# julia_pixel_scheduler

**julia_pixel_scheduler: floorplan with the power grid**

Bar = 50 um. Pins as bars on the die edge.
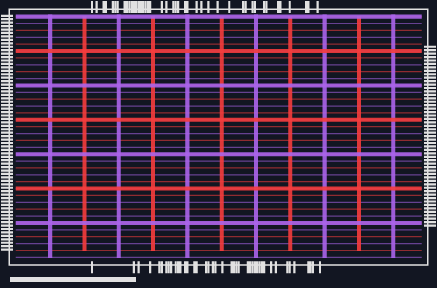
--- config.mk ---
export PLATFORM = sky130hd
export DESIGN_NAME = julia_pixel_scheduler
export DESIGN_NICKNAME = d
export VERILOG_FILES = /design/src/rtl/julia_pkg.sv /design/src/rtl/julia_coord_gen.sv /design/src/rtl/julia_pixel_scheduler.sv
export SDC_FILE = /design/constraint.sdc
export NUM_CORES = 1
export LEC_CHECK = 0
export CORE_ASPECT_RATIO = 0.6
export CORE_MARGIN = 2
export CORE_UTILIZATION = 54
export CTS_BUF_LIST = sky130_fd_sc_hd__clkbuf_16
export DETAILED_ROUTE_END_ITERATION = 16
export MAX_ROUTING_LAYER = met4
export PLACE_DENSITY = 0.86
export RECOVER_POWER = 100
export SETUP_SLACK_MARGIN = 0.05
export SYNTH_ARGS = -nofsm -noshare
export SYNTH_HDL_FRONTEND = slang
export SYNTH_SLANG_ARGS = --single-unit
export TNS_END_PERCENT = 30
--- constraint.sdc ---
create_clock -name clock -period 5.4 [get_ports clock]
set_input_delay 1.62 -clock clock [delete_from_list [all_inputs] [get_ports clock]]
set_output_delay 1.62 -clock clock [all_outputs]
set_load 0.05 [all_outputs]
--- src/rtl/julia_pkg.sv ---
// Shared constants and state encoding for the Julia-set frame scheduler.
// 4.14 two's complement fixed point throughout.
package julia_pkg;

    localparam int DATA_W    = 18;
    localparam int ITER_W    = 8;
    localparam int H_PIX     = 640;
    localparam int V_PIX     = 480;
    localparam int COL_W     = 10;
    localparam int ROW_W     = 9;
    localparam int ADDR_W    = 19;
    localparam int FRAC_BITS = 14;
    localparam int INT_BITS  = DATA_W - FRAC_BITS;

    typedef enum logic [2:0] {
        S_IDLE,
        S_ISSUE,
        S_WAIT,
        S_WRITE,
        S_DONE
    } state_t;

endpackage

--- src/rtl/julia_coord_gen.sv ---
// Raster column/row/address counters with incremental z start points.
// Adds only: z_real steps by scale per column, z_imag steps down per row.
module julia_coord_gen
    import julia_pkg::*;
#(
    parameter int H_PIX  = julia_pkg::H_PIX,
    parameter int V_PIX  = julia_pkg::V_PIX,
    parameter int COL_W  = julia_pkg::COL_W,
    parameter int ROW_W  = julia_pkg::ROW_W,
    parameter int ADDR_W = julia_pkg::ADDR_W,
    parameter int DATA_W = julia_pkg::DATA_W
) (
    input  logic              clock,
    input  logic              reset,
    input  logic              load,
    input  logic              advance,
    input  logic [DATA_W-1:0] x,
    input  logic [DATA_W-1:0] y,
    input  logic [DATA_W-1:0] scale,
    output logic [ADDR_W-1:0] addr,
    output logic [DATA_W-1:0] z_real,
    output logic [DATA_W-1:0] z_imag,
    output logic              last_col,
    output logic              last_pix
);

    localparam logic [COL_W-1:0] LAST_COL = COL_W'(H_PIX - 1);
    localparam logic [ROW_W-1:0] LAST_ROW = ROW_W'(V_PIX - 1);

    logic [COL_W-1:0]  col;
    logic [ROW_W-1:0]  row;
    logic [DATA_W-1:0] x_q;
    logic [DATA_W-1:0] scale_q;

    assign last_col = (col == LAST_COL);
    assign last_pix = last_col && (row == LAST_ROW);

    always_ff @(posedge clock or negedge reset) begin
        if (!reset) begin
            col     <= '0;
            row     <= '0;
            addr    <= '0;
            z_real  <= '0;
            z_imag  <= '0;
            x_q     <= '0;
            scale_q <= '0;
        end else if (load) begin
            col     <= '0;
            row     <= '0;
            addr    <= '0;
            z_real  <= x;
            z_imag  <= y;
            x_q     <= x;
            scale_q <= scale;
        end else if (advance) begin
            addr <= addr + 1'b1;
            if (last_col) begin
                col    <= '0;
                row    <= row + 1'b1;
                z_real <= x_q;
                z_imag <= z_imag - scale_q;
            end else begin
                col    <= col + 1'b1;
                z_real <= z_real + scale_q;
            end
        end
    end

endmodule

--- src/rtl/julia_pixel_scheduler.sv ---
// Walks one frame of pixels through the Julia iteration engine into the frame buffer.
// Optional JULIA_SCHED_PERF_EN adds a frame_cycles counter output.
module julia_pixel_scheduler
    import julia_pkg::*;
#(
    parameter int H_PIX  = julia_pkg::H_PIX,
    parameter int V_PIX  = julia_pkg::V_PIX,
    parameter int COL_W  = julia_pkg::COL_W,
    parameter int ROW_W  = julia_pkg::ROW_W,
    parameter int ADDR_W = julia_pkg::ADDR_W,
    parameter int ITER_W = julia_pkg::ITER_W,
    parameter int DATA_W = julia_pkg::DATA_W
) (
    input  logic              clock,
    input  logic              reset,
    input  logic              cfg_valid,
    input  logic [DATA_W-1:0] c_real,
    input  logic [DATA_W-1:0] c_comp,
    input  logic [DATA_W-1:0] x,
    input  logic [DATA_W-1:0] y,
    input  logic [DATA_W-1:0] scale,
    output logic              eng_start,
    input  logic              eng_ready,
    output logic [DATA_W-1:0] eng_z_real,
    output logic [DATA_W-1:0] eng_z_imag,
    output logic [DATA_W-1:0] eng_c_real,
    output logic [DATA_W-1:0] eng_c_imag,
    input  logic              eng_done,
    input  logic [ITER_W-1:0] eng_count,
    output logic              fb_we,
    input  logic              fb_busy,
    output logic [ADDR_W-1:0] fb_addr,
    output logic [ITER_W-1:0] fb_data,
    output logic              busy,
    output logic              frame_done
`ifdef JULIA_SCHED_PERF_EN
    ,
    output logic [31:0]       frame_cycles
`endif
);

    state_t state;
    state_t state_nx;

    logic load;
    logic advance;
    logic capture;
    logic last_col;
    logic last_pix;
    logic frame_end;

    logic [DATA_W-1:0] c_real_q;
    logic [DATA_W-1:0] c_comp_q;
    logic [ITER_W-1:0] fb_data_q;
    logic              frame_done_q;

    julia_coord_gen #(
        .H_PIX  (H_PIX),
        .V_PIX  (V_PIX),
        .COL_W  (COL_W),
        .ROW_W  (ROW_W),
        .ADDR_W (ADDR_W),
        .DATA_W (DATA_W)
    ) u_coord (
        .clock    (clock),
        .reset    (reset),
        .load     (load),
        .advance  (advance),
        .x        (x),
        .y        (y),
        .scale    (scale),
        .addr     (fb_addr),
        .z_real   (eng_z_real),
        .z_imag   (eng_z_imag),
        .last_col (last_col),
        .last_pix (last_pix)
    );

    always_ff @(posedge clock or negedge reset) begin
        if (!reset) begin
            state <= S_IDLE;
        end else begin
            state <= state_nx;
        end
    end

    always_comb begin
        state_nx  = state;
        eng_start = 1'b0;
        fb_we     = 1'b0;
        busy      = 1'b0;
        load      = 1'b0;
        advance   = 1'b0;
        capture   = 1'b0;
        frame_end = 1'b0;
        unique case (state)
            S_IDLE: begin
                if (cfg_valid) begin
                    load     = 1'b1;
                    state_nx = S_ISSUE;
                end
            end
            S_ISSUE: begin
                busy      = 1'b1;
                eng_start = 1'b1;
                if (eng_ready) begin
                    state_nx = S_WAIT;
                end
            end
            S_WAIT: begin
                busy = 1'b1;
                if (eng_done) begin
                    capture  = 1'b1;
                    state_nx = S_WRITE;
                end
            end
            S_WRITE: begin
                busy  = 1'b1;
                fb_we = 1'b1;
                if (!fb_busy) begin
                    if (last_col && last_pix) begin
                        frame_end = 1'b1;
                        state_nx  = S_DONE;
                    end else begin
                        advance  = 1'b1;
                        state_nx = S_ISSUE;
                    end
                end
            end
            S_DONE: begin
                if (!cfg_valid) begin
                    state_nx = S_IDLE;
                end
            end
            default: state_nx = S_IDLE;
        endcase
    end

    always_ff @(posedge clock or negedge reset) begin
        if (!reset) begin
            c_real_q     <= '0;
            c_comp_q     <= '0;
            fb_data_q    <= '0;
            frame_done_q <= 1'b0;
        end else begin
            frame_done_q <= frame_end;
            if (load) begin
                c_real_q <= c_real;
                c_comp_q <= c_comp;
            end
            if (capture) begin
                fb_data_q <= eng_count;
            end
        end
    end

    assign eng_c_real = c_real_q;
    assign eng_c_imag = c_comp_q;
    assign fb_data    = fb_data_q;
    assign frame_done = frame_done_q;

`ifdef JULIA_SCHED_PERF_EN
    // The leaving-IDLE cycle counts as 1; entering DONE is the last counted.
    logic [31:0] cyc_q;

    always_ff @(posedge clock or negedge reset) begin
        if (!reset) begin
            cyc_q <= '0;
        end else if (load) begin
            cyc_q <= 32'd1;
        end else if (busy) begin
            cyc_q <= cyc_q + 32'd1;
        end
    end

    assign frame_cycles = cyc_q;
`endif

endmodule
==> flow_metrics.py <==
# Physical implementation metrics
metrics = {
    "drt": {
        "drt-pass1-iter-count": 5,
        "wl_met2_mm": 9.44,
    },
    "power": {
        "clock_power_mw": 1.24,
        "peakVddDrop_v": 0.000499,
        "maxPowerGroup": "combinational cells",
        "p_leak_nw": 5.26,
        "p_clk_share_pct": 16.2,
        "total_power_mw": 7.66,
    },
    "final_layout": {
        "largest_reg_flops": 19,
        "finalInstanceArea_sq_mm": 0.0112,
        "top_register": "u_coord.addr",
        "comb_share_pct": 37.4,
        "layout.nets": 1283,
    },
    "flow_run": {
        "maxCapViolCount": 2,
    },
    "status": {
        "status": "finished with violations",
        "violations": "max-capacitance violations, max-slew violations",
    },
    "sta": {
        "drv_slew": 150,
        "tns_ns": 0,
        "setup_viol": 0,
    },
    "setup_path": {
        "crit_start": "fb_busy",
        "critPathArrivalTime_ns": 4.64,
    },
    "global_route": {
        "grt_pass1_vias": 7142,
        "grt_pass1_wl_mm": 36.8,
    },
    "clock_tree": {
        "cts_hold_buf": 0,
        "clock-sinks": 158,
        "worstSkewPairLatency_ns": 0.43,
    },
    "placement": {
        "dp_hpwl_mm": 16.4,
    },
    "logic_synthesis": {
        "syn-num-nets": 1089,
        "yosysTopAreaCell": "dfrtp_1",
        "synth.avg_cell_area_sq_um": 8.87,
    },
}
Notes on 'floorplan with the power grid' of julia_pixel_scheduler above:
Purple marks VSS. Red marks VDD.
7 straps on met5. 36 met1 rails follow the rows. The core has 35 rows. 11 straps on met4. 207 signal pins sit on the boundary.


# regfile_op_sequencer

**regfile_op_sequencer: floorplan with the power grid**

Bar = 20 um. Pins as bars on the die edge.
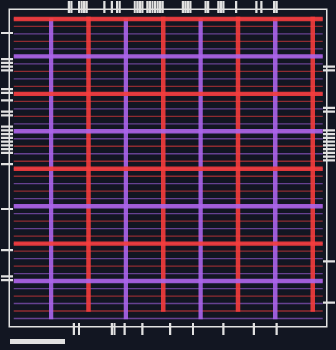
**regfile_op_sequencer: placed cells, one color a class**

Fill, decap, tap and diode cells in gray.
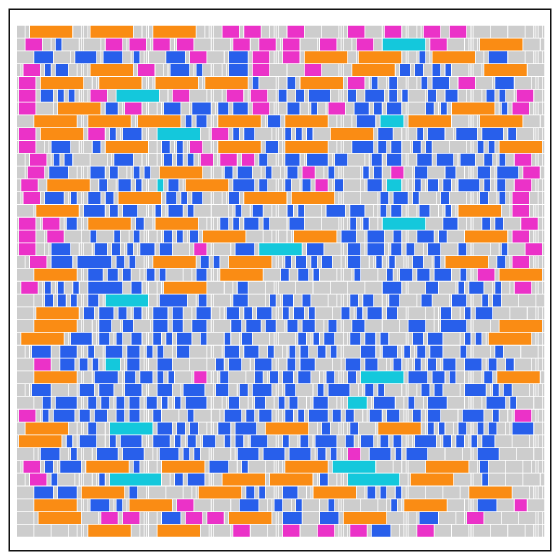
$ cat config.mk
export PLATFORM = sky130hd
export DESIGN_NAME = regfile_op_sequencer
export DESIGN_NICKNAME = d
export VERILOG_FILES = /design/src/rtl/regfile_op_sequencer.sv
export SDC_FILE = /design/constraint.sdc
export NUM_CORES = 1
export LEC_CHECK = 0
export ABC_AREA = 0
export CAP_MARGIN = 20
export CELL_PAD_IN_SITES_DETAIL_PLACEMENT = 1
export CELL_PAD_IN_SITES_GLOBAL_PLACEMENT = 1
export CORE_UTILIZATION = 45
export CTS_BUF_LIST = sky130_fd_sc_hd__clkbuf_8 sky130_fd_sc_hd__clkbuf_16
export CTS_CLUSTER_SIZE = 20
export DETAILED_ROUTE_END_ITERATION = 16
export PLACE_DENSITY_LB_ADDON = 0.1
export SLEW_MARGIN = 20
export SYNTH_ARGS = -nofsm -noshare
export SYNTH_HDL_FRONTEND = slang
export SYNTH_SLANG_ARGS = --single-unit
$ cat constraint.sdc
create_clock -name clk -period 6.7 [get_ports clk]
set_input_delay 1.675 -clock clk [delete_from_list [all_inputs] [get_ports clk]]
set_output_delay 1.675 -clock clk [all_outputs]
set_load 0.05 [all_outputs]
$ cat src/rtl/regfile_op_sequencer.sv
// regfile_op_sequencer: multi-cycle initiator for the 8x16 register file port.
// Accepts one register-transfer command at a time, reads up to two operands
// through the single combinational read port, evaluates, and writes back.
module regfile_op_sequencer #(
  parameter int DW   = 16,
  parameter int IMMW = 8
) (
  input  logic            clk,
  input  logic            reset_n,
  input  logic            cmd_valid,
  output logic            cmd_ready,
  input  logic [2:0]      cmd_op,
  input  logic [2:0]      cmd_rd,
  input  logic [2:0]      cmd_rn,
  input  logic [2:0]      cmd_rm,
  input  logic [IMMW-1:0] cmd_imm,
  output logic [2:0]      readnum,
  input  logic [DW-1:0]   data_out,
  output logic [2:0]      writenum,
  output logic            write,
  output logic [DW-1:0]   data_in,
  output logic [DW-1:0]   result,
  output logic            flag_z,
  output logic            flag_n,
  output logic            flag_v,
  output logic            done,
  output logic            err
);

  typedef enum logic [2:0] {
    OP_MOVI = 3'd0,
    OP_MOV  = 3'd1,
    OP_ADD  = 3'd2,
    OP_SUB  = 3'd3,
    OP_AND  = 3'd4,
    OP_MVN  = 3'd5,
    OP_CMP  = 3'd6,
    OP_ILL  = 3'd7
  } op_e;

  typedef enum logic [2:0] {
    S_IDLE = 3'd0,
    S_RD_A = 3'd1,
    S_RD_B = 3'd2,
    S_EXEC = 3'd3,
    S_WB   = 3'd4,
    S_DONE = 3'd5
  } state_e;

  state_e               state;
  op_e                  op_q;
  logic [2:0]           rd_q;
  logic [2:0]           rm_q;
  logic [IMMW-1:0]      imm_q;
  logic signed [DW-1:0] opa_q;
  logic signed [DW-1:0] opb_q;
  logic signed [DW-1:0] sum_val;
  logic signed [DW-1:0] dif_val;
  logic signed [DW-1:0] alu_val;
  logic                 alu_v;
  logic                 sets_flags;

  // Sign-extend the immediate to the datapath width.
  function automatic logic signed [DW-1:0] sext_imm(input logic [IMMW-1:0] imm);
    return {{(DW-IMMW){imm[IMMW-1]}}, imm};
  endfunction

  // Signed overflow of a+b: same-sign operands producing a different-sign sum.
  function automatic logic add_ovf(input logic signed [DW-1:0] a,
                                   input logic signed [DW-1:0] b,
                                   input logic signed [DW-1:0] s);
    return (a[DW-1] == b[DW-1]) && (s[DW-1] != a[DW-1]);
  endfunction

  // Signed overflow of a-b: differing-sign operands whose difference flips sign from a.
  function automatic logic sub_ovf(input logic signed [DW-1:0] a,
                                   input logic signed [DW-1:0] b,
                                   input logic signed [DW-1:0] s);
    return (a[DW-1] != b[DW-1]) && (s[DW-1] != a[DW-1]);
  endfunction

  // Ready only in IDLE and never while reset is held.
  assign cmd_ready = reset_n && (state == S_IDLE);

  // The write port always presents the latest computed value.
  assign data_in = result;

  assign sum_val    = opa_q + opb_q;
  assign dif_val    = opa_q - opb_q;
  assign sets_flags = (op_q == OP_ADD) || (op_q == OP_SUB) || (op_q == OP_CMP);

  // ALU: evaluates the captured opcode on the captured operands.
  always_comb begin
    alu_val = result;
    alu_v   = flag_v;
    case (op_q)
      OP_MOVI: alu_val = sext_imm(imm_q);
      OP_MOV:  alu_val = opb_q;
      OP_ADD: begin
        alu_val = sum_val;
        alu_v   = add_ovf(opa_q, opb_q, sum_val);
      end
      OP_SUB, OP_CMP: begin
        alu_val = dif_val;
        alu_v   = sub_ovf(opa_q, opb_q, dif_val);
      end
      OP_AND:  alu_val = opa_q & opb_q;
      OP_MVN:  alu_val = ~opb_q;
      default: alu_val = result;
    endcase
  end

  // Command FSM with registered register-file controls; reset aborts at once.
  always_ff @(posedge clk or negedge reset_n) begin
    if (!reset_n) begin
      state    <= S_IDLE;
      op_q     <= OP_MOVI;
      rd_q     <= '0;
      rm_q     <= '0;
      imm_q    <= '0;
      opa_q    <= '0;
      opb_q    <= '0;
      readnum  <= '0;
      writenum <= '0;
      write    <= 1'b0;
      result   <= '0;
      flag_z   <= 1'b0;
      flag_n   <= 1'b0;
      flag_v   <= 1'b0;
      done     <= 1'b0;
      err      <= 1'b0;
    end else begin
      done    <= 1'b0;
      err     <= 1'b0;
      write   <= 1'b0;
      readnum <= '0;
      case (state)
        S_IDLE: begin
          if (cmd_valid) begin
            op_q  <= op_e'(cmd_op);
            rd_q  <= cmd_rd;
            rm_q  <= cmd_rm;
            imm_q <= cmd_imm;
            case (op_e'(cmd_op))
              OP_ADD, OP_SUB, OP_AND, OP_CMP: begin
                state   <= S_RD_A;
                readnum <= cmd_rn;
              end
              OP_MOV, OP_MVN: begin
                state   <= S_RD_B;
                readnum <= cmd_rm;
              end
              OP_MOVI: state <= S_EXEC;
              default: begin
                state <= S_DONE;
                done  <= 1'b1;
                err   <= 1'b1;
              end
            endcase
          end
        end
        S_RD_A: begin
          opa_q   <= data_out;
          readnum <= rm_q;
          state   <= S_RD_B;
        end
        S_RD_B: begin
          opb_q <= data_out;
          state <= S_EXEC;
        end
        S_EXEC: begin
          result <= alu_val;
          if (sets_flags) begin
            flag_z <= (alu_val == '0);
            flag_n <= alu_val[DW-1];
            flag_v <= alu_v;
          end
          if (op_q == OP_CMP) begin
            state <= S_DONE;
            done  <= 1'b1;
          end else begin
            state    <= S_WB;
            write    <= 1'b1;
            writenum <= rd_q;
          end
        end
        S_WB: begin
          state <= S_DONE;
          done  <= 1'b1;
        end
        S_DONE: state <= S_IDLE;
        default: state <= S_IDLE;
      endcase
    end
  end

endmodule
==> flow_metrics.py <==
# Physical implementation metrics
metrics = {
    "status": {
        "status": "finished clean",
    },
    "final_layout": {
        "syn_to_final_growth_pct": 20.1,
        "buffers": 92,
    },
    "setup_path": {
        "cp_max_fo": 33,
        "crit_family": "buffers and inverters",
        "slowest_stage": "clkdlybuf4s50_1",
    },
    "global_route": {
        "met2_usage_pct": 55.5,
        "grt.busiest_layer": "met2",
    },
    "sta": {
        "drv_slew": 0,
        "hold_ws_ns": 0.471,
    },
    "drt": {
        "totalWireLength_mm": 19.0,
        "num_vias": 5352,
    },
    "floorplan": {
        "die_height_um": 115,
        "fp_util_pct": 46.9,
    },
    "clock_tree": {
        "cts_resized": 0,
        "root_buffer": "clkbuf_16",
    },
    "logic_synthesis": {
        "yosysSeqAreaShare_pct": 35.0,
        "topCellsByArea": "dfrtp_1 (35%), ha_1 (6.8%), mux2_2 (6.7%)",
        "synth-main-ff-cell": "dfrtp_1",
        "ys_types": 69,
    },
}
Notes on 'floorplan with the power grid' of regfile_op_sequencer above:
Purple marks VSS. Red marks VDD.
84 signal pins sit on the boundary. The core has 40 rows. 8 straps on met4. 8 straps on met5. 41 met1 rails follow the rows.

Notes on 'placed cells, one color a class' of regfile_op_sequencer above:
Cyan marks clock drivers and dummy loads, cells 16, share of their area 5.0%. Magenta marks remaining buffers and delay cells, cells 92, share of their area 13%. Blue marks remaining logic cells, cells 516, share of their area 52%. Orange marks registers, cells 80, share of their area 30%.


# n_bit_universal_register

**config.mk**
```make
export PLATFORM = sky130hd
export DESIGN_NAME = n_bit_universal_register
export DESIGN_NICKNAME = d
export VERILOG_FILES = /design/src/rtl/n_bit_universal_register.sv
export SDC_FILE = /design/constraint.sdc
export NUM_CORES = 1
export LEC_CHECK = 0
export CAP_MARGIN = 40
export CORE_MARGIN = 2
export CORE_UTILIZATION = 35
export DETAILED_ROUTE_END_ITERATION = 12
export PLACE_DENSITY = 0.65
export SLEW_MARGIN = 10
export SYNTH_ARGS = -nofsm -noshare
export SYNTH_HDL_FRONTEND = slang
export SYNTH_SLANG_ARGS = --single-unit
```
**constraint.sdc**
```tcl
create_clock -name clk -period 1.5 [get_ports clk]
set_input_delay 0.15 -clock clk [delete_from_list [all_inputs] [get_ports clk]]
set_output_delay 0.15 -clock clk [all_outputs]
set_load 0.01 [all_outputs]
```
**src/rtl/n_bit_universal_register.sv**
```systemverilog
// n-bit universal register: hold, parallel load, logical shifts, rotates,
// arithmetic shift right and synchronous clear, chosen by a 3-bit mode.
// shout keeps the last bit shifted or rotated out; zero flags Q == 0.
module n_bit_universal_register #(
    parameter int             n         = 8,
    parameter logic [n-1:0]   RESET_VAL = {n{1'b0}}
) (
    input  logic         clk,
    input  logic         Resetn,
    input  logic         en,
    input  logic [2:0]   mode,
    input  logic [n-1:0] D,
    input  logic         sin_l,
    input  logic         sin_r,
    output logic [n-1:0] Q,
    output logic         shout,
    output logic         zero
);

    localparam logic [2:0] M_HOLD = 3'b000;
    localparam logic [2:0] M_LOAD = 3'b001;
    localparam logic [2:0] M_SHL  = 3'b010;
    localparam logic [2:0] M_SHR  = 3'b011;
    localparam logic [2:0] M_ROL  = 3'b100;
    localparam logic [2:0] M_ROR  = 3'b101;
    localparam logic [2:0] M_ASR  = 3'b110;
    localparam logic [2:0] M_CLR  = 3'b111;

    logic [n-1:0] q_q, q_d;
    logic         shout_q, shout_d;

    // Next-state decode; en=0 falls through to hold for every mode.
    always_comb begin
        q_d     = q_q;
        shout_d = shout_q;
        if (en) begin
            unique case (mode)
                M_HOLD: ;
                M_LOAD: q_d = D;
                M_SHL: begin
                    q_d     = {q_q[n-2:0], sin_l};
                    shout_d = q_q[n-1];
                end
                M_SHR: begin
                    q_d     = {sin_r, q_q[n-1:1]};
                    shout_d = q_q[0];
                end
                M_ROL: begin
                    q_d     = {q_q[n-2:0], q_q[n-1]};
                    shout_d = q_q[n-1];
                end
                M_ROR: begin
                    q_d     = {q_q[0], q_q[n-1:1]};
                    shout_d = q_q[0];
                end
                M_ASR: begin
                    // sign bit replicated; sin_r deliberately unused here
                    q_d     = {q_q[n-1], q_q[n-1:1]};
                    shout_d = q_q[0];
                end
                M_CLR: begin
                    // clear goes to zero, not to RESET_VAL
                    q_d     = '0;
                    shout_d = 1'b0;
                end
                default: ;
            endcase
        end
    end

    // State register; reset is asynchronous and dominates everything.
    always_ff @(posedge clk or negedge Resetn) begin
        if (!Resetn) begin
            q_q     <= RESET_VAL;
            shout_q <= 1'b0;
        end else begin
            q_q     <= q_d;
            shout_q <= shout_d;
        end
    end

    assign Q     = q_q;
    assign shout = shout_q;
    assign zero  = (q_q == '0);

endmodule

```
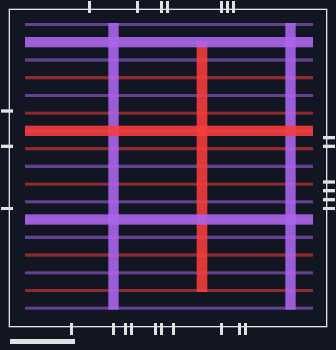
**Above:** n_bit_universal_register (floorplan with the power grid).
Bar = 10 um. Pins as bars on the die edge.
Red marks VDD. Purple marks VSS.
17 met1 rails follow the rows. 3 straps on met5. The core has 16 rows.

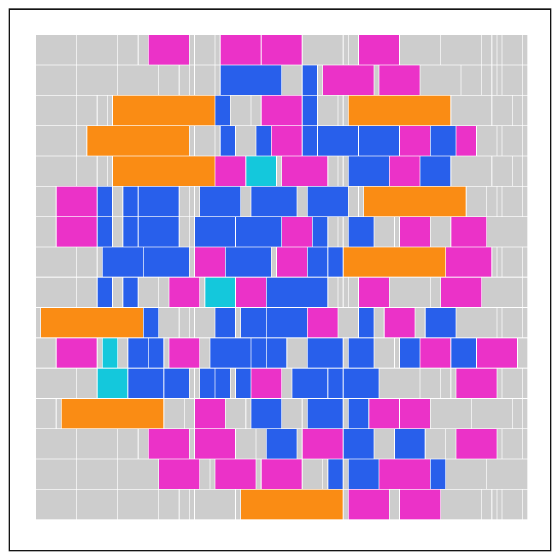
**Above:** n_bit_universal_register (placed cells, one color a class).
Fill, decap, tap and diode cells in gray.
Orange marks registers, cells 9, share of their area 20%. Blue marks remaining logic cells, cells 65, share of their area 40%. Magenta marks remaining buffers and delay cells, cells 46, share of their area 37%. Cyan marks clock drivers and dummy loads, cells 4, share of their area 2.4%.

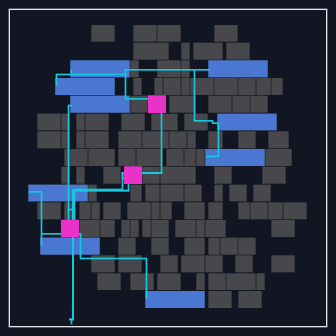
**Above:** n_bit_universal_register (clock wires, drivers and flops).
Cyan marks clock wires, length 178 um. Blue marks flip-flops, count 9. Magenta marks clock-net drivers, count 3.
There are 4 routed clock nets.

==> flow_metrics.py <==
# Physical implementation metrics
metrics = {
    "status": {
        "status": "finished with violations",
        "violations": "negative setup slack",
    },
    "global_route": {
        "grt-ovfl-total": 0,
    },
    "hold_path": {
        "min-delay-path-class": "input port to async pin",
    },
    "sta": {
        "finalCriticalPeriod_ns": 1.57,
        "setup_viol": 2,
        "fin_ws_ns": -0.0690,
    },
    "power": {
        "power.density_mw_per_mm2": 908,
        "peakVddDrop_v": 0.000563,
        "seq_power_mw": 0.314,
    },
    "setup_path": {
        "crit_chain": "buf_4 > buf_4 > mux2_4 > a221o_1 > a32o_1",
        "worst-r2r-cell-count": 5,
        "critical_path_buf_inv_count": 2,
    },
    "logic_synthesis": {
        "yosysTopAreaCell": "dfrtp_1",
        "muxShareOfSynthArea_pct": 10.7,
    },
    "final_layout": {
        "logic_area_sq_um": 428,
    },
    "drt": {
        "route.detailed.drc": 0,
        "wl_met3_um": 144,
    },
    "placement": {
        "pre_cts_ws_ns": -0.325,
    },
    "floorplan": {
        "core-area_sq_mm": 0.00192,
    },
}

# sc_screen_sequencer

**sc_screen_sequencer: floorplan with the power grid**

Bar = 10 um. Pins as bars on the die edge.
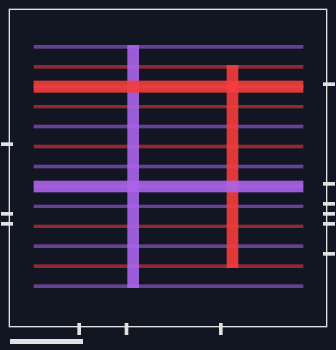
[src/rtl/sc_screen_sequencer.sv]
// Game-flow controller for the RoadFighter display path: drives the screen-pattern
// mux select through boot, attract, pattern load, play and crash-blink phases.
module sc_screen_sequencer #(
    parameter int SELWIDTH   = 2,
    parameter int CNTWIDTH   = 4,
    parameter int BOOT_TICKS = 4,
    parameter int LOSE_TICKS = 8
) (
    input  logic                SC_SCREENSEQ_CLOCK_50,
    input  logic                SC_SCREENSEQ_RESET_InHigh,
    input  logic                SC_SCREENSEQ_TICK_In,
    input  logic                SC_SCREENSEQ_START_InLow,
    input  logic                SC_SCREENSEQ_CRASH_InHigh,
    output logic [SELWIDTH-1:0] SC_SCREENSEQ_SELECT_Out,
    output logic                SC_SCREENSEQ_LOAD_Out,
    output logic                SC_SCREENSEQ_SHIFT_Out,
    output logic [2:0]          SC_SCREENSEQ_STATE_Out
);

    typedef enum logic [2:0] {
        ST_BOOT  = 3'd0,
        ST_IDLE  = 3'd1,
        ST_LOAD  = 3'd2,
        ST_PLAY  = 3'd3,
        ST_CRASH = 3'd4
    } state_t;

    localparam logic [CNTWIDTH-1:0] BOOT_CNT = CNTWIDTH'(BOOT_TICKS);
    localparam logic [CNTWIDTH-1:0] LOSE_CNT = CNTWIDTH'(LOSE_TICKS);
    localparam logic [SELWIDTH-1:0] SEL_ZERO = SELWIDTH'(0);
    localparam logic [SELWIDTH-1:0] SEL_ONES = SELWIDTH'(1);
    localparam logic [SELWIDTH-1:0] SEL_RAND = SELWIDTH'(2);
    localparam logic [SELWIDTH-1:0] SEL_GAME = SELWIDTH'(3);

    // Plain vector rather than state_t so that any 3-bit code, legal or not, can be held.
    logic [2:0]          state_reg, state_next;
    logic [CNTWIDTH-1:0] cnt_reg, cnt_next, cnt_inc;
    logic                phase_reg, phase_next;
    logic                start_hist_reg;
    logic [SELWIDTH-1:0] select_reg, select_next;
    logic                load_reg, load_next;
    logic                start_event;

    assign cnt_inc     = cnt_reg + CNTWIDTH'(1);
    assign start_event = start_hist_reg & ~SC_SCREENSEQ_START_InLow;

    always_comb begin
        state_next = state_reg;
        cnt_next   = cnt_reg;
        phase_next = phase_reg;
        case (state_reg)
            ST_BOOT: begin
                if (SC_SCREENSEQ_TICK_In) begin
                    if (cnt_inc == BOOT_CNT) begin
                        state_next = ST_IDLE;
                        cnt_next   = '0;
                    end else begin
                        cnt_next = cnt_inc;
                    end
                end
            end
            ST_IDLE: begin
                if (start_event) state_next = ST_LOAD;
            end
            ST_LOAD: state_next = ST_PLAY;
            ST_PLAY: begin
                if (SC_SCREENSEQ_CRASH_InHigh) begin
                    state_next = ST_CRASH;
                    cnt_next   = '0;
                    phase_next = 1'b0;
                end
            end
            ST_CRASH: begin
                if (SC_SCREENSEQ_TICK_In) begin
                    if (cnt_inc == LOSE_CNT) begin
                        state_next = ST_IDLE;
                        cnt_next   = '0;
                        phase_next = 1'b0;
                    end else begin
                        cnt_next   = cnt_inc;
                        phase_next = ~phase_reg;
                    end
                end
            end
            default: begin
                state_next = ST_BOOT;
                cnt_next   = '0;
                phase_next = 1'b0;
            end
        endcase

        // Outputs are decoded from the next state so they register alongside it.
        select_next = SEL_ZERO;
        case (state_next)
            ST_IDLE:  select_next = SEL_ONES;
            ST_LOAD:  select_next = SEL_RAND;
            ST_PLAY:  select_next = SEL_GAME;
            ST_CRASH: select_next = phase_next ? SEL_GAME : SEL_ZERO;
            default:  select_next = SEL_ZERO;
        endcase
        load_next = (state_next == ST_LOAD);
    end

    always_ff @(posedge SC_SCREENSEQ_CLOCK_50 or posedge SC_SCREENSEQ_RESET_InHigh) begin
        if (SC_SCREENSEQ_RESET_InHigh) begin
            state_reg      <= ST_BOOT;
            cnt_reg        <= '0;
            phase_reg      <= 1'b0;
            start_hist_reg <= 1'b1;
            select_reg     <= SEL_ZERO;
            load_reg       <= 1'b0;
        end else begin
            state_reg      <= state_next;
            cnt_reg        <= cnt_next;
            phase_reg      <= phase_next;
            start_hist_reg <= SC_SCREENSEQ_START_InLow;
            select_reg     <= select_next;
            load_reg       <= load_next;
        end
    end

    assign SC_SCREENSEQ_SELECT_Out = select_reg;
    assign SC_SCREENSEQ_LOAD_Out   = load_reg;
    assign SC_SCREENSEQ_STATE_Out  = state_reg;
    assign SC_SCREENSEQ_SHIFT_Out  = SC_SCREENSEQ_TICK_In && (state_reg == ST_PLAY)
                                     && !SC_SCREENSEQ_CRASH_InHigh;

endmodule

[config.mk]
export PLATFORM = sky130hd
export DESIGN_NAME = sc_screen_sequencer
export DESIGN_NICKNAME = d
export VERILOG_FILES = /design/src/rtl/sc_screen_sequencer.sv
export SDC_FILE = /design/constraint.sdc
export NUM_CORES = 1
export LEC_CHECK = 0
export CORE_MARGIN = 3
export CORE_UTILIZATION = 49
export CTS_CLUSTER_DIAMETER = 200
export CTS_CLUSTER_SIZE = 40
export DETAILED_ROUTE_END_ITERATION = 10
export GPL_TIMING_DRIVEN = 0
export PLACE_DENSITY = 0.75
export SLEW_MARGIN = 20
export SYNTH_ARGS = -nofsm -noshare
export SYNTH_HDL_FRONTEND = slang
export SYNTH_SLANG_ARGS = --single-unit
[constraint.sdc]
create_clock -name SC_SCREENSEQ_CLOCK_50 -period 2.3 [get_ports SC_SCREENSEQ_CLOCK_50]
set_input_delay 0.69 -clock SC_SCREENSEQ_CLOCK_50 [delete_from_list [all_inputs] [get_ports SC_SCREENSEQ_CLOCK_50]]
set_output_delay 0.69 -clock SC_SCREENSEQ_CLOCK_50 [all_outputs]
set_load 0.1 [all_outputs]
==> flow_metrics.py <==
# Physical implementation metrics
metrics = {
    "status": {
        "status": "finished clean",
    },
    "logic_synthesis": {
        "ys_types": 32,
        "synth.avg_cell_area_sq_um": 9.37,
        "muxShareOfSynthArea_pct": 0,
        "netlist_top_cells_count": "nand2_1 (12), dfrtp_1 (11), o21ai_0 (7)",
    },
    "final_layout": {
        "n_all_inverters": 3,
        "ff_count": 12,
        "buffers": 14,
        "final_cells": 101,
    },
    "clock_tree": {
        "clock-sinks": 12,
    },
    "power": {
        "total_power_mw": 1.27,
        "p_leak_nw": 0.421,
        "maxPowerGroup": "combinational cells",
        "p_sw_mw": 0.671,
    },
    "setup_path": {
        "slowest_delay_ns": 0.86,
        "endpoint": "SC_SCREENSEQ_STATE_Out[2]",
        "cp-end-kind": "primary output",
        "critical_path_buf_inv_count": 1,
    },
    "sta": {
        "clock.fmax_mhz": 441,
    },
    "floorplan": {
        "fp.dieW_um": 43.1,
        "tapCellCount": 14,
        "core-area_sq_mm": 0.00120,
    },
    "global_route": {
        "globalRouteTotalUtil_pct": 17.3,
    },
    "drt": {
        "wl_met3_um": 85,
    },
    "placement": {
        "dp.cells": 97,
        "routabilityCongestion": 0.841,
    },
}
## Picture notes: 'floorplan with the power grid' of sc_screen_sequencer
Purple marks VSS. Red marks VDD.
12 signal pins sit on the boundary. The core has 12 rows. 2 straps on met5.


# envelope_vca_flat

--- config.mk ---
export PLATFORM = sky130hd
export DESIGN_NAME = envelope_vca_flat
export DESIGN_NICKNAME = d
export VERILOG_FILES = /design/src/rtl/vca_pkg.sv /design/src/rtl/envelope_vca_if.sv /design/src/rtl/vca_gain_slew.sv /design/src/rtl/envelope_vca.sv /design/src/flat_wrapper.sv
export SDC_FILE = /design/constraint.sdc
export NUM_CORES = 1
export LEC_CHECK = 0
export ABC_AREA = 1
export CELL_PAD_IN_SITES_DETAIL_PLACEMENT = 1
export CELL_PAD_IN_SITES_GLOBAL_PLACEMENT = 1
export CORE_MARGIN = 10
export CORE_UTILIZATION = 42
export CTS_CLUSTER_SIZE = 8
export DETAILED_ROUTE_END_ITERATION = 7
export PLACE_DENSITY_LB_ADDON = 0.3
export SLEW_MARGIN = 15
export SYNTH_ARGS = -nofsm -noshare
export SYNTH_HDL_FRONTEND = slang
export SYNTH_HIERARCHICAL = 1
export SYNTH_SLANG_ARGS = --single-unit
--- constraint.sdc ---
create_clock -name Sys_clk -period 6.1 [get_ports Sys_clk]
set_input_delay 0.915 -clock Sys_clk [delete_from_list [all_inputs] [get_ports Sys_clk]]
set_output_delay 0.915 -clock Sys_clk [all_outputs]
set_load 0.05 [all_outputs]
--- src/rtl/vca_pkg.sv ---
// vca_pkg: shared widths, rounding/saturation constants and gain-shift codes for envelope_vca
package vca_pkg;
  localparam int SAMPLE_W = 16;
  localparam int LEVEL_W = 16;
  localparam int PROD_W = SAMPLE_W + LEVEL_W + 1;
  localparam int SCALE_W = 20;
  localparam int RND = 1 << 15;
  localparam int SMP_MAX = 32767;
  localparam int SMP_MIN = -32768;
  typedef enum logic [1:0] {SH_X1, SH_X2, SH_X4, SH_X8} gain_sh_e;
endpackage

--- src/rtl/envelope_vca_if.sv ---
// envelope_vca_if: valid/ready sample stream; the producer uses master, the consumer uses slave
interface envelope_vca_if #(parameter int W = 16);
  logic [W-1:0] data;
  logic valid;
  logic ready;
  modport master (output data, valid, input ready);
  modport slave (input data, valid, output ready);
endinterface

--- src/rtl/vca_gain_slew.sv ---
// vca_gain_slew: applied-gain tracker; slews by SLEW_STEP per tick with VCA_SLEW_EN, else follows Env_lvl directly
module vca_gain_slew
  import vca_pkg::*;
#(
  parameter int SLEW_STEP = 64
) (
  input  logic               Sys_clk,
  input  logic               Vca_rst_n,
  input  logic               Vca_ce,
  input  logic               Syn_tick,
  input  logic [LEVEL_W-1:0] Env_lvl,
  output logic [LEVEL_W-1:0] g_cur
);
  logic [LEVEL_W-1:0] g_cur_q, g_cur_d;
`ifdef VCA_SLEW_EN
  localparam logic [LEVEL_W:0] STEP = (LEVEL_W+1)'(SLEW_STEP);
  logic [LEVEL_W:0] up, dn;
  // step toward Env_lvl by at most STEP, landing exactly on it when close so it never overshoots or wraps
  always_comb begin
    up = {1'b0, Env_lvl} - {1'b0, g_cur_q};
    dn = {1'b0, g_cur_q} - {1'b0, Env_lvl};
    g_cur_d = !(Syn_tick & Vca_ce) ? g_cur_q :
              (Env_lvl >= g_cur_q) ? ((up <= STEP) ? Env_lvl : g_cur_q + STEP[LEVEL_W-1:0]) :
              ((dn <= STEP) ? Env_lvl : g_cur_q - STEP[LEVEL_W-1:0]);
  end
`else
  // no slew: take the envelope level on every enabled tick
  always_comb g_cur_d = (Syn_tick & Vca_ce) ? Env_lvl : g_cur_q;
`endif
  // applied-gain register, zero after reset
  always_ff @(posedge Sys_clk) g_cur_q <= !Vca_rst_n ? '0 : g_cur_d;
  assign g_cur = g_cur_q;
endmodule

--- src/rtl/envelope_vca.sv ---
// envelope_vca: two-stage VCA (gain multiply, round/shift/saturate) with sticky clip; optional slew via VCA_SLEW_EN
module envelope_vca
  import vca_pkg::*;
#(
  parameter int SLEW_STEP = 64
) (
  input  logic               Sys_clk,
  input  logic               Vca_rst_n,
  input  logic               Vca_ce,
  input  logic               Syn_tick,
  input  logic [LEVEL_W-1:0] Env_lvl,
  input  logic [1:0]         Gain_sh,
  envelope_vca_if.slave      smp_if,
  envelope_vca_if.master     out_if,
  output logic               Clip,
  input  logic               Clip_clr
);
  logic [LEVEL_W-1:0] g_cur;
  logic adv, acc, ovf;
  logic s1_v_q, s1_v_d, out_valid_q, out_valid_d, clip_q, clip_d;
  logic signed [PROD_W-1:0] prod_q, prod_d, sum;
  logic signed [SCALE_W-1:0] s;
  logic signed [SAMPLE_W-1:0] smp_out_q, smp_out_d, sat;
  gain_sh_e sh_q, sh_d;
  vca_gain_slew #(.SLEW_STEP(SLEW_STEP)) u_slew (
    .Sys_clk   (Sys_clk),
    .Vca_rst_n (Vca_rst_n),
    .Vca_ce    (Vca_ce),
    .Syn_tick  (Syn_tick),
    .Env_lvl   (Env_lvl),
    .g_cur     (g_cur)
  );
  // whole pipeline moves together on adv; stage 1 captures product and shift, stage 2 rounds, shifts and saturates
  always_comb begin
    adv = Vca_ce & (!out_valid_q | out_if.ready);
    acc = adv & smp_if.valid;
    sum = prod_q + PROD_W'(RND);
    s = SCALE_W'(sum >>> 16) <<< sh_q;
    ovf = (s > SCALE_W'(SMP_MAX)) | (s < SCALE_W'(SMP_MIN));
    sat = (s > SCALE_W'(SMP_MAX)) ? SAMPLE_W'(SMP_MAX) : (s < SCALE_W'(SMP_MIN)) ? SAMPLE_W'(SMP_MIN) : s[SAMPLE_W-1:0];
    s1_v_d = adv ? acc : s1_v_q;
    prod_d = acc ? PROD_W'($signed(smp_if.data)) * PROD_W'($signed({1'b0, g_cur})) : prod_q;
    sh_d = acc ? gain_sh_e'(Gain_sh) : sh_q;
    out_valid_d = adv ? s1_v_q : out_valid_q;
    smp_out_d = (adv & s1_v_q) ? sat : smp_out_q;
    clip_d = (adv & s1_v_q & ovf) | (clip_q & !(Vca_ce & Clip_clr));
  end
  // stage registers; reset drops any in-flight samples
  always_ff @(posedge Sys_clk) begin
    if (!Vca_rst_n) begin
      s1_v_q <= 1'b0;
      prod_q <= '0;
      sh_q <= SH_X1;
      out_valid_q <= 1'b0;
      smp_out_q <= '0;
      clip_q <= 1'b0;
    end else begin
      s1_v_q <= s1_v_d;
      prod_q <= prod_d;
      sh_q <= sh_d;
      out_valid_q <= out_valid_d;
      smp_out_q <= smp_out_d;
      clip_q <= clip_d;
    end
  end
  assign smp_if.ready = adv & Vca_rst_n;
  assign out_if.data = smp_out_q;
  assign out_if.valid = out_valid_q;
  assign Clip = clip_q;
endmodule
--- src/flat_wrapper.sv ---
// flat-port wrapper written by rule: the top's interface ports become plain ports
module envelope_vca_flat import vca_pkg::*;
#(
  parameter int SLEW_STEP = 64
)
  (Sys_clk, Vca_rst_n, Vca_ce, Syn_tick, Env_lvl, Gain_sh, Clip, Clip_clr, smp_if_data, smp_if_valid, smp_if_ready, out_if_data, out_if_valid, out_if_ready);
  envelope_vca_if smp_if_i ();
  envelope_vca_if out_if_i ();
  input  logic Sys_clk;
  input  logic Vca_rst_n;
  input  logic Vca_ce;
  input  logic Syn_tick;
  input  logic [LEVEL_W-1:0] Env_lvl;
  input  logic [1:0] Gain_sh;
  output logic Clip;
  input  logic Clip_clr;
  input wire logic [$bits(smp_if_i.data)-1:0] smp_if_data;
  input wire logic [$bits(smp_if_i.valid)-1:0] smp_if_valid;
  output wire logic [$bits(smp_if_i.ready)-1:0] smp_if_ready;
  output wire logic [$bits(out_if_i.data)-1:0] out_if_data;
  output wire logic [$bits(out_if_i.valid)-1:0] out_if_valid;
  input wire logic [$bits(out_if_i.ready)-1:0] out_if_ready;
  assign smp_if_i.data = smp_if_data;
  assign smp_if_i.valid = smp_if_valid;
  assign smp_if_ready = smp_if_i.ready;
  assign out_if_data = out_if_i.data;
  assign out_if_valid = out_if_i.valid;
  assign out_if_i.ready = out_if_ready;
  envelope_vca #(.SLEW_STEP(SLEW_STEP)) u_core (.Sys_clk(Sys_clk), .Vca_rst_n(Vca_rst_n), .Vca_ce(Vca_ce), .Syn_tick(Syn_tick), .Env_lvl(Env_lvl), .Gain_sh(Gain_sh), .smp_if(smp_if_i), .out_if(out_if_i), .Clip(Clip), .Clip_clr(Clip_clr));
endmodule
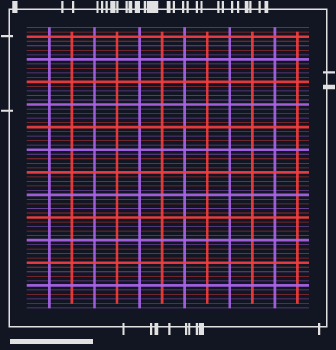
**Above:** envelope_vca_flat (floorplan with the power grid).
Bar = 50 um. Pins as bars on the die edge.
Red marks VDD. Purple marks VSS.
63 met1 rails follow the rows. The core has 62 rows. 12 straps on met4.

==> flow_metrics.py <==
# Physical implementation metrics
metrics = {
    "logic_synthesis": {
        "topCellsByArea": "fa_1 (32%), nand2_1 (13%), inv_1 (13%)",
        "ys_types": 44,
        "netlist_area_sq_mm": 0.0122,
    },
    "status": {
        "status": "finished clean",
    },
    "placement": {
        "port_buffers": 59,
        "dp.cells": 2177,
    },
    "sta": {
        "tightest_slew_ns": 0.722,
        "hold_violations": 0,
        "fin_crit_sh_pct": 98.7,
    },
    "final_layout": {
        "layout_top_cell": "nand2_1",
        "clkCellAreaFrac_pct": 1.20,
        "diodes": 0,
        "seq_share_pct": 7.53,
    },
    "clock_tree": {
        "clock-sinks": 55,
        "cts_hold_buf": 0,
        "h-tree-depth": 2,
        "cts_resized": 120,
    },
    "hold_path": {
        "hold_end": "u_core/Clip",
        "min-delay-start": "u_core/Clip",
    },
    "global_route": {
        "grt.busiest_layer": "met2",
    },
    "setup_path": {
        "crit_chain": "dlygate4sd2_1 > buf_12 > buf_8 > nand2_1 > fa_1 > inv_1 > fa_1 > fa_1 > fa_1 > fa_1 > inv_1 > fa_1 > inv_2 > ha_4 > a21o_1 > o21bai_1 > inv_1 > o21ai_2 > a21oi_2 > nand2_1 > or2_2 > nand3_1 > nand2_1 > inv_1",
    },
    "power": {
        "clock_power_mw": 0.359,
    },
    "drt": {
        "wl_met1_mm": 16.2,
    },
}
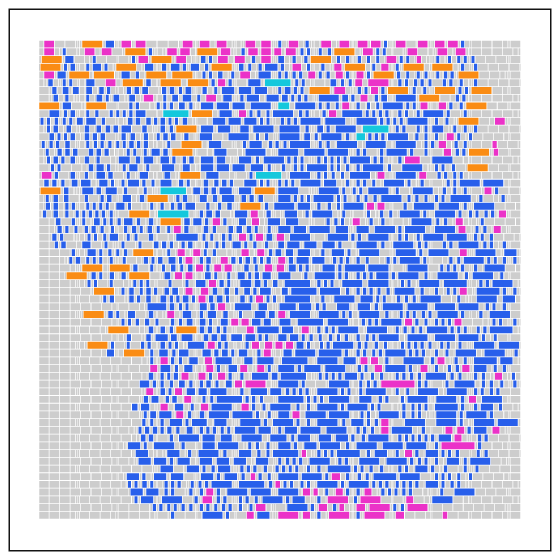
**Above:** envelope_vca_flat (placed cells, one color a class).
Fill, decap, tap and diode cells in gray.
Magenta marks remaining buffers and delay cells, cells 183, share of their area 12%. Blue marks remaining logic cells, cells 1564, share of their area 79%. Orange marks registers, cells 55, share of their area 7.8%. Cyan marks clock drivers and dummy loads, cells 8, share of their area 1.2%.


# prod_accum

**prod_accum: metal layers overlaid**

Bar = 20 um. Two of the layers only.
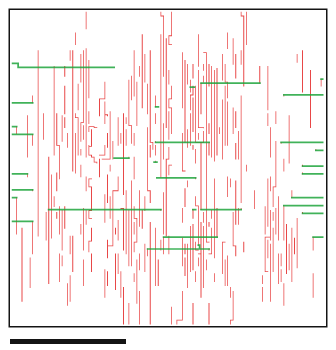
**config.mk**
```make
export PLATFORM = sky130hd
export DESIGN_NAME = prod_accum
export DESIGN_NICKNAME = d
export VERILOG_FILES = /design/src/rtl/prod_accum.sv
export SDC_FILE = /design/constraint.sdc
export NUM_CORES = 1
export LEC_CHECK = 0
export ABC_CLOCK_PERIOD_IN_PS = 4000
export CORE_UTILIZATION = 50
export CTS_BUF_LIST = sky130_fd_sc_hd__clkbuf_8
export DETAILED_ROUTE_END_ITERATION = 12
export HOLD_SLACK_MARGIN = 0.05
export PLACE_DENSITY = 0.8
export SETUP_SLACK_MARGIN = 0.02
export SLEW_MARGIN = 20
export SYNTH_ARGS = -nofsm -noshare
export SYNTH_HDL_FRONTEND = slang
export SYNTH_SLANG_ARGS = --single-unit
export TNS_END_PERCENT = 5
```
**constraint.sdc**
```tcl
create_clock -name clk -period 4 [get_ports clk]
set_input_delay 0.4 -clock clk [delete_from_list [all_inputs] [get_ports clk]]
set_output_delay 0.4 -clock clk [all_outputs]
set_load 0.005 [all_outputs]
```
**src/rtl/prod_accum.sv**
```systemverilog
// Product accumulator: sums CNT consecutive multiplier products per group and
// presents each group sum on a valid/ready output. Optional saturation via PROD_ACCUM_SAT_EN.
module prod_accum #(
    parameter int PW  = 8,
    parameter int AW  = 16,
    parameter int CNT = 4
) (
    input  logic          clk,
    input  logic          rst,
    input  logic          flush,
    input  logic          in_valid,
    output logic          in_ready,
    input  logic [PW-1:0] in_prod,
    output logic          out_valid,
    input  logic          out_ready,
    output logic [AW-1:0] out_sum,
    output logic          out_ovf
);

    localparam int CW = (CNT > 1) ? $clog2(CNT) : 1;
    localparam logic [CW-1:0] CNT_LAST = CW'(CNT - 1);

    if (AW < PW) begin : g_bad_aw
        $error("prod_accum: AW must be >= PW");
    end
    if (CNT < 1) begin : g_bad_cnt
        $error("prod_accum: CNT must be >= 1");
    end

    typedef enum logic {
        ST_ACC   = 1'b0,
        ST_DRAIN = 1'b1
    } state_t;

    state_t        state_q, state_d;
    logic [AW-1:0] acc_q, acc_d;
    logic [CW-1:0] cnt_q, cnt_d;
    logic          ovf_q, ovf_d;
    logic [AW:0]   wide;
    logic          accept;

    assign accept = in_valid && (state_q == ST_ACC);
    // One extra bit so the carry-out can be recorded as the overflow flag.
    assign wide   = {1'b0, acc_q} + {{(AW + 1 - PW){1'b0}}, in_prod};

    always_ff @(posedge clk or posedge rst) begin
        if (rst) begin
            state_q <= ST_ACC;
            acc_q   <= '0;
            cnt_q   <= '0;
            ovf_q   <= 1'b0;
        end else begin
            state_q <= state_d;
            acc_q   <= acc_d;
            cnt_q   <= cnt_d;
            ovf_q   <= ovf_d;
        end
    end

    always_comb begin
        state_d = state_q;
        acc_d   = acc_q;
        cnt_d   = cnt_q;
        ovf_d   = ovf_q;
        case (state_q)
            ST_ACC: begin
                if (accept) begin
`ifdef PROD_ACCUM_SAT_EN
                    acc_d = wide[AW] ? {AW{1'b1}} : wide[AW-1:0];
`else
                    acc_d = wide[AW-1:0];
`endif
                    ovf_d = ovf_q | wide[AW];
                    if (cnt_q == CNT_LAST) begin
                        cnt_d   = '0;
                        state_d = ST_DRAIN;
                    end else begin
                        cnt_d = cnt_q + CW'(1);
                    end
                end
            end
            ST_DRAIN: begin
                if (out_ready) begin
                    acc_d   = '0;
                    ovf_d   = 1'b0;
                    state_d = ST_ACC;
                end
            end
            default: state_d = ST_ACC;
        endcase
        // Abort overrides everything, including a same-cycle accept or drain handshake.
        if (flush) begin
            acc_d   = '0;
            cnt_d   = '0;
            ovf_d   = 1'b0;
            state_d = ST_ACC;
        end
    end

    assign in_ready  = (state_q == ST_ACC);
    assign out_valid = (state_q == ST_DRAIN);
    assign out_sum   = out_valid ? acc_q : '0;
    assign out_ovf   = out_valid & ovf_q;

endmodule

```
==> flow_metrics.py <==
# Physical implementation metrics
metrics = {
    "clock_tree": {
        "cts_hold_buf": 0,
        "clkTransAtPathRegs_ns": 0.07,
        "worstSkewPairLatency_ns": 0.26,
        "cts_resized": 0,
        "root_buffer": "clkbuf_8",
        "cts_made_buffers": 3,
    },
    "setup_path": {
        "crit_cells": 3,
        "r2r-start": "acc_q[0]",
        "crit_start": "out_valid",
        "critical_path_buf_inv_count": 2,
    },
    "final_layout": {
        "ff_count": 20,
        "buffers": 31,
    },
    "floorplan": {
        "die_height_um": 54.4,
        "pin_count": 32,
    },
    "sta": {
        "setup_viol": 0,
        "finalCriticalPeriod_ns": 2.51,
        "fin_skew_ns": 0.00397,
    },
    "status": {
        "status": "finished clean",
    },
    "logic_synthesis": {
        "yosysChipArea_sq_mm": 0.00137,
        "synthXorXnorAreaFrac_pct": 3.19,
        "netlist_top_cells_count": "dfrtp_1 (20), nand2_1 (19), and2_1 (14), nor2_1 (14), inv_1 (10)",
        "muxShareOfSynthArea_pct": 1.46,
        "ys_sh_aoi_pct": 23.1,
        "yosysSeqAreaShare_pct": 36.4,
        "yosys.area_share.simple_pct": 21.2,
    },
    "power": {
        "power.density_mw_per_mm2": 314,
        "p_sw_share_pct": 30.9,
        "pwr-share-seq_pct": 42.5,
    },
    "placement": {
        "dp_hpwl_mm": 2.30,
        "pre_cts_ws_ns": 1.28,
    },
}
About 'metal layers overlaid' of prod_accum:
Red marks M2, wire length 1470 um. Green marks M3, wire length 152 um.


# uart_mmio_tx

<file path="config.mk">
export PLATFORM = sky130hd
export DESIGN_NAME = uart_mmio_tx
export DESIGN_NICKNAME = d
export VERILOG_FILES = /design/src/rtl/uart_mmio_tx.sv
export SDC_FILE = /design/constraint.sdc
export NUM_CORES = 1
export LEC_CHECK = 0
export CAP_MARGIN = 10
export CORE_MARGIN = 5
export CORE_UTILIZATION = 44
export DETAILED_ROUTE_END_ITERATION = 10
export MAX_ROUTING_LAYER = met4
export PLACE_DENSITY = 0.81
export SYNTH_ARGS = -nofsm -noshare
export SYNTH_HDL_FRONTEND = slang
export SYNTH_SLANG_ARGS = --single-unit
</file>
<file path="constraint.sdc">
create_clock -name clk -period 3 [get_ports clk]
set_clock_uncertainty 0.2 [all_clocks]
set_input_delay 0.6 -clock clk [delete_from_list [all_inputs] [get_ports clk]]
set_output_delay 0.6 -clock clk [all_outputs]
set_load 0.05 [all_outputs]
</file>
<file path="src/rtl/uart_mmio_tx.sv">
// Memory-mapped 8N1 UART transmitter: TXDATA/STATUS registers on the core store path,
// a byte FIFO, and a start/data/stop serialiser with back-to-back frame chaining.
module uart_mmio_tx #(
    parameter int unsigned CLK_FREQ   = 50_000_000,
    parameter int unsigned BAUD_RATE  = 115_200,
    parameter int unsigned FIFO_DEPTH = 8,
    parameter logic [31:0] BASE_ADDR  = 32'h1000_0000
) (
    input  logic        clk,
    input  logic        rst,
    input  logic        we,
    input  logic [31:0] addr,
    input  logic [31:0] wdata,
    output logic        sel,
    output logic [31:0] rdata,
    output logic        tx,
    output logic        tx_busy,
    output logic        irq_idle
);

    localparam int unsigned DIV    = CLK_FREQ / BAUD_RATE;
    localparam int unsigned BAUD_W = (DIV > 1) ? $clog2(DIV) : 1;
    localparam int unsigned PTR_W  = $clog2(FIFO_DEPTH);
    localparam int unsigned CNT_W  = $clog2(FIFO_DEPTH + 1);

    typedef enum logic [1:0] {
        ST_IDLE  = 2'd0,
        ST_START = 2'd1,
        ST_DATA  = 2'd2,
        ST_STOP  = 2'd3
    } state_t;

    // FIFO and status state
    logic [7:0]       mem_q [FIFO_DEPTH];
    logic [PTR_W-1:0] wr_ptr_q, rd_ptr_q;
    logic [CNT_W-1:0] count_q, count_d;
    logic             ovf_q, ovf_d;

    // Serialiser state
    state_t           state_q;
    logic [BAUD_W-1:0] baud_q;
    logic [2:0]       bit_q;
    logic [7:0]       shift_q;
    logic             tx_q;
    logic             busy_q;

    logic wr_txdata, wr_status, full, empty, baud_last, pop, push_ok;
    logic unused_bits;

    assign sel       = (addr[31:3] == BASE_ADDR[31:3]);
    assign wr_txdata = we && sel && !addr[2];
    assign wr_status = we && sel && addr[2];
    assign empty     = (count_q == '0);
    assign full      = (count_q == CNT_W'(FIFO_DEPTH));
    assign baud_last = (baud_q == BAUD_W'(DIV - 1));
    // A pop happens when the line is free: from IDLE, or at the last stop-bit cycle
    assign pop       = !empty && ((state_q == ST_IDLE) || ((state_q == ST_STOP) && baud_last));
    // A full FIFO still takes a byte when the head leaves in the same cycle
    assign push_ok   = wr_txdata && (!full || pop);

    assign tx          = tx_q;
    assign tx_busy     = busy_q;
    assign irq_idle    = empty && (state_q == ST_IDLE);
    assign unused_bits = ^{addr[1:0], wdata[31:8]};

    // Occupancy and sticky overflow next-state; a clear beats a set
    always_comb begin
        count_d = count_q;
        ovf_d   = ovf_q;
        case ({push_ok, pop})
            2'b10:   count_d = count_q + CNT_W'(1);
            2'b01:   count_d = count_q - CNT_W'(1);
            default: count_d = count_q;
        endcase
        if (wr_txdata && !push_ok) ovf_d = 1'b1;
        if (wr_status && wdata[3]) ovf_d = 1'b0;
    end

    // Register read mux; TXDATA and unselected addresses read as zero
    always_comb begin
        rdata = '0;
        if (sel && addr[2]) begin
            rdata = {16'h0000, 8'(count_q), 4'h0, ovf_q, full, empty, busy_q};
        end
    end

    // FIFO storage (no reset needed; count guards validity)
    always_ff @(posedge clk) begin
        if (push_ok) mem_q[wr_ptr_q] <= wdata[7:0];
    end

    // FIFO pointers, count and overflow flag
    always_ff @(posedge clk or posedge rst) begin
        if (rst) begin
            wr_ptr_q <= '0;
            rd_ptr_q <= '0;
            count_q  <= '0;
            ovf_q    <= 1'b0;
        end else begin
            if (push_ok) wr_ptr_q <= wr_ptr_q + PTR_W'(1);
            if (pop)     rd_ptr_q <= rd_ptr_q + PTR_W'(1);
            count_q <= count_d;
            ovf_q   <= ovf_d;
        end
    end

    // Frame serialiser: start bit, 8 data bits LSB first, stop bit, DIV cycles each
    always_ff @(posedge clk or posedge rst) begin
        if (rst) begin
            state_q <= ST_IDLE;
            baud_q  <= '0;
            bit_q   <= '0;
            shift_q <= '0;
            tx_q    <= 1'b1;
            busy_q  <= 1'b0;
        end else begin
            case (state_q)
                ST_IDLE: begin
                    if (pop) begin
                        shift_q <= mem_q[rd_ptr_q];
                        state_q <= ST_START;
                        tx_q    <= 1'b0;
                        busy_q  <= 1'b1;
                        baud_q  <= '0;
                    end
                end
                ST_START: begin
                    if (baud_last) begin
                        baud_q  <= '0;
                        bit_q   <= '0;
                        tx_q    <= shift_q[0];
                        state_q <= ST_DATA;
                    end else begin
                        baud_q <= baud_q + BAUD_W'(1);
                    end
                end
                ST_DATA: begin
                    if (baud_last) begin
                        baud_q <= '0;
                        if (bit_q == 3'd7) begin
                            tx_q    <= 1'b1;
                            state_q <= ST_STOP;
                        end else begin
                            bit_q   <= bit_q + 3'd1;
                            shift_q <= {1'b0, shift_q[7:1]};
                            tx_q    <= shift_q[1];
                        end
                    end else begin
                        baud_q <= baud_q + BAUD_W'(1);
                    end
                end
                ST_STOP: begin
                    if (baud_last) begin
                        baud_q <= '0;
                        if (pop) begin
                            shift_q <= mem_q[rd_ptr_q];
                            tx_q    <= 1'b0;
                            state_q <= ST_START;
                        end else begin
                            busy_q  <= 1'b0;
                            state_q <= ST_IDLE;
                        end
                    end else begin
                        baud_q <= baud_q + BAUD_W'(1);
                    end
                end
                default: state_q <= ST_IDLE;
            endcase
        end
    end

endmodule

</file>
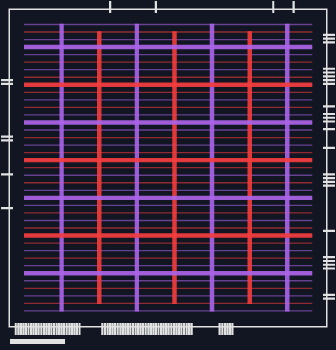
**Above:** uart_mmio_tx (floorplan with the power grid).
Bar = 20 um. Pins as bars on the die edge.
Purple marks VSS. Red marks VDD.
39 met1 rails follow the rows. 7 straps on met5. 7 straps on met4. 103 signal pins sit on the boundary.

==> flow_metrics.py <==
# Physical implementation metrics
metrics = {
    "final_layout": {
        "largest_reg_flops": 64,
        "ff_count": 99,
        "top_register": "mem_q",
        "clkCellAreaFrac_pct": 3.30,
        "final-seq-area_sq_mm": 0.00280,
    },
    "logic_synthesis": {
        "syn_inst": 346,
        "async_flop_share_pct": 35.4,
    },
    "placement": {
        "dp_hpwl_mm": 6.62,
        "dp.cells": 550,
    },
    "floorplan": {
        "core-area_sq_mm": 0.0107,
    },
    "setup_path": {
        "cp-end-kind": "primary output",
        "endpoint": "rdata[2]",
        "worst-r2r-cell-count": 10,
        "critPathRequiredTime_ns": 2.20,
    },
    "drt": {
        "vias_per_cell": 5.25,
        "wl_met3_um": 369,
    },
    "clock_tree": {
        "cts_setup_buffers": 1,
        "cts_made_buffers": 9,
        "clock-sinks": 99,
        "cts_hold_buf": 0,
        "clock_tree.buffer_depth": 2,
        "root_buffer": "clkbuf_8",
        "worstSkewPairLatency_ns": 0.38,
    },
    "status": {
        "status": "finished clean",
    },
    "hold_path": {
        "hold_depth": 2,
    },
    "global_route": {
        "grt_use_met3_pct": 3.45,
    },
    "power": {
        "power.density_mw_per_mm2": 431,
    },
}

# spike_aer_encoder

**config.mk**
```make
export PLATFORM = sky130hd
export DESIGN_NAME = spike_aer_encoder
export DESIGN_NICKNAME = d
export VERILOG_FILES = /design/src/rtl/snn_aer_pkg.sv /design/src/rtl/spike_prio_enc.sv /design/src/rtl/spike_aer_encoder.sv
export SDC_FILE = /design/constraint.sdc
export NUM_CORES = 2
export LEC_CHECK = 0
export CORE_MARGIN = 2
export CORE_UTILIZATION = 40
export DETAILED_ROUTE_END_ITERATION = 12
export PLACE_DENSITY = 0.7
export SYNTH_ARGS = -nofsm -noshare
export SYNTH_HDL_FRONTEND = slang
export SYNTH_SLANG_ARGS = --single-unit
```
**constraint.sdc**
```tcl
create_clock -name clk -period 4.7 [get_ports clk]
set_input_delay 1.41 -clock clk [delete_from_list [all_inputs] [get_ports clk]]
set_output_delay 1.41 -clock clk [all_outputs]
set_load 0.005 [all_outputs]
```
**src/rtl/snn_aer_pkg.sv**
```systemverilog
// Shared AER definitions for the encoder, router and decoder.
// Address width follows the neuron count; timestamps default to 16 bits.
package snn_aer_pkg;

    localparam int AER_NUM_NEURONS = 256;
    localparam int AER_TS_W        = 16;

    function automatic int aer_id_width(input int n);
        return (n > 1) ? $clog2(n) : 1;
    endfunction

    localparam int AER_ID_W = aer_id_width(AER_NUM_NEURONS);

    typedef struct packed {
        logic [AER_ID_W-1:0] id;
        logic [AER_TS_W-1:0] ts;
        logic                last;
    } aer_event_t;

endpackage

```
**src/rtl/spike_prio_enc.sv**
```systemverilog
// Combinational lowest-set-bit encoder; idx is 0 when no bit is set.
module spike_prio_enc
    import snn_aer_pkg::*;
#(
    parameter int N = 256,
    parameter int W = aer_id_width(N)
) (
    input  logic [N-1:0] vec,
    output logic [W-1:0] idx,
    output logic         any
);

    always_comb begin
        idx = '0;
        // Scan downward so the lowest set bit is the last one written.
        for (int i = N - 1; i >= 0; i--) begin
            if (vec[i]) begin
                idx = W'(i);
            end
        end
    end

    assign any = |vec;

endmodule

```
**src/rtl/spike_aer_encoder.sv**
```systemverilog
// Collects per-timestep spike bitmaps and drains them lowest-ID-first as AER events.
// Tick->first event is 2 edges; 1 event/cycle under ready; payload held while stalled.
module spike_aer_encoder
    import snn_aer_pkg::*;
#(
    parameter int NUM_NEURONS = AER_NUM_NEURONS,
    parameter int ID_W        = aer_id_width(NUM_NEURONS),
    parameter int TS_W        = AER_TS_W
) (
    input  logic                   clk,
    input  logic                   rst_n,
    input  logic [NUM_NEURONS-1:0] spike_valid,
    input  logic                   frame_tick,
    input  logic                   cfg_enable,
    output logic                   aer_valid,
    input  logic                   aer_ready,
    output logic [ID_W-1:0]        aer_id,
    output logic [TS_W-1:0]        aer_ts,
    output logic                   aer_last,
    output logic                   busy,
    output logic [31:0]            evt_cnt,
    output logic [15:0]            drop_cnt
);

    localparam logic STATE_IDLE = 1'b0;
    localparam logic STATE_SEND = 1'b1;

    logic [NUM_NEURONS-1:0] collect;
    logic [NUM_NEURONS-1:0] drain;
    logic [NUM_NEURONS-1:0] sel_mask;
    logic [NUM_NEURONS-1:0] drain_rest;
    logic [NUM_NEURONS-1:0] frame_bits;
    logic [TS_W-1:0]        ts_cnt;
    logic [TS_W-1:0]        frame_ts;
    logic [ID_W-1:0]        enc_idx;
    logic                   enc_any;
    logic                   state;
    logic                   accept;
    logic                   load_next;
    logic                   frame_close;
    logic                   frame_take;

    spike_prio_enc #(
        .N (NUM_NEURONS),
        .W (ID_W)
    ) u_prio_enc (
        .vec (drain),
        .idx (enc_idx),
        .any (enc_any)
    );

    always_comb begin
        sel_mask          = '0;
        sel_mask[enc_idx] = 1'b1;
    end

    assign drain_rest  = drain & ~sel_mask;
    assign frame_bits  = collect | spike_valid;
    assign accept      = aer_valid && aer_ready;
    assign load_next   = enc_any && ((state == STATE_IDLE) || aer_ready);
    assign frame_close = cfg_enable && frame_tick;
    // A frame is only handed over when nothing from the previous one is in flight.
    assign frame_take  = frame_close && !enc_any && (state == STATE_IDLE);

    assign aer_valid = (state == STATE_SEND);
    assign busy      = enc_any || aer_valid;

    always_ff @(posedge clk or negedge rst_n) begin
        if (!rst_n) begin
            collect  <= '0;
            ts_cnt   <= '0;
            frame_ts <= '0;
            drop_cnt <= '0;
        end else if (cfg_enable) begin
            if (frame_tick) begin
                collect <= '0;
                ts_cnt  <= ts_cnt + 1'b1;
                if (frame_take) begin
                    frame_ts <= ts_cnt;
                end else if (frame_bits != '0 && drop_cnt != 16'hFFFF) begin
                    drop_cnt <= drop_cnt + 1'b1;
                end
            end else begin
                collect <= frame_bits;
            end
        end
    end

    // frame_take requires an empty drain and load_next a non-empty one, so they never collide.
    always_ff @(posedge clk or negedge rst_n) begin
        if (!rst_n) begin
            drain    <= '0;
            state    <= STATE_IDLE;
            aer_id   <= '0;
            aer_ts   <= '0;
            aer_last <= 1'b0;
        end else if (frame_take) begin
            drain <= frame_bits;
        end else if (load_next) begin
            drain    <= drain_rest;
            state    <= STATE_SEND;
            aer_id   <= enc_idx;
            aer_ts   <= frame_ts;
            aer_last <= (drain_rest == '0);
        end else if (accept) begin
            state <= STATE_IDLE;
        end
    end

    always_ff @(posedge clk or negedge rst_n) begin
        if (!rst_n) begin
            evt_cnt <= '0;
        end else if (accept) begin
            evt_cnt <= evt_cnt + 1'b1;
        end
    end

endmodule

```
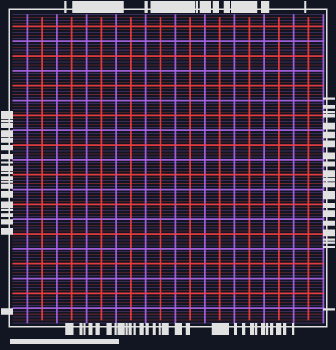
**Above:** spike_aer_encoder (floorplan with the power grid).
Bar = 100 um. Pins as bars on the die edge.
Purple marks VSS. Red marks VDD.
20 straps on met5. 21 straps on met4.

==> flow_metrics.py <==
# Physical implementation metrics
metrics = {
    "status": {
        "status": "finished with violations",
        "violations": "negative setup slack",
    },
    "clock_tree": {
        "worstSkewPairLatency_ns": 0.66,
        "cts_resized": 253,
    },
    "global_route": {
        "grt_pass1_wl_mm": 264,
    },
    "placement": {
        "dp.cells": 6156,
        "routabilityCongestion": 1.11,
    },
    "logic_synthesis": {
        "fa_ha_area_share_pct": 0.115,
        "yosysSeqAreaShare_pct": 47.3,
        "syn_inst": 3936,
        "ys.warnings.count": 0,
    },
    "setup_path": {
        "slowest_stage": "or4_4",
        "crit_chain": "buf_4 > nor4_1 > buf_4 > nand4_1 > buf_4 > nand2b_1 > nor2_1 > buf_4 > and3_1 > nand2_2 > buf_6 > o41a_1 > a211oi_2 > nand3_1 > nor4_2 > buf_4 > nand4_1 > or4_4 > o31ai_2",
        "r2r-end": "aer_last",
        "critical_path_buf_inv_count": 6,
        "cp-end-kind": "flop",
    },
    "sta": {
        "fin_crit_sh_pct": 109,
        "setup_viol": 2,
        "fin_ws_ns": -0.405,
        "rsz0062_at_grt": "yes",
    },
    "final_layout": {
        "logic_area_sq_mm": 0.0173,
    },
    "drt": {
        "drt-initial-drc-count": 4884,
        "wl_met2_mm": 78.9,
        "wl_per_cell_um": 29.3,
    },
}
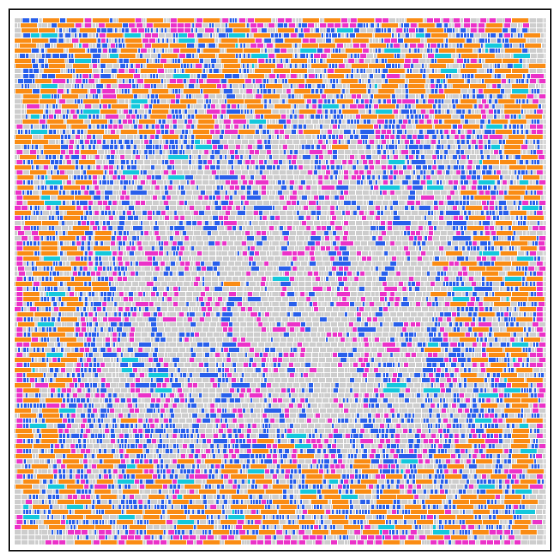
**Above:** spike_aer_encoder (placed cells, one color a class).
Fill, decap, tap and diode cells in gray.
Blue marks remaining logic cells, cells 3099, share of their area 37%. Magenta marks remaining buffers and delay cells, cells 1410, share of their area 25%. Orange marks registers, cells 618, share of their area 33%. Cyan marks clock drivers and dummy loads, cells 121, share of their area 4.9%.


# traffic_light_controller_n

<file path="src/rtl/light_package.sv">
// Shared light types for the intersection controllers: light colors, the
// controller phase, and a helper that renders one active light into a
// full light vector.
package light_package;

  typedef enum logic [1:0] {
    red    = 2'd0,
    yellow = 2'd1,
    green  = 2'd2
  } colors;

  typedef enum logic [1:0] {
    ALL_RED = 2'd0,
    GREEN   = 2'd1,
    YELLOW  = 2'd2
  } phase_t;

  // Widest supported intersection; controllers slice the low NUM_CH lights.
  localparam int MAX_CH    = 8;
  localparam int MAX_IDX_W = 3;

  typedef colors [MAX_CH-1:0] light_vec_t;

  // All lights red except channel idx, which shows the color of the phase.
  // ALL_RED leaves every light red regardless of idx.
  function automatic light_vec_t colors_onehot(input logic [MAX_IDX_W-1:0] idx,
                                               input phase_t ph);
    light_vec_t v;
    for (int i = 0; i < MAX_CH; i++) begin
      v[i] = red;
    end
    case (ph)
      GREEN:   v[idx] = green;
      YELLOW:  v[idx] = yellow;
      default: ;
    endcase
    return v;
  endfunction

endpackage

</file>
<file path="src/rtl/rr_arbiter_n.sv">
// Combinational round-robin picker: returns the first requesting channel
// found scanning upward from ptr with wrap-around.
module rr_arbiter_n #(
  parameter  int NUM_CH = 3,
  localparam int IDX_W  = $clog2(NUM_CH)
) (
  input  logic [NUM_CH-1:0] req,
  input  logic [IDX_W-1:0]  ptr,
  output logic              grant_valid,
  output logic [IDX_W-1:0]  grant_idx
);

  // Scan offsets from the highest down so the smallest offset from ptr wins.
  always_comb begin
    int j;
    j           = 0;
    grant_valid = 1'b0;
    grant_idx   = '0;
    for (int i = NUM_CH - 1; i >= 0; i--) begin
      j = int'(ptr) + i;
      if (j >= NUM_CH) begin
        j = j - NUM_CH;
      end
      if (req[IDX_W'(j)]) begin
        grant_valid = 1'b1;
        grant_idx   = IDX_W'(j);
      end
    end
  end

endmodule

</file>
<file path="src/rtl/traffic_light_controller_n.sv">
// NUM_CH-approach intersection controller. A single phase FSM cycles
// ALL_RED -> GREEN -> YELLOW -> ALL_RED, granting one channel at a time in
// round-robin order. force_red ends a green early and blocks new grants.
// All outputs are registered; the phase output doubles as the FSM state.
module traffic_light_controller_n
  import light_package::*;
#(
  parameter  int NUM_CH     = 3,
  parameter  int GREEN_MIN  = 3,
  parameter  int GREEN_MAX  = 5,
  parameter  int YELLOW_CYC = 2,
  parameter  int CLEAR_CYC  = 1,
  localparam int IDX_W      = $clog2(NUM_CH)
) (
  input  logic                    clk,
  input  logic                    reset,
  input  logic [NUM_CH-1:0]       sensors,
  input  logic                    force_red,
  output colors [NUM_CH-1:0]      lights,
  output logic [IDX_W-1:0]        active_ch,
  output phase_t                  phase
);

  localparam int GW = $clog2(GREEN_MAX + 1);
  localparam int YW = $clog2(YELLOW_CYC + 1);
  localparam int CW = $clog2(CLEAR_CYC + 1);

  localparam logic [GW-1:0]    G_MIN    = GW'(GREEN_MIN);
  localparam logic [GW-1:0]    G_MAX    = GW'(GREEN_MAX);
  localparam logic [YW-1:0]    Y_CYC    = YW'(YELLOW_CYC);
  localparam logic [CW-1:0]    C_CYC    = CW'(CLEAR_CYC);
  localparam logic [IDX_W-1:0] LAST_CH  = IDX_W'(NUM_CH - 1);

  typedef colors [NUM_CH-1:0] ch_lights_t;

  // Light vector for this intersection's width.
  function automatic ch_lights_t light_vec(input logic [IDX_W-1:0] idx,
                                           input phase_t ph);
    light_vec_t full;
    full = colors_onehot(MAX_IDX_W'(idx), ph);
    return full[NUM_CH-1:0];
  endfunction

  phase_t           phase_q;
  logic [IDX_W-1:0] active_q;
  logic [IDX_W-1:0] ptr_q;
  logic [GW-1:0]    green_cnt;
  logic [YW-1:0]    yellow_cnt;
  logic [CW-1:0]    clear_cnt;
  ch_lights_t       lights_q;

  logic              grant_valid;
  logic [IDX_W-1:0]  grant_idx;
  logic [NUM_CH-1:0] own_mask;
  logic              own_req;
  logic              other_req;
  logic              clear_done;
  logic [IDX_W-1:0]  next_ptr;

  rr_arbiter_n #(
    .NUM_CH (NUM_CH)
  ) u_arb (
    .req         (sensors),
    .ptr         (ptr_q),
    .grant_valid (grant_valid),
    .grant_idx   (grant_idx)
  );

  // Request views relative to the active channel, clearance status and the
  // pointer value the next ALL_RED will start scanning from.
  always_comb begin
    own_mask   = NUM_CH'(1) << active_q;
    own_req    = |(sensors & own_mask);
    other_req  = |(sensors & ~own_mask);
    clear_done = (clear_cnt >= C_CYC);
    next_ptr   = (active_q == LAST_CH) ? '0 : active_q + 1'b1;
  end

  // Phase FSM with its counters; lights are computed from the next state so
  // they change on the same edge as phase and active_ch.
  // Counters hold "cycles elapsed including the current one", so each is
  // loaded with 1 on phase entry and saturates at its limit.
  always_ff @(posedge clk or posedge reset) begin
    if (reset) begin
      phase_q    <= ALL_RED;
      active_q   <= '0;
      ptr_q      <= '0;
      green_cnt  <= '0;
      yellow_cnt <= '0;
      clear_cnt  <= C_CYC;
      lights_q   <= light_vec('0, ALL_RED);
    end else begin
      case (phase_q)
        ALL_RED: begin
          if (clear_done && !force_red && grant_valid) begin
            phase_q   <= GREEN;
            active_q  <= grant_idx;
            green_cnt <= GW'(1);
            lights_q  <= light_vec(grant_idx, GREEN);
          end else if (!clear_done) begin
            clear_cnt <= clear_cnt + 1'b1;
          end
        end
        GREEN: begin
          if (force_red ||
              ((green_cnt >= G_MIN) && !own_req) ||
              ((green_cnt >= G_MAX) && other_req)) begin
            phase_q    <= YELLOW;
            yellow_cnt <= YW'(1);
            lights_q   <= light_vec(active_q, YELLOW);
          end else if (green_cnt < G_MAX) begin
            green_cnt <= green_cnt + 1'b1;
          end
        end
        YELLOW: begin
          if (yellow_cnt >= Y_CYC) begin
            phase_q   <= ALL_RED;
            clear_cnt <= CW'(1);
            ptr_q     <= next_ptr;
            lights_q  <= light_vec(active_q, ALL_RED);
          end else begin
            yellow_cnt <= yellow_cnt + 1'b1;
          end
        end
        default: begin
          phase_q  <= ALL_RED;
          lights_q <= light_vec(active_q, ALL_RED);
        end
      endcase
    end
  end

  assign lights    = lights_q;
  assign active_ch = active_q;
  assign phase     = phase_q;

endmodule

</file>
<file path="config.mk">
export PLATFORM = sky130hd
export DESIGN_NAME = traffic_light_controller_n
export DESIGN_NICKNAME = d
export VERILOG_FILES = /design/src/rtl/light_package.sv /design/src/rtl/rr_arbiter_n.sv /design/src/rtl/traffic_light_controller_n.sv
export SDC_FILE = /design/constraint.sdc
export NUM_CORES = 1
export LEC_CHECK = 0
export CAP_MARGIN = 20
export CORE_MARGIN = 10
export CORE_UTILIZATION = 45
export DETAILED_ROUTE_END_ITERATION = 10
export GPL_TIMING_DRIVEN = 0
export PLACE_DENSITY = 0.73
export SYNTH_ARGS = -nofsm -noshare
export SYNTH_HDL_FRONTEND = slang
export SYNTH_SLANG_ARGS = --single-unit
</file>
<file path="constraint.sdc">
create_clock -name clk -period 2.2 [get_ports clk]
set_input_delay 0.44 -clock clk [delete_from_list [all_inputs] [get_ports clk]]
set_output_delay 0.44 -clock clk [all_outputs]
set_load 0.1 [all_outputs]
</file>
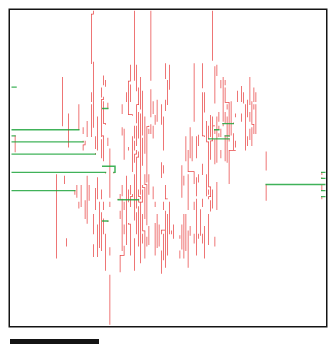
**Above:** traffic_light_controller_n (metal layers overlaid).
Bar = 20 um. Two of the layers only.
Green marks M3, wire length 122 um. Red marks M2, wire length 1110 um.

==> flow_metrics.py <==
# Physical implementation metrics
metrics = {
    "status": {
        "status": "finished clean",
    },
    "logic_synthesis": {
        "synthXorXnorAreaFrac_pct": 0,
        "yosys.area_share.simple_pct": 15.7,
        "ys.flops": 18,
    },
    "setup_path": {
        "crit_type": "flop to primary output",
        "slowest_delay_ns": 0.87,
        "r2r_setup_slack_ns": 0.15,
    },
    "sta": {
        "finalCriticalPeriod_ns": 2.14,
        "rsz0062_at_grt": "yes",
        "setup_viol": 0,
        "slew_headroom_pct": 35.4,
    },
    "placement": {
        "port_buffers": 13,
    },
    "clock_tree": {
        "cts_setup_buffers": 0,
    },
    "global_route": {
        "grt.busiest_layer": "met2",
        "met2_usage_pct": 14.8,
    },
    "hold_path": {
        "min-delay-path-class": "flop to flop",
    },
}
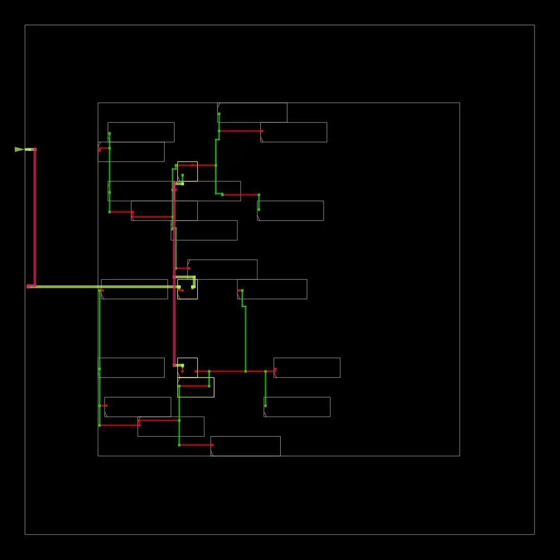
**Above:** traffic_light_controller_n (clock wiring as the flow saved it).
Clock Sink Count: 18
CLK BUF: 4


# uart_tx_unit_flat

**uart_tx_unit_flat: floorplan with the power grid**

Bar = 20 um. Pins as bars on the die edge.
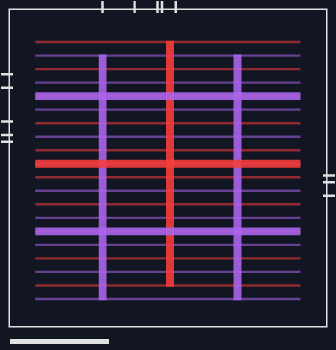
File: src/rtl/uart_pkg.sv
// Shared types and constants for the UART transmitter.
package uart_pkg;

  typedef enum logic [1:0] {
    IDLE  = 2'd0,
    START = 2'd1,
    DATA  = 2'd2,
    STOP  = 2'd3
  } uart_state_e;

  localparam int unsigned DEF_CLK_FREQ = 50000000;
  localparam int unsigned DEF_UART_BPS = 115200;

  // Clock cycles per serial bit (truncating divide; caller guarantees >= 2).
  function automatic int unsigned baud_div(input int unsigned clk_freq,
                                           input int unsigned bps);
    return clk_freq / bps;
  endfunction

  // Width of a counter that spans 0..div-1.
  function automatic int unsigned cnt_width(input int unsigned div);
    return (div <= 2) ? 1 : $clog2(div);
  endfunction

endpackage

File: src/rtl/uart_tx_unit_if.sv
// Client-side byte handshake and serial line of the UART transmitter.
interface uart_tx_unit_if;
  logic       tx_en;
  logic [7:0] tx_din;
  logic       tx_dout;
  logic       tx_busy;

  modport master (output tx_en, output tx_din, input tx_dout, input tx_busy);
  modport slave  (input tx_en, input tx_din, output tx_dout, output tx_busy);
endinterface

File: src/rtl/uart_baud_gen.sv
// Bit-period counter: cleared while idle, pulses bit_done_o on the last cycle of each bit.
module uart_baud_gen #(
  parameter int unsigned BAUD_DIV = 434
) (
  input  logic clk_i,
  input  logic rst_i,
  input  logic clr_i,
  output logic bit_done_o
);
  import uart_pkg::*;

  localparam int unsigned CNT_W = cnt_width(BAUD_DIV);

  logic [CNT_W-1:0] cnt_q, cnt_d;
  logic             done_q, done_d;

  // Next count and a pulse registered one cycle early so it coincides with cnt==BAUD_DIV-1.
  always_comb begin
    cnt_d  = cnt_q + CNT_W'(1);
    done_d = 1'b0;
    if (clr_i || (cnt_q == CNT_W'(BAUD_DIV - 1))) begin
      cnt_d = '0;
    end
    if (!clr_i && (cnt_q == CNT_W'(BAUD_DIV - 2))) begin
      done_d = 1'b1;
    end
  end

  // Counter and pulse registers.
  always_ff @(posedge clk_i or posedge rst_i) begin
    if (rst_i) begin
      cnt_q  <= '0;
      done_q <= 1'b0;
    end else begin
      cnt_q  <= cnt_d;
      done_q <= done_d;
    end
  end

  assign bit_done_o = done_q;

endmodule

File: src/rtl/uart_tx_unit.sv
// 8N1 UART transmitter: one byte per accepted request, busy for the whole frame.
module uart_tx_unit #(
  parameter int unsigned CLK_FREQ = uart_pkg::DEF_CLK_FREQ,
  parameter int unsigned UART_BPS = uart_pkg::DEF_UART_BPS
) (
  input logic            sys_clk,
  input logic            sys_rst,
  uart_tx_unit_if.slave  tx_if
);
  import uart_pkg::*;

  localparam int unsigned BAUD_DIV = baud_div(CLK_FREQ, UART_BPS);

  uart_state_e state_q, state_d;
  logic [7:0]  shreg_q, shreg_d;
  logic [2:0]  bit_idx_q, bit_idx_d;
  logic        dout_q, dout_d;
  logic        busy_q, busy_d;
  logic        baud_clr_c;
  logic        bit_done;

  // Bit timing restarts from zero on every frame because the counter is held clear while idle.
  assign baud_clr_c = (state_q == IDLE);

  uart_baud_gen #(
    .BAUD_DIV (BAUD_DIV)
  ) u_baud (
    .clk_i      (sys_clk),
    .rst_i      (sys_rst),
    .clr_i      (baud_clr_c),
    .bit_done_o (bit_done)
  );

  // Next-state and line/busy logic; the shift register feeds bits out LSB first.
  always_comb begin
    state_d   = state_q;
    shreg_d   = shreg_q;
    bit_idx_d = bit_idx_q;
    dout_d    = dout_q;
    busy_d    = busy_q;
    case (state_q)
      IDLE: begin
        dout_d    = 1'b1;
        busy_d    = 1'b0;
        bit_idx_d = '0;
        if (tx_if.tx_en) begin
          shreg_d = tx_if.tx_din;
          dout_d  = 1'b0;
          busy_d  = 1'b1;
          state_d = START;
        end
      end
      START: begin
        if (bit_done) begin
          dout_d    = shreg_q[0];
          shreg_d   = {1'b0, shreg_q[7:1]};
          bit_idx_d = '0;
          state_d   = DATA;
        end
      end
      DATA: begin
        if (bit_done) begin
          if (bit_idx_q == 3'd7) begin
            dout_d  = 1'b1;
            state_d = STOP;
          end else begin
            dout_d    = shreg_q[0];
            shreg_d   = {1'b0, shreg_q[7:1]};
            bit_idx_d = bit_idx_q + 3'd1;
          end
        end
      end
      STOP: begin
        if (bit_done) begin
          busy_d  = 1'b0;
          state_d = IDLE;
        end
      end
      default: state_d = IDLE;
    endcase
  end

  // State and output registers; reset abandons any frame and idles the line.
  always_ff @(posedge sys_clk or posedge sys_rst) begin
    if (sys_rst) begin
      state_q   <= IDLE;
      shreg_q   <= '0;
      bit_idx_q <= '0;
      dout_q    <= 1'b1;
      busy_q    <= 1'b0;
    end else begin
      state_q   <= state_d;
      shreg_q   <= shreg_d;
      bit_idx_q <= bit_idx_d;
      dout_q    <= dout_d;
      busy_q    <= busy_d;
    end
  end

  assign tx_if.tx_dout = dout_q;
  assign tx_if.tx_busy = busy_q;

endmodule

File: src/flat_wrapper.sv
// flat-port wrapper written by rule: the top's interface ports become plain ports
module uart_tx_unit_flat import uart_pkg::*;
#(
  parameter int unsigned CLK_FREQ = uart_pkg::DEF_CLK_FREQ,
  parameter int unsigned UART_BPS = uart_pkg::DEF_UART_BPS
)
  (sys_clk, sys_rst, tx_if_tx_en, tx_if_tx_din, tx_if_tx_dout, tx_if_tx_busy);
  uart_tx_unit_if tx_if_i ();
  input logic sys_clk;
  input logic sys_rst;
  input wire logic [$bits(tx_if_i.tx_en)-1:0] tx_if_tx_en;
  input wire logic [$bits(tx_if_i.tx_din)-1:0] tx_if_tx_din;
  output wire logic [$bits(tx_if_i.tx_dout)-1:0] tx_if_tx_dout;
  output wire logic [$bits(tx_if_i.tx_busy)-1:0] tx_if_tx_busy;
  assign tx_if_i.tx_en = tx_if_tx_en;
  assign tx_if_i.tx_din = tx_if_tx_din;
  assign tx_if_tx_dout = tx_if_i.tx_dout;
  assign tx_if_tx_busy = tx_if_i.tx_busy;
  uart_tx_unit #(.CLK_FREQ(CLK_FREQ), .UART_BPS(UART_BPS)) u_core (.sys_clk(sys_clk), .sys_rst(sys_rst), .tx_if(tx_if_i));
endmodule
File: config.mk
export PLATFORM = sky130hd
export DESIGN_NAME = uart_tx_unit_flat
export DESIGN_NICKNAME = d
export VERILOG_FILES = /design/src/rtl/uart_pkg.sv /design/src/rtl/uart_tx_unit_if.sv /design/src/rtl/uart_baud_gen.sv /design/src/rtl/uart_tx_unit.sv /design/src/flat_wrapper.sv
export SDC_FILE = /design/constraint.sdc
export NUM_CORES = 1
export LEC_CHECK = 0
export CELL_PAD_IN_SITES_DETAIL_PLACEMENT = 0
export CELL_PAD_IN_SITES_GLOBAL_PLACEMENT = 1
export CORE_MARGIN = 5
export CORE_UTILIZATION = 48
export CTS_CLUSTER_DIAMETER = 80
export DETAILED_ROUTE_END_ITERATION = 8
export MAX_ROUTING_LAYER = met4
export PLACE_DENSITY_LB_ADDON = 0.1
export SLEW_MARGIN = 15
export SYNTH_ARGS = -nofsm -noshare
export SYNTH_HDL_FRONTEND = slang
export SYNTH_SLANG_ARGS = --single-unit
File: constraint.sdc
create_clock -name sys_clk -period 3.43 [get_ports sys_clk]
set_input_delay 0.686 -clock sys_clk [delete_from_list [all_inputs] [get_ports sys_clk]]
set_output_delay 0.686 -clock sys_clk [all_outputs]
set_load 0.005 [all_outputs]
==> flow_metrics.py <==
# Physical implementation metrics
metrics = {
    "clock_tree": {
        "worstSkewPairLatency_ns": 0.31,
        "clock_tree.buffer_depth": 2,
        "cts_hold_buf": 0,
        "cts_made_buffers": 3,
    },
    "power": {
        "maxPowerGroup": "registers",
        "p_leak_nw": 0.730,
        "p_int_mw": 0.349,
        "p_sw_mw": 0.0926,
        "seq_power_mw": 0.295,
    },
    "placement": {
        "dp_hpwl_mm": 1.77,
    },
    "final_layout": {
        "logic_gates": 83,
        "buf_share_pct": 7.82,
        "n_all_inverters": 6,
        "layout_top_cell": "dfrtp_1",
        "seq_share_pct": 40.8,
    },
    "sta": {
        "hold_ws_ns": 0.498,
        "finalCriticalPeriod_ns": 2.03,
    },
    "logic_synthesis": {
        "async_flop_share_pct": 100,
        "ys_sh_aoi_pct": 10.1,
    },
    "setup_path": {
        "worst-r2r-cell-count": 4,
    },
    "global_route": {
        "grt_max_degree": 26,
    },
    "status": {
        "status": "finished clean",
    },
}
## Picture notes: 'floorplan with the power grid' of uart_tx_unit_flat
Red marks VDD. Purple marks VSS.
20 met1 rails follow the rows. The core has 19 rows. 3 straps on met5. 13 signal pins sit on the boundary.


# sd_rx_helpers

**sd_rx_helpers: floorplan with the power grid**

Bar = 20 um. Pins as bars on the die edge.
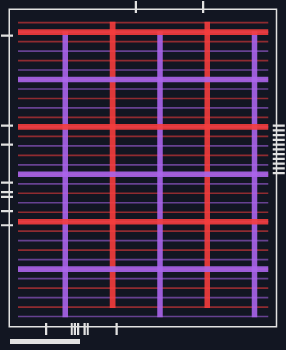
**sd_rx_helpers: placed cells, one color a class**

Fill, decap, tap and diode cells in gray.
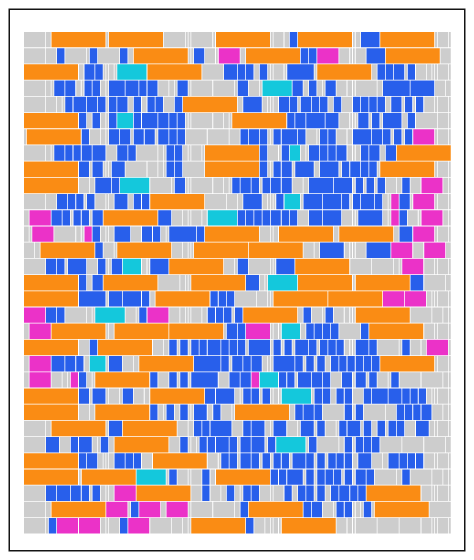
==> src/rtl/sd_rx_helpers.sv <==
// SD-card SPI receive helpers: word deserializer, cycle waiter and push-button debouncer.
// Define SD_RX_LSB_FIRST_EN for LSB-first word assembly in the deserializer.
module sd_rx_helpers #(
  parameter int DATA_LENGTH   = 4096,
  parameter int WORD_SIZE     = 8,
  parameter int COUNTER_SIZE  = 8,
  parameter int DEBOUNCE_BITS = 16
) (
  input  logic                    clock,
  input  logic                    reset,
  input  logic                    des_start,
  input  logic                    des_data_in,
  output logic [WORD_SIZE-1:0]    des_data_out,
  output logic                    des_busy,
  output logic                    des_rco,
  input  logic                    wait_start,
  input  logic [COUNTER_SIZE-1:0] wait_count_to,
  output logic                    wait_busy,
  input  logic                    pb_in,
  output logic                    pb_state,
  output logic                    pb_down,
  output logic                    pb_up
);

  localparam int BCW = $clog2(DATA_LENGTH + 1);
  localparam int WCW = $clog2(WORD_SIZE + 1);

  typedef enum logic {D_IDLE, D_SHIFT} des_state_t;
  typedef enum logic {W_IDLE, W_COUNT} wait_state_t;

  des_state_t                 dst_q, dst_d;
  logic [BCW-1:0]             bcnt_q, bcnt_d;
  logic [WCW-1:0]             wbit_q, wbit_d;
  logic [WORD_SIZE-1:0]       sh_q, sh_d, sh_next, partial;
  logic [WORD_SIZE-1:0]       dout_q, dout_d;
  logic                       rco_q, rco_d;

  wait_state_t                wst_q, wst_d;
  logic [COUNTER_SIZE-1:0]    wlen_q, wlen_d, tcnt_q, tcnt_d;

  logic                       sync1_q, sync2_q;
  logic                       pbst_q, pbst_d, down_q, down_d, up_q, up_d;
  logic [DEBOUNCE_BITS-1:0]   pbcnt_q, pbcnt_d, pbcnt_inc;

  always_ff @(posedge clock or posedge reset) begin
    if (reset) begin
      dst_q   <= D_IDLE;
      bcnt_q  <= '0;
      wbit_q  <= '0;
      sh_q    <= '0;
      dout_q  <= '0;
      rco_q   <= 1'b0;
      wst_q   <= W_IDLE;
      wlen_q  <= '0;
      tcnt_q  <= '0;
      sync1_q <= 1'b0;
      sync2_q <= 1'b0;
      pbst_q  <= 1'b0;
      pbcnt_q <= '0;
      down_q  <= 1'b0;
      up_q    <= 1'b0;
    end else begin
      dst_q   <= dst_d;
      bcnt_q  <= bcnt_d;
      wbit_q  <= wbit_d;
      sh_q    <= sh_d;
      dout_q  <= dout_d;
      rco_q   <= rco_d;
      wst_q   <= wst_d;
      wlen_q  <= wlen_d;
      tcnt_q  <= tcnt_d;
      sync1_q <= pb_in;
      sync2_q <= sync1_q;
      pbst_q  <= pbst_d;
      pbcnt_q <= pbcnt_d;
      down_q  <= down_d;
      up_q    <= up_d;
    end
  end

  // The shift register is cleared at run start and after every word, so a
  // partial final word arrives already zero-padded.
  always_comb begin
`ifdef SD_RX_LSB_FIRST_EN
    sh_next = {des_data_in, sh_q[WORD_SIZE-1:1]};
    partial = sh_next >> (WCW'(WORD_SIZE - 1) - wbit_q);
`else
    sh_next = {sh_q[WORD_SIZE-2:0], des_data_in};
    partial = sh_next;
`endif
    dst_d  = dst_q;
    bcnt_d = bcnt_q;
    wbit_d = wbit_q;
    sh_d   = sh_q;
    dout_d = dout_q;
    rco_d  = 1'b0;
    case (dst_q)
      D_IDLE: begin
        if (des_start) begin
          dst_d  = D_SHIFT;
          bcnt_d = '0;
          wbit_d = '0;
          sh_d   = '0;
        end
      end
      D_SHIFT: begin
        sh_d   = sh_next;
        bcnt_d = bcnt_q + BCW'(1);
        wbit_d = wbit_q + WCW'(1);
        if (wbit_q == WCW'(WORD_SIZE - 1)) begin
          dout_d = sh_next;
          rco_d  = 1'b1;
          wbit_d = '0;
          sh_d   = '0;
        end
        if (bcnt_q == BCW'(DATA_LENGTH - 1)) begin
          dst_d = D_IDLE;
          if (wbit_q != WCW'(WORD_SIZE - 1)) begin
            dout_d = partial;
            rco_d  = 1'b1;
          end
        end
      end
      default: dst_d = D_IDLE;
    endcase
  end

  always_comb begin
    wst_d  = wst_q;
    wlen_d = wlen_q;
    tcnt_d = tcnt_q;
    case (wst_q)
      W_IDLE: begin
        if (wait_start && (wait_count_to != '0)) begin
          wst_d  = W_COUNT;
          wlen_d = wait_count_to;
          tcnt_d = '0;
        end
      end
      W_COUNT: begin
        if (tcnt_q == (wlen_q - COUNTER_SIZE'(1))) wst_d = W_IDLE;
        else                                       tcnt_d = tcnt_q + COUNTER_SIZE'(1);
      end
      default: wst_d = W_IDLE;
    endcase
  end

  always_comb begin
    pbcnt_inc = pbcnt_q + DEBOUNCE_BITS'(1);
    pbst_d    = pbst_q;
    pbcnt_d   = pbcnt_q;
    down_d    = 1'b0;
    up_d      = 1'b0;
    if (sync2_q == pbst_q) begin
      pbcnt_d = '0;
    end else if (&pbcnt_inc) begin
      pbst_d  = ~pbst_q;
      pbcnt_d = '0;
      down_d  = ~pbst_q;
      up_d    = pbst_q;
    end else begin
      pbcnt_d = pbcnt_inc;
    end
  end

  assign des_data_out = dout_q;
  assign des_busy     = (dst_q == D_SHIFT);
  assign des_rco      = rco_q;
  assign wait_busy    = (wst_q == W_COUNT);
  assign pb_state     = pbst_q;
  assign pb_down      = down_q;
  assign pb_up        = up_q;

endmodule

==> config.mk <==
export PLATFORM = sky130hd
export DESIGN_NAME = sd_rx_helpers
export DESIGN_NICKNAME = d
export VERILOG_FILES = /design/src/rtl/sd_rx_helpers.sv
export SDC_FILE = /design/constraint.sdc
export NUM_CORES = 1
export LEC_CHECK = 0
export ABC_AREA = 1
export CAP_MARGIN = 20
export CORE_ASPECT_RATIO = 1.2
export CORE_MARGIN = 2
export CORE_UTILIZATION = 60
export DETAILED_ROUTE_END_ITERATION = 10
export GPL_TIMING_DRIVEN = 0
export PLACE_DENSITY_LB_ADDON = 0.08
export SYNTH_ARGS = -nofsm -noshare
export SYNTH_HDL_FRONTEND = slang
export SYNTH_SLANG_ARGS = --single-unit
==> constraint.sdc <==
create_clock -name clock -period 5.2 [get_ports clock]
set_clock_uncertainty 0.1 [all_clocks]
set_input_delay 1.04 -clock clock [delete_from_list [all_inputs] [get_ports clock]]
set_output_delay 1.04 -clock clock [all_outputs]
set_load 0.01 [all_outputs]
==> flow_metrics.py <==
# Physical implementation metrics
metrics = {
    "status": {
        "status": "finished clean",
    },
    "power": {
        "comb_power_mw": 0.617,
        "p_int_mw": 1.17,
    },
    "final_layout": {
        "reg_top3": "pbcnt_q x16, bcnt_q x13",
        "diodes": 0,
    },
    "global_route": {
        "met2_usage_pct": 39.8,
        "grt_pass1_wl_mm": 13.5,
    },
    "sta": {
        "tns_ns": 0,
    },
    "setup_path": {
        "r2r_setup_slack_ns": 2.96,
        "slowest_stage": "clkdlybuf4s50_1",
        "crit_start": "wait_count_to[7]",
    },
    "placement": {
        "routabilityCongestion": 0.878,
    },
    "logic_synthesis": {
        "synthTopLogicFamily": "simple AND/OR/NAND/NOR gates",
        "synth-main-ff-cell": "dfrtp_1",
        "topCellsByArea": "dfrtp_1 (48%), nand2_1 (13%), inv_1 (6.3%)",
        "synth.most_common_cell": "nand2_1",
    },
}
Notes on 'floorplan with the power grid' of sd_rx_helpers above:
Red marks VDD. Purple marks VSS.
6 straps on met5. 32 met1 rails follow the rows. 28 signal pins sit on the boundary.

Notes on 'placed cells, one color a class' of sd_rx_helpers above:
Blue marks remaining logic cells, cells 404, share of their area 46%. Magenta marks remaining buffers and delay cells, cells 33, share of their area 7.1%. Orange marks registers, cells 72, share of their area 43%. Cyan marks clock drivers and dummy loads, cells 16, share of their area 4.2%.


# multicycle_controller_flat

**multicycle_controller_flat: floorplan with the power grid**

Bar = 10 um. Pins as bars on the die edge.
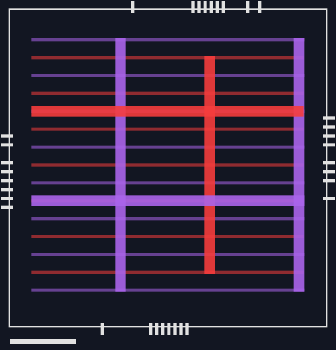
File: config.mk
export PLATFORM = sky130hd
export DESIGN_NAME = multicycle_controller_flat
export DESIGN_NICKNAME = d
export VERILOG_FILES = /design/src/rtl/multicycle_controller_pkg.sv /design/src/rtl/multicycle_controller_if.sv /design/src/rtl/multicycle_controller_alu_decoder.sv /design/src/rtl/multicycle_controller.sv /design/src/flat_wrapper.sv
export SDC_FILE = /design/constraint.sdc
export NUM_CORES = 1
export LEC_CHECK = 0
export ABC_CLOCK_PERIOD_IN_PS = 2500
export CORE_MARGIN = 3
export CORE_UTILIZATION = 40
export CTS_BUF_LIST = sky130_fd_sc_hd__clkbuf_8 sky130_fd_sc_hd__clkbuf_16
export DETAILED_ROUTE_END_ITERATION = 8
export HOLD_SLACK_MARGIN = 0.12
export PLACE_DENSITY = 0.81
export SLEW_MARGIN = 20
export SYNTH_ARGS = -nofsm -noshare
export SYNTH_HDL_FRONTEND = slang
export SYNTH_HIERARCHICAL = 1
export SYNTH_SLANG_ARGS = --single-unit
File: constraint.sdc
create_clock -name clk -period 2.5 [get_ports clk]
set_clock_uncertainty 0.1 [all_clocks]
set_input_delay 0.5 -clock clk [delete_from_list [all_inputs] [get_ports clk]]
set_output_delay 0.5 -clock clk [all_outputs]
set_load 0.01 [all_outputs]
File: src/rtl/multicycle_controller_pkg.sv
// Shared encodings for the multicycle RV32I control FSM: opcodes, states,
// ALU operation codes and datapath mux selects.
package multicycle_controller_pkg;

    localparam logic [6:0] OP_LW  = 7'b0000011;
    localparam logic [6:0] OP_SW  = 7'b0100011;
    localparam logic [6:0] OP_R   = 7'b0110011;
    localparam logic [6:0] OP_I   = 7'b0010011;
    localparam logic [6:0] OP_BEQ = 7'b1100011;
    localparam logic [6:0] OP_JAL = 7'b1101111;

    typedef enum logic [3:0] {
        S_FETCH    = 4'd0,
        S_DECODE   = 4'd1,
        S_MEMADR   = 4'd2,
        S_MEMREAD  = 4'd3,
        S_MEMWB    = 4'd4,
        S_MEMWRITE = 4'd5,
        S_EXECR    = 4'd6,
        S_EXECI    = 4'd7,
        S_ALUWB    = 4'd8,
        S_BEQ      = 4'd9,
        S_JAL      = 4'd10
    } state_t;

    typedef enum logic [1:0] {
        ALUOP_ADD   = 2'b00,
        ALUOP_SUB   = 2'b01,
        ALUOP_FUNCT = 2'b10
    } alu_op_t;

    localparam logic [2:0] ALU_ADD = 3'b000;
    localparam logic [2:0] ALU_SUB = 3'b001;
    localparam logic [2:0] ALU_AND = 3'b010;
    localparam logic [2:0] ALU_OR  = 3'b011;
    localparam logic [2:0] ALU_SLT = 3'b101;

    localparam logic [1:0] RES_ALUOUT    = 2'b00;
    localparam logic [1:0] RES_DATA      = 2'b01;
    localparam logic [1:0] RES_ALURESULT = 2'b10;

    localparam logic [1:0] SRCA_PC    = 2'b00;
    localparam logic [1:0] SRCA_OLDPC = 2'b01;
    localparam logic [1:0] SRCA_RD1   = 2'b10;

    localparam logic [1:0] SRCB_RD2  = 2'b00;
    localparam logic [1:0] SRCB_IMM  = 2'b01;
    localparam logic [1:0] SRCB_FOUR = 2'b10;

    localparam logic [1:0] IMM_I = 2'b00;
    localparam logic [1:0] IMM_S = 2'b01;
    localparam logic [1:0] IMM_B = 2'b10;
    localparam logic [1:0] IMM_J = 2'b11;

    // Immediate format depends only on the opcode, so it is valid in every state.
    function automatic logic [1:0] imm_src_of(input logic [6:0] op);
        logic [1:0] sel;
        case (op)
            OP_SW:   sel = IMM_S;
            OP_BEQ:  sel = IMM_B;
            OP_JAL:  sel = IMM_J;
            default: sel = IMM_I;
        endcase
        return sel;
    endfunction

endpackage

File: src/rtl/multicycle_controller_if.sv
// Control/status bundle between the multicycle controller (master) and the
// shared datapath plus memory (slave).
interface multicycle_controller_if;

    logic [6:0] OP;
    logic [2:0] funct3;
    logic       funct7;
    logic       ZERO;
    logic       mem_ready;

    logic       PCWrite;
    logic       AdrSrc;
    logic       MemWrite;
    logic       IRWrite;
    logic [1:0] ResultSrc;
    logic [1:0] ALUSrcA;
    logic [1:0] ALUSrcB;
    logic [2:0] ALUControl;
    logic [1:0] ImmSrc;
    logic       RegWrite;
    logic       illegal;
    logic       instr_done;

    modport master (
        input  OP, funct3, funct7, ZERO, mem_ready,
        output PCWrite, AdrSrc, MemWrite, IRWrite, ResultSrc, ALUSrcA, ALUSrcB,
               ALUControl, ImmSrc, RegWrite, illegal, instr_done
    );

    modport slave (
        output OP, funct3, funct7, ZERO, mem_ready,
        input  PCWrite, AdrSrc, MemWrite, IRWrite, ResultSrc, ALUSrcA, ALUSrcB,
               ALUControl, ImmSrc, RegWrite, illegal, instr_done
    );

endinterface

File: src/rtl/multicycle_controller_alu_decoder.sv
// Team ALU decoder: turns the controller's ALUOp plus instruction function
// fields into the 3-bit ALU operation select.
module ALUDecoder
    import multicycle_controller_pkg::*;
(
    input  alu_op_t    alu_op,
    input  logic [2:0] funct3,
    input  logic       funct7,
    input  logic       op5,
    output logic [2:0] alu_control
);

    // Subtract only for R-type with instr[30] set; I-type addi never subtracts.
    always_comb begin
        alu_control = ALU_ADD;
        case (alu_op)
            ALUOP_ADD: alu_control = ALU_ADD;
            ALUOP_SUB: alu_control = ALU_SUB;
            ALUOP_FUNCT: begin
                case (funct3)
                    3'b000:  alu_control = (op5 & funct7) ? ALU_SUB : ALU_ADD;
                    3'b010:  alu_control = ALU_SLT;
                    3'b110:  alu_control = ALU_OR;
                    3'b111:  alu_control = ALU_AND;
                    default: alu_control = ALU_ADD;
                endcase
            end
            default: alu_control = ALU_ADD;
        endcase
    end

endmodule

File: src/rtl/multicycle_controller.sv
// Multicycle control FSM for lw/sw/R/I/beq/jal sharing one ALU and one
// unified memory; slow memory stalls FETCH, MEMREAD and MEMWRITE.
module multicycle_controller
    import multicycle_controller_pkg::*;
#(
    parameter bit RESET_PC_UPDATE = 1'b0
) (
    input  logic                    clk,
    input  logic                    rst_n,
    multicycle_controller_if.master bus
);

    state_t     state;
    state_t     next_state;
    logic       first_fetch;
    alu_op_t    alu_op;
    logic [2:0] alu_control;

    logic       pc_write;
    logic       adr_src;
    logic       mem_write;
    logic       ir_write;
    logic [1:0] result_src;
    logic [1:0] src_a;
    logic [1:0] src_b;
    logic       reg_write;
    logic       illegal_op;
    logic       done;

    // first_fetch marks the fetch right after reset so its PC update can be suppressed.
    always_ff @(posedge clk or negedge rst_n) begin
        if (!rst_n) begin
            state       <= S_FETCH;
            first_fetch <= 1'b1;
        end else begin
            state <= next_state;
            if (state == S_FETCH && bus.mem_ready) begin
                first_fetch <= 1'b0;
            end
        end
    end

    always_comb begin
        next_state = state;
        pc_write   = 1'b0;
        adr_src    = 1'b0;
        mem_write  = 1'b0;
        ir_write   = 1'b0;
        result_src = RES_ALUOUT;
        src_a      = SRCA_PC;
        src_b      = SRCB_RD2;
        alu_op     = ALUOP_ADD;
        reg_write  = 1'b0;
        illegal_op = 1'b0;
        done       = 1'b0;

        case (state)
            S_FETCH: begin
                src_b      = SRCB_FOUR;
                result_src = RES_ALURESULT;
                ir_write   = bus.mem_ready;
                pc_write   = bus.mem_ready & (RESET_PC_UPDATE | ~first_fetch);
                next_state = bus.mem_ready ? S_DECODE : S_FETCH;
            end

            // OldPC + imm lands in ALUOut here so BEQ can use it as its target.
            S_DECODE: begin
                src_a = SRCA_OLDPC;
                src_b = SRCB_IMM;
                case (bus.OP)
                    OP_LW, OP_SW: next_state = S_MEMADR;
                    OP_R:         next_state = S_EXECR;
                    OP_I:         next_state = S_EXECI;
                    OP_BEQ:       next_state = S_BEQ;
                    OP_JAL:       next_state = S_JAL;
                    default: begin
                        illegal_op = 1'b1;
                        done       = 1'b1;
                        next_state = S_FETCH;
                    end
                endcase
            end

            S_MEMADR: begin
                src_a      = SRCA_RD1;
                src_b      = SRCB_IMM;
                next_state = bus.OP[5] ? S_MEMWRITE : S_MEMREAD;
            end

            S_MEMREAD: begin
                adr_src    = 1'b1;
                result_src = RES_ALUOUT;
                next_state = bus.mem_ready ? S_MEMWB : S_MEMREAD;
            end

            S_MEMWB: begin
                result_src = RES_DATA;
                reg_write  = 1'b1;
                done       = 1'b1;
                next_state = S_FETCH;
            end

            // The write strobe is held until memory accepts it.
            S_MEMWRITE: begin
                adr_src    = 1'b1;
                result_src = RES_ALUOUT;
                mem_write  = 1'b1;
                done       = bus.mem_ready;
                next_state = bus.mem_ready ? S_FETCH : S_MEMWRITE;
            end

            S_EXECR: begin
                src_a      = SRCA_RD1;
                src_b      = SRCB_RD2;
                alu_op     = ALUOP_FUNCT;
                next_state = S_ALUWB;
            end

            S_EXECI: begin
                src_a      = SRCA_RD1;
                src_b      = SRCB_IMM;
                alu_op     = ALUOP_FUNCT;
                next_state = S_ALUWB;
            end

            S_ALUWB: begin
                result_src = RES_ALUOUT;
                reg_write  = 1'b1;
                done       = 1'b1;
                next_state = S_FETCH;
            end

            S_BEQ: begin
                src_a      = SRCA_RD1;
                src_b      = SRCB_RD2;
                alu_op     = ALUOP_SUB;
                result_src = RES_ALUOUT;
                pc_write   = bus.ZERO;
                done       = 1'b1;
                next_state = S_FETCH;
            end

            // PC takes the target from ALUOut while the ALU forms OldPC+4 for rd.
            S_JAL: begin
                src_a      = SRCA_OLDPC;
                src_b      = SRCB_FOUR;
                result_src = RES_ALUOUT;
                pc_write   = 1'b1;
                next_state = S_ALUWB;
            end

            default: begin
                next_state = S_FETCH;
            end
        endcase
    end

    ALUDecoder u_alu_decoder (
        .alu_op      (alu_op),
        .funct3      (bus.funct3),
        .funct7      (bus.funct7),
        .op5         (bus.OP[5]),
        .alu_control (alu_control)
    );

    // Strobes are gated by rst_n so an asserted reset silences them immediately.
    assign bus.PCWrite    = pc_write & rst_n;
    assign bus.IRWrite    = ir_write & rst_n;
    assign bus.MemWrite   = mem_write & rst_n;
    assign bus.RegWrite   = reg_write & rst_n;
    assign bus.illegal    = illegal_op & rst_n;
    assign bus.instr_done = done & rst_n;

    assign bus.AdrSrc     = adr_src;
    assign bus.ResultSrc  = result_src;
    assign bus.ALUSrcA    = src_a;
    assign bus.ALUSrcB    = src_b;
    assign bus.ALUControl = alu_control;
    assign bus.ImmSrc     = imm_src_of(bus.OP);

endmodule

File: src/flat_wrapper.sv
// flat-port wrapper written by rule: the top's interface ports become plain ports
module multicycle_controller_flat import multicycle_controller_pkg::*;
#(
    parameter bit RESET_PC_UPDATE = 1'b0
)
  (clk, rst_n, bus_OP, bus_funct3, bus_funct7, bus_ZERO, bus_mem_ready, bus_PCWrite, bus_AdrSrc, bus_MemWrite, bus_IRWrite, bus_ResultSrc, bus_ALUSrcA, bus_ALUSrcB, bus_ALUControl, bus_ImmSrc, bus_RegWrite, bus_illegal, bus_instr_done);
  multicycle_controller_if bus_i ();
  input  logic clk;
  input  logic rst_n;
  input wire logic [$bits(bus_i.OP)-1:0] bus_OP;
  input wire logic [$bits(bus_i.funct3)-1:0] bus_funct3;
  input wire logic [$bits(bus_i.funct7)-1:0] bus_funct7;
  input wire logic [$bits(bus_i.ZERO)-1:0] bus_ZERO;
  input wire logic [$bits(bus_i.mem_ready)-1:0] bus_mem_ready;
  output wire logic [$bits(bus_i.PCWrite)-1:0] bus_PCWrite;
  output wire logic [$bits(bus_i.AdrSrc)-1:0] bus_AdrSrc;
  output wire logic [$bits(bus_i.MemWrite)-1:0] bus_MemWrite;
  output wire logic [$bits(bus_i.IRWrite)-1:0] bus_IRWrite;
  output wire logic [$bits(bus_i.ResultSrc)-1:0] bus_ResultSrc;
  output wire logic [$bits(bus_i.ALUSrcA)-1:0] bus_ALUSrcA;
  output wire logic [$bits(bus_i.ALUSrcB)-1:0] bus_ALUSrcB;
  output wire logic [$bits(bus_i.ALUControl)-1:0] bus_ALUControl;
  output wire logic [$bits(bus_i.ImmSrc)-1:0] bus_ImmSrc;
  output wire logic [$bits(bus_i.RegWrite)-1:0] bus_RegWrite;
  output wire logic [$bits(bus_i.illegal)-1:0] bus_illegal;
  output wire logic [$bits(bus_i.instr_done)-1:0] bus_instr_done;
  assign bus_i.OP = bus_OP;
  assign bus_i.funct3 = bus_funct3;
  assign bus_i.funct7 = bus_funct7;
  assign bus_i.ZERO = bus_ZERO;
  assign bus_i.mem_ready = bus_mem_ready;
  assign bus_PCWrite = bus_i.PCWrite;
  assign bus_AdrSrc = bus_i.AdrSrc;
  assign bus_MemWrite = bus_i.MemWrite;
  assign bus_IRWrite = bus_i.IRWrite;
  assign bus_ResultSrc = bus_i.ResultSrc;
  assign bus_ALUSrcA = bus_i.ALUSrcA;
  assign bus_ALUSrcB = bus_i.ALUSrcB;
  assign bus_ALUControl = bus_i.ALUControl;
  assign bus_ImmSrc = bus_i.ImmSrc;
  assign bus_RegWrite = bus_i.RegWrite;
  assign bus_illegal = bus_i.illegal;
  assign bus_instr_done = bus_i.instr_done;
  multicycle_controller #(.RESET_PC_UPDATE(RESET_PC_UPDATE)) u_core (.clk(clk), .rst_n(rst_n), .bus(bus_i));
endmodule
==> flow_metrics.py <==
# Physical implementation metrics
metrics = {
    "floorplan": {
        "fp.dieW_um": 48.0,
    },
    "power": {
        "seq_power_mw": 0.0868,
        "p_leak_nw": 0.564,
        "total_power_mw": 0.412,
        "combPwrFrac_pct": 44.7,
        "power.density_mw_per_mm2": 335,
    },
    "logic_synthesis": {
        "fa_ha_area_share_pct": 3.54,
        "yosysTopAreaCell": "dfrtp_1",
        "syn-num-nets": 109,
    },
    "clock_tree": {
        "cts_hold_buf": 0,
        "clock_tree.buffer_depth": 2,
    },
    "final_layout": {
        "n_all_inverters": 5,
        "drive_gt1_share_pct": 28.8,
    },
    "drt": {
        "route.detailed.drc": 0,
        "totalWireLength_mm": 2.18,
    },
    "sta": {
        "clock.fmax_mhz": 411,
    },
    "status": {
        "status": "finished clean",
    },
    "setup_path": {
        "critPathArrivalTime_ns": 1.83,
        "slowest_stage": "clkdlybuf4s50_1",
    },
    "global_route": {
        "grt-ovfl-total": 0,
        "grt_use_met3_pct": 3.01,
    },
    "hold_path": {
        "hold_depth": 1,
    },
}
Notes on 'floorplan with the power grid' of multicycle_controller_flat above:
Purple marks VSS. Red marks VDD.
The core has 14 rows. 2 straps on met5. 33 signal pins sit on the boundary. 3 straps on met4.


# count_mod

<file path="src/rtl/count_mod.sv">
// Parametrised up/down event/timebase counter: wrap or saturate, load, enable, terminal count.
// Latency: count_out, tc, up_count (and cmp_hit when COUNT_MOD_CMP_EN is defined) register on the same edge.
// Backpressure: none; en advances one step per clk, load takes priority over en.
module count_mod #(
    parameter int WIDTH    = 16,
    parameter int MAX_VAL  = 2**WIDTH-1,
    parameter int STEP     = 1,
    parameter bit SATURATE = 1'b0
) (
    input  logic             clk,
    input  logic             rst,
    input  logic             en,
    input  logic             up_down,
    input  logic             load,
    input  logic [WIDTH-1:0] load_val,
    output logic [WIDTH-1:0] count_out,
    output logic             up_count,
    output logic             tc
`ifdef COUNT_MOD_CMP_EN
    ,
    input  logic [WIDTH-1:0] cmp_val,
    output logic             cmp_hit
`endif
);

    // One extra bit keeps MAX_VAL+1 and every intermediate sum representable.
    localparam logic [WIDTH:0] MAX_X  = (WIDTH+1)'(MAX_VAL);
    localparam logic [WIDTH:0] MAX_P1 = (WIDTH+1)'(MAX_VAL + 1);
    localparam logic [WIDTH:0] STEP_X = (WIDTH+1)'(STEP);

    logic [WIDTH:0]   cnt_x;
    logic [WIDTH:0]   load_x;
    logic [WIDTH:0]   nxt_x;
    logic [WIDTH-1:0] nxt_cnt;
    logic             nxt_tc;
    logic             unused_msb;

    assign cnt_x  = {1'b0, count_out};
    assign load_x = {1'b0, load_val};

    always_comb begin
        nxt_x  = cnt_x;
        nxt_tc = 1'b0;
        if (load) begin
            nxt_x = (load_x > MAX_X) ? MAX_X : load_x;
        end else if (en) begin
            if (!up_down) begin
                if (cnt_x <= MAX_X - STEP_X) begin
                    nxt_x = cnt_x + STEP_X;
                end else begin
                    nxt_tc = 1'b1;
                    nxt_x  = SATURATE ? MAX_X : (cnt_x + STEP_X - MAX_P1);
                end
            end else begin
                if (cnt_x >= STEP_X) begin
                    nxt_x = cnt_x - STEP_X;
                end else begin
                    nxt_tc = 1'b1;
                    nxt_x  = SATURATE ? '0 : (cnt_x + MAX_P1 - STEP_X);
                end
            end
        end
    end

    // Every branch lands in 0..MAX_VAL, so the top bit is always zero here.
    assign nxt_cnt    = nxt_x[WIDTH-1:0];
    assign unused_msb = nxt_x[WIDTH];

    always_ff @(posedge clk or posedge rst) begin
        if (rst) begin
            count_out <= '0;
            up_count  <= 1'b0;
            tc        <= 1'b0;
        end else begin
            count_out <= nxt_cnt;
            up_count  <= up_down;
            tc        <= nxt_tc;
        end
    end

`ifdef COUNT_MOD_CMP_EN
    always_ff @(posedge clk or posedge rst) begin
        if (rst) begin
            cmp_hit <= 1'b0;
        end else begin
            cmp_hit <= (nxt_cnt == cmp_val);
        end
    end
`endif

endmodule

</file>
<file path="config.mk">
export PLATFORM = sky130hd
export DESIGN_NAME = count_mod
export DESIGN_NICKNAME = d
export VERILOG_FILES = /design/src/rtl/count_mod.sv
export SDC_FILE = /design/constraint.sdc
export NUM_CORES = 1
export LEC_CHECK = 0
export CAP_MARGIN = 20
export CORE_MARGIN = 2
export CORE_UTILIZATION = 45
export CTS_CLUSTER_SIZE = 16
export DETAILED_ROUTE_END_ITERATION = 10
export PLACE_DENSITY = 0.77
export SLEW_MARGIN = 20
export SYNTH_ARGS = -nofsm -noshare
export SYNTH_HDL_FRONTEND = slang
export SYNTH_SLANG_ARGS = --single-unit
</file>
<file path="constraint.sdc">
create_clock -name clk -period 2.5 [get_ports clk]
set_input_delay 0.75 -clock clk [delete_from_list [all_inputs] [get_ports clk]]
set_output_delay 0.75 -clock clk [all_outputs]
set_load 0.1 [all_outputs]
</file>
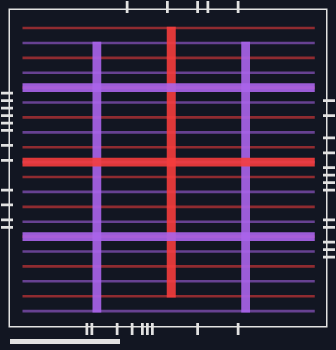
**Above:** count_mod (floorplan with the power grid).
Bar = 20 um. Pins as bars on the die edge.
Purple marks VSS. Red marks VDD.
3 straps on met4. 3 straps on met5. 20 met1 rails follow the rows.

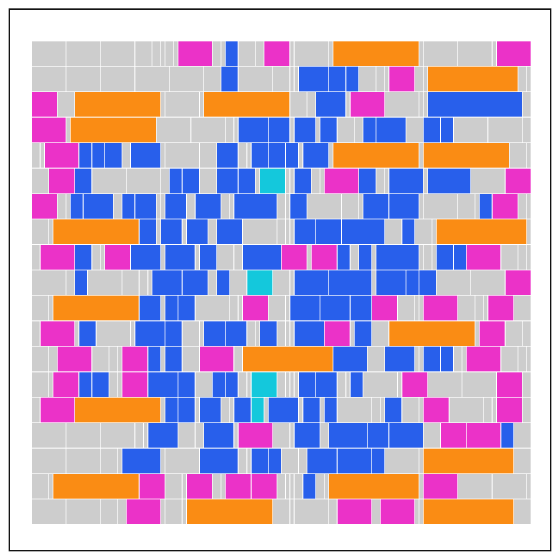
**Above:** count_mod (placed cells, one color a class).
Fill, decap, tap and diode cells in gray.
Blue marks remaining logic cells, cells 123, share of their area 47%. Magenta marks remaining buffers and delay cells, cells 48, share of their area 24%. Cyan marks clock drivers and dummy loads, cells 4, share of their area 1.5%. Orange marks registers, cells 18, share of their area 27%.

==> flow_metrics.py <==
# Physical implementation metrics
metrics = {
    "status": {
        "status": "finished clean",
    },
    "setup_path": {
        "endpoint": "count_out[15]",
        "slowest_delay_ns": 0.66,
        "critical_path_buf_inv_count": 1,
        "r2r_setup_slack_ns": 0.25,
    },
    "power": {
        "pwr-share-seq_pct": 38.3,
    },
    "drt": {
        "top_layer": "met4",
        "vias_per_cell": 5.60,
        "route.detailed.drc": 0,
    },
    "clock_tree": {
        "clkTransAtPathRegs_ns": 0.10,
        "root_buffer": "clkbuf_4",
        "cts_made_buffers": 3,
    },
    "logic_synthesis": {
        "yosysTopAreaCell": "dfrtp_1",
        "ys_sh_aoi_pct": 14.6,
        "syn-num-nets": 175,
        "ys_types": 40,
        "topCellsByArea": "dfrtp_1 (35%), o21ai_0 (6.6%), xnor2_1 (6.1%)",
    },
    "global_route": {
        "globalRouteTotalUtil_pct": 21.0,
        "grt_util_met1_pct": 27.3,
    },
    "final_layout": {
        "utilization_pct": 63.0,
        "n_all_inverters": 7,
        "finalInstanceArea_sq_mm": 0.00174,
        "clkCellAreaFrac_pct": 1.51,
        "clkbuf_count": 4,
        "dominant_cells": "multi-input combinational cells",
        "logic_gates": 116,
    },
    "sta": {
        "rsz0062_at_grt": "no",
        "fin_skew_ns": 0.0185,
    },
    "floorplan": {
        "tapCellCount": 31,
    },
}


==> layout pictures side by side <==
Placed cells, one color a class.
Fill, decap, tap and diode cells in gray.
picture 1
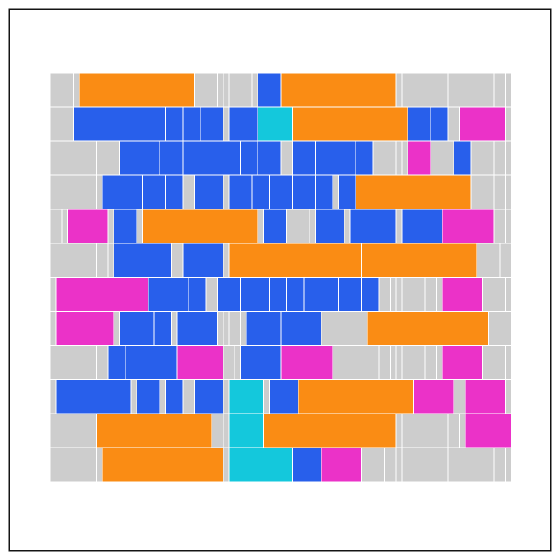
picture 2
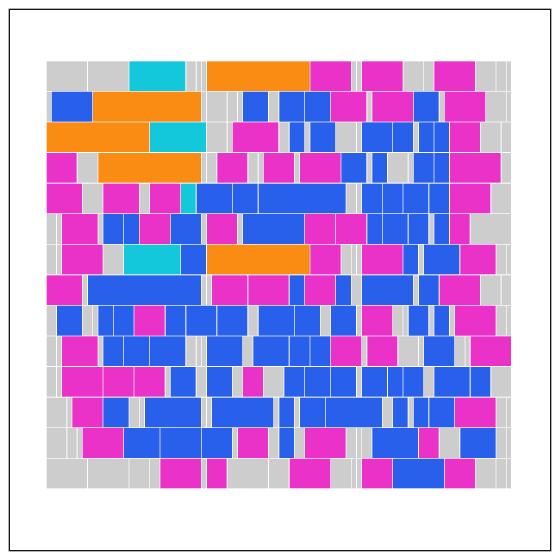
picture 3
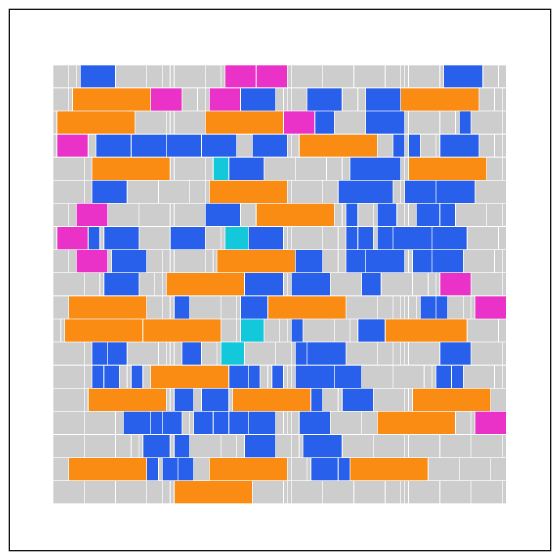
picture 4
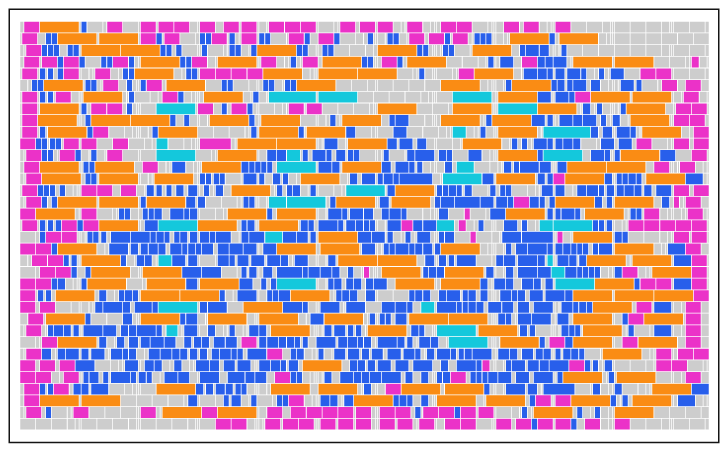
picture 5
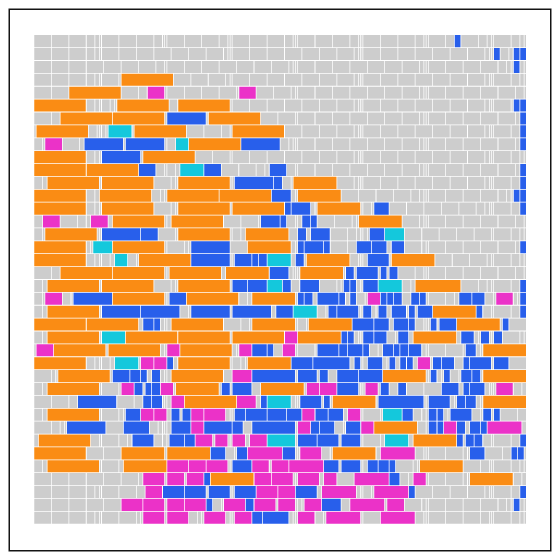
picture 6
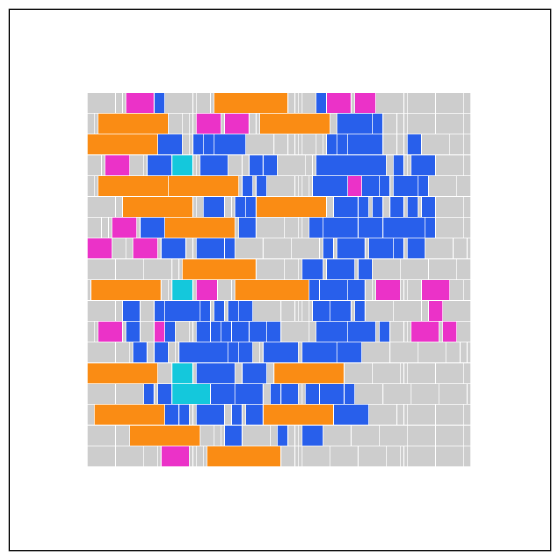
multicycle_controller_flat is picture 2.
uart_mmio_tx is picture 5.
uart_tx_unit_flat is picture 3.
julia_pixel_scheduler is picture 4.
traffic_light_controller_n is picture 6.
sc_screen_sequencer is picture 1.

Key to picture 6:
Magenta marks remaining buffers and delay cells, cells 19, share of their area 11%. Blue marks remaining logic cells, cells 105, share of their area 53%. Cyan marks clock drivers and dummy loads, cells 4, share of their area 2.7%. Orange marks registers, cells 18, share of their area 34%.


==> layout pictures side by side <==
Clock wiring as the flow saved it.
Plate I
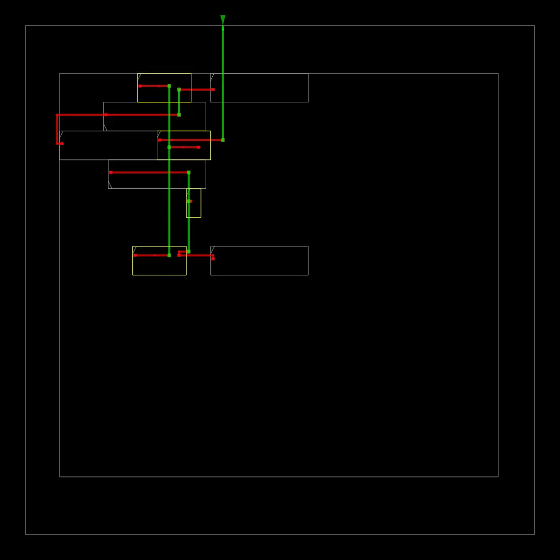
Plate II
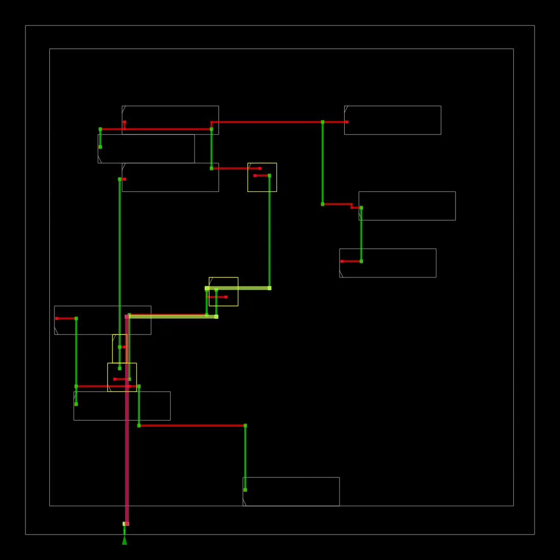
Plate III
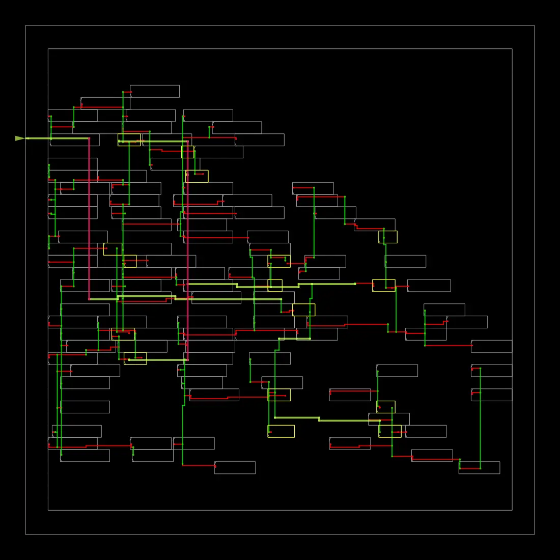
Plate IV
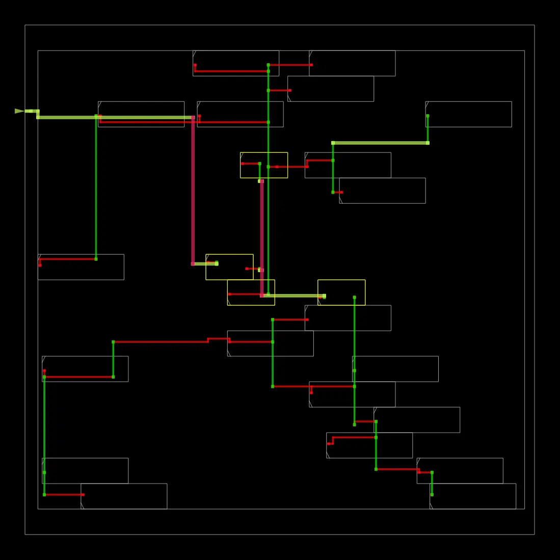
Plate V
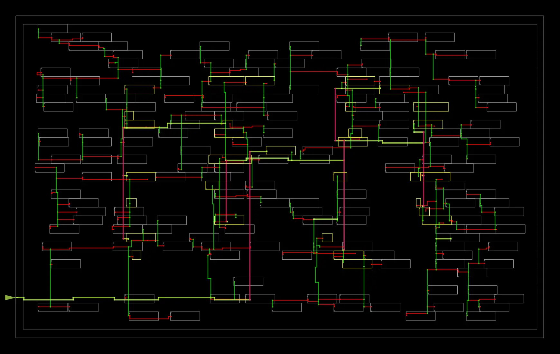
Plate VI
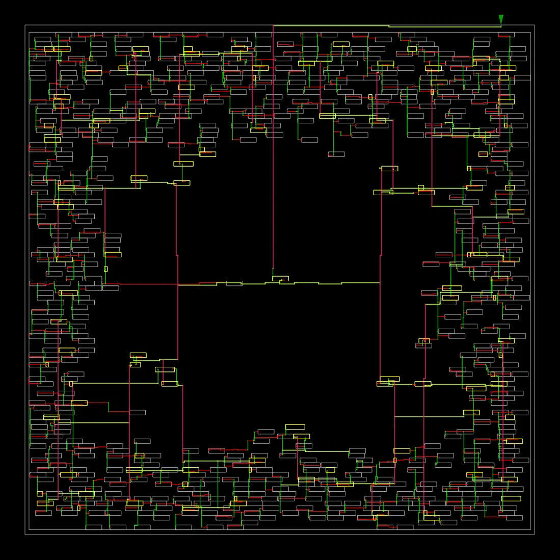
julia_pixel_scheduler is Plate V.
uart_mmio_tx is Plate III.
multicycle_controller_flat is Plate I.
n_bit_universal_register is Plate II.
prod_accum is Plate IV.
spike_aer_encoder is Plate VI.

Power figures rest on the tool's default switching activity, not on a simulated workload.
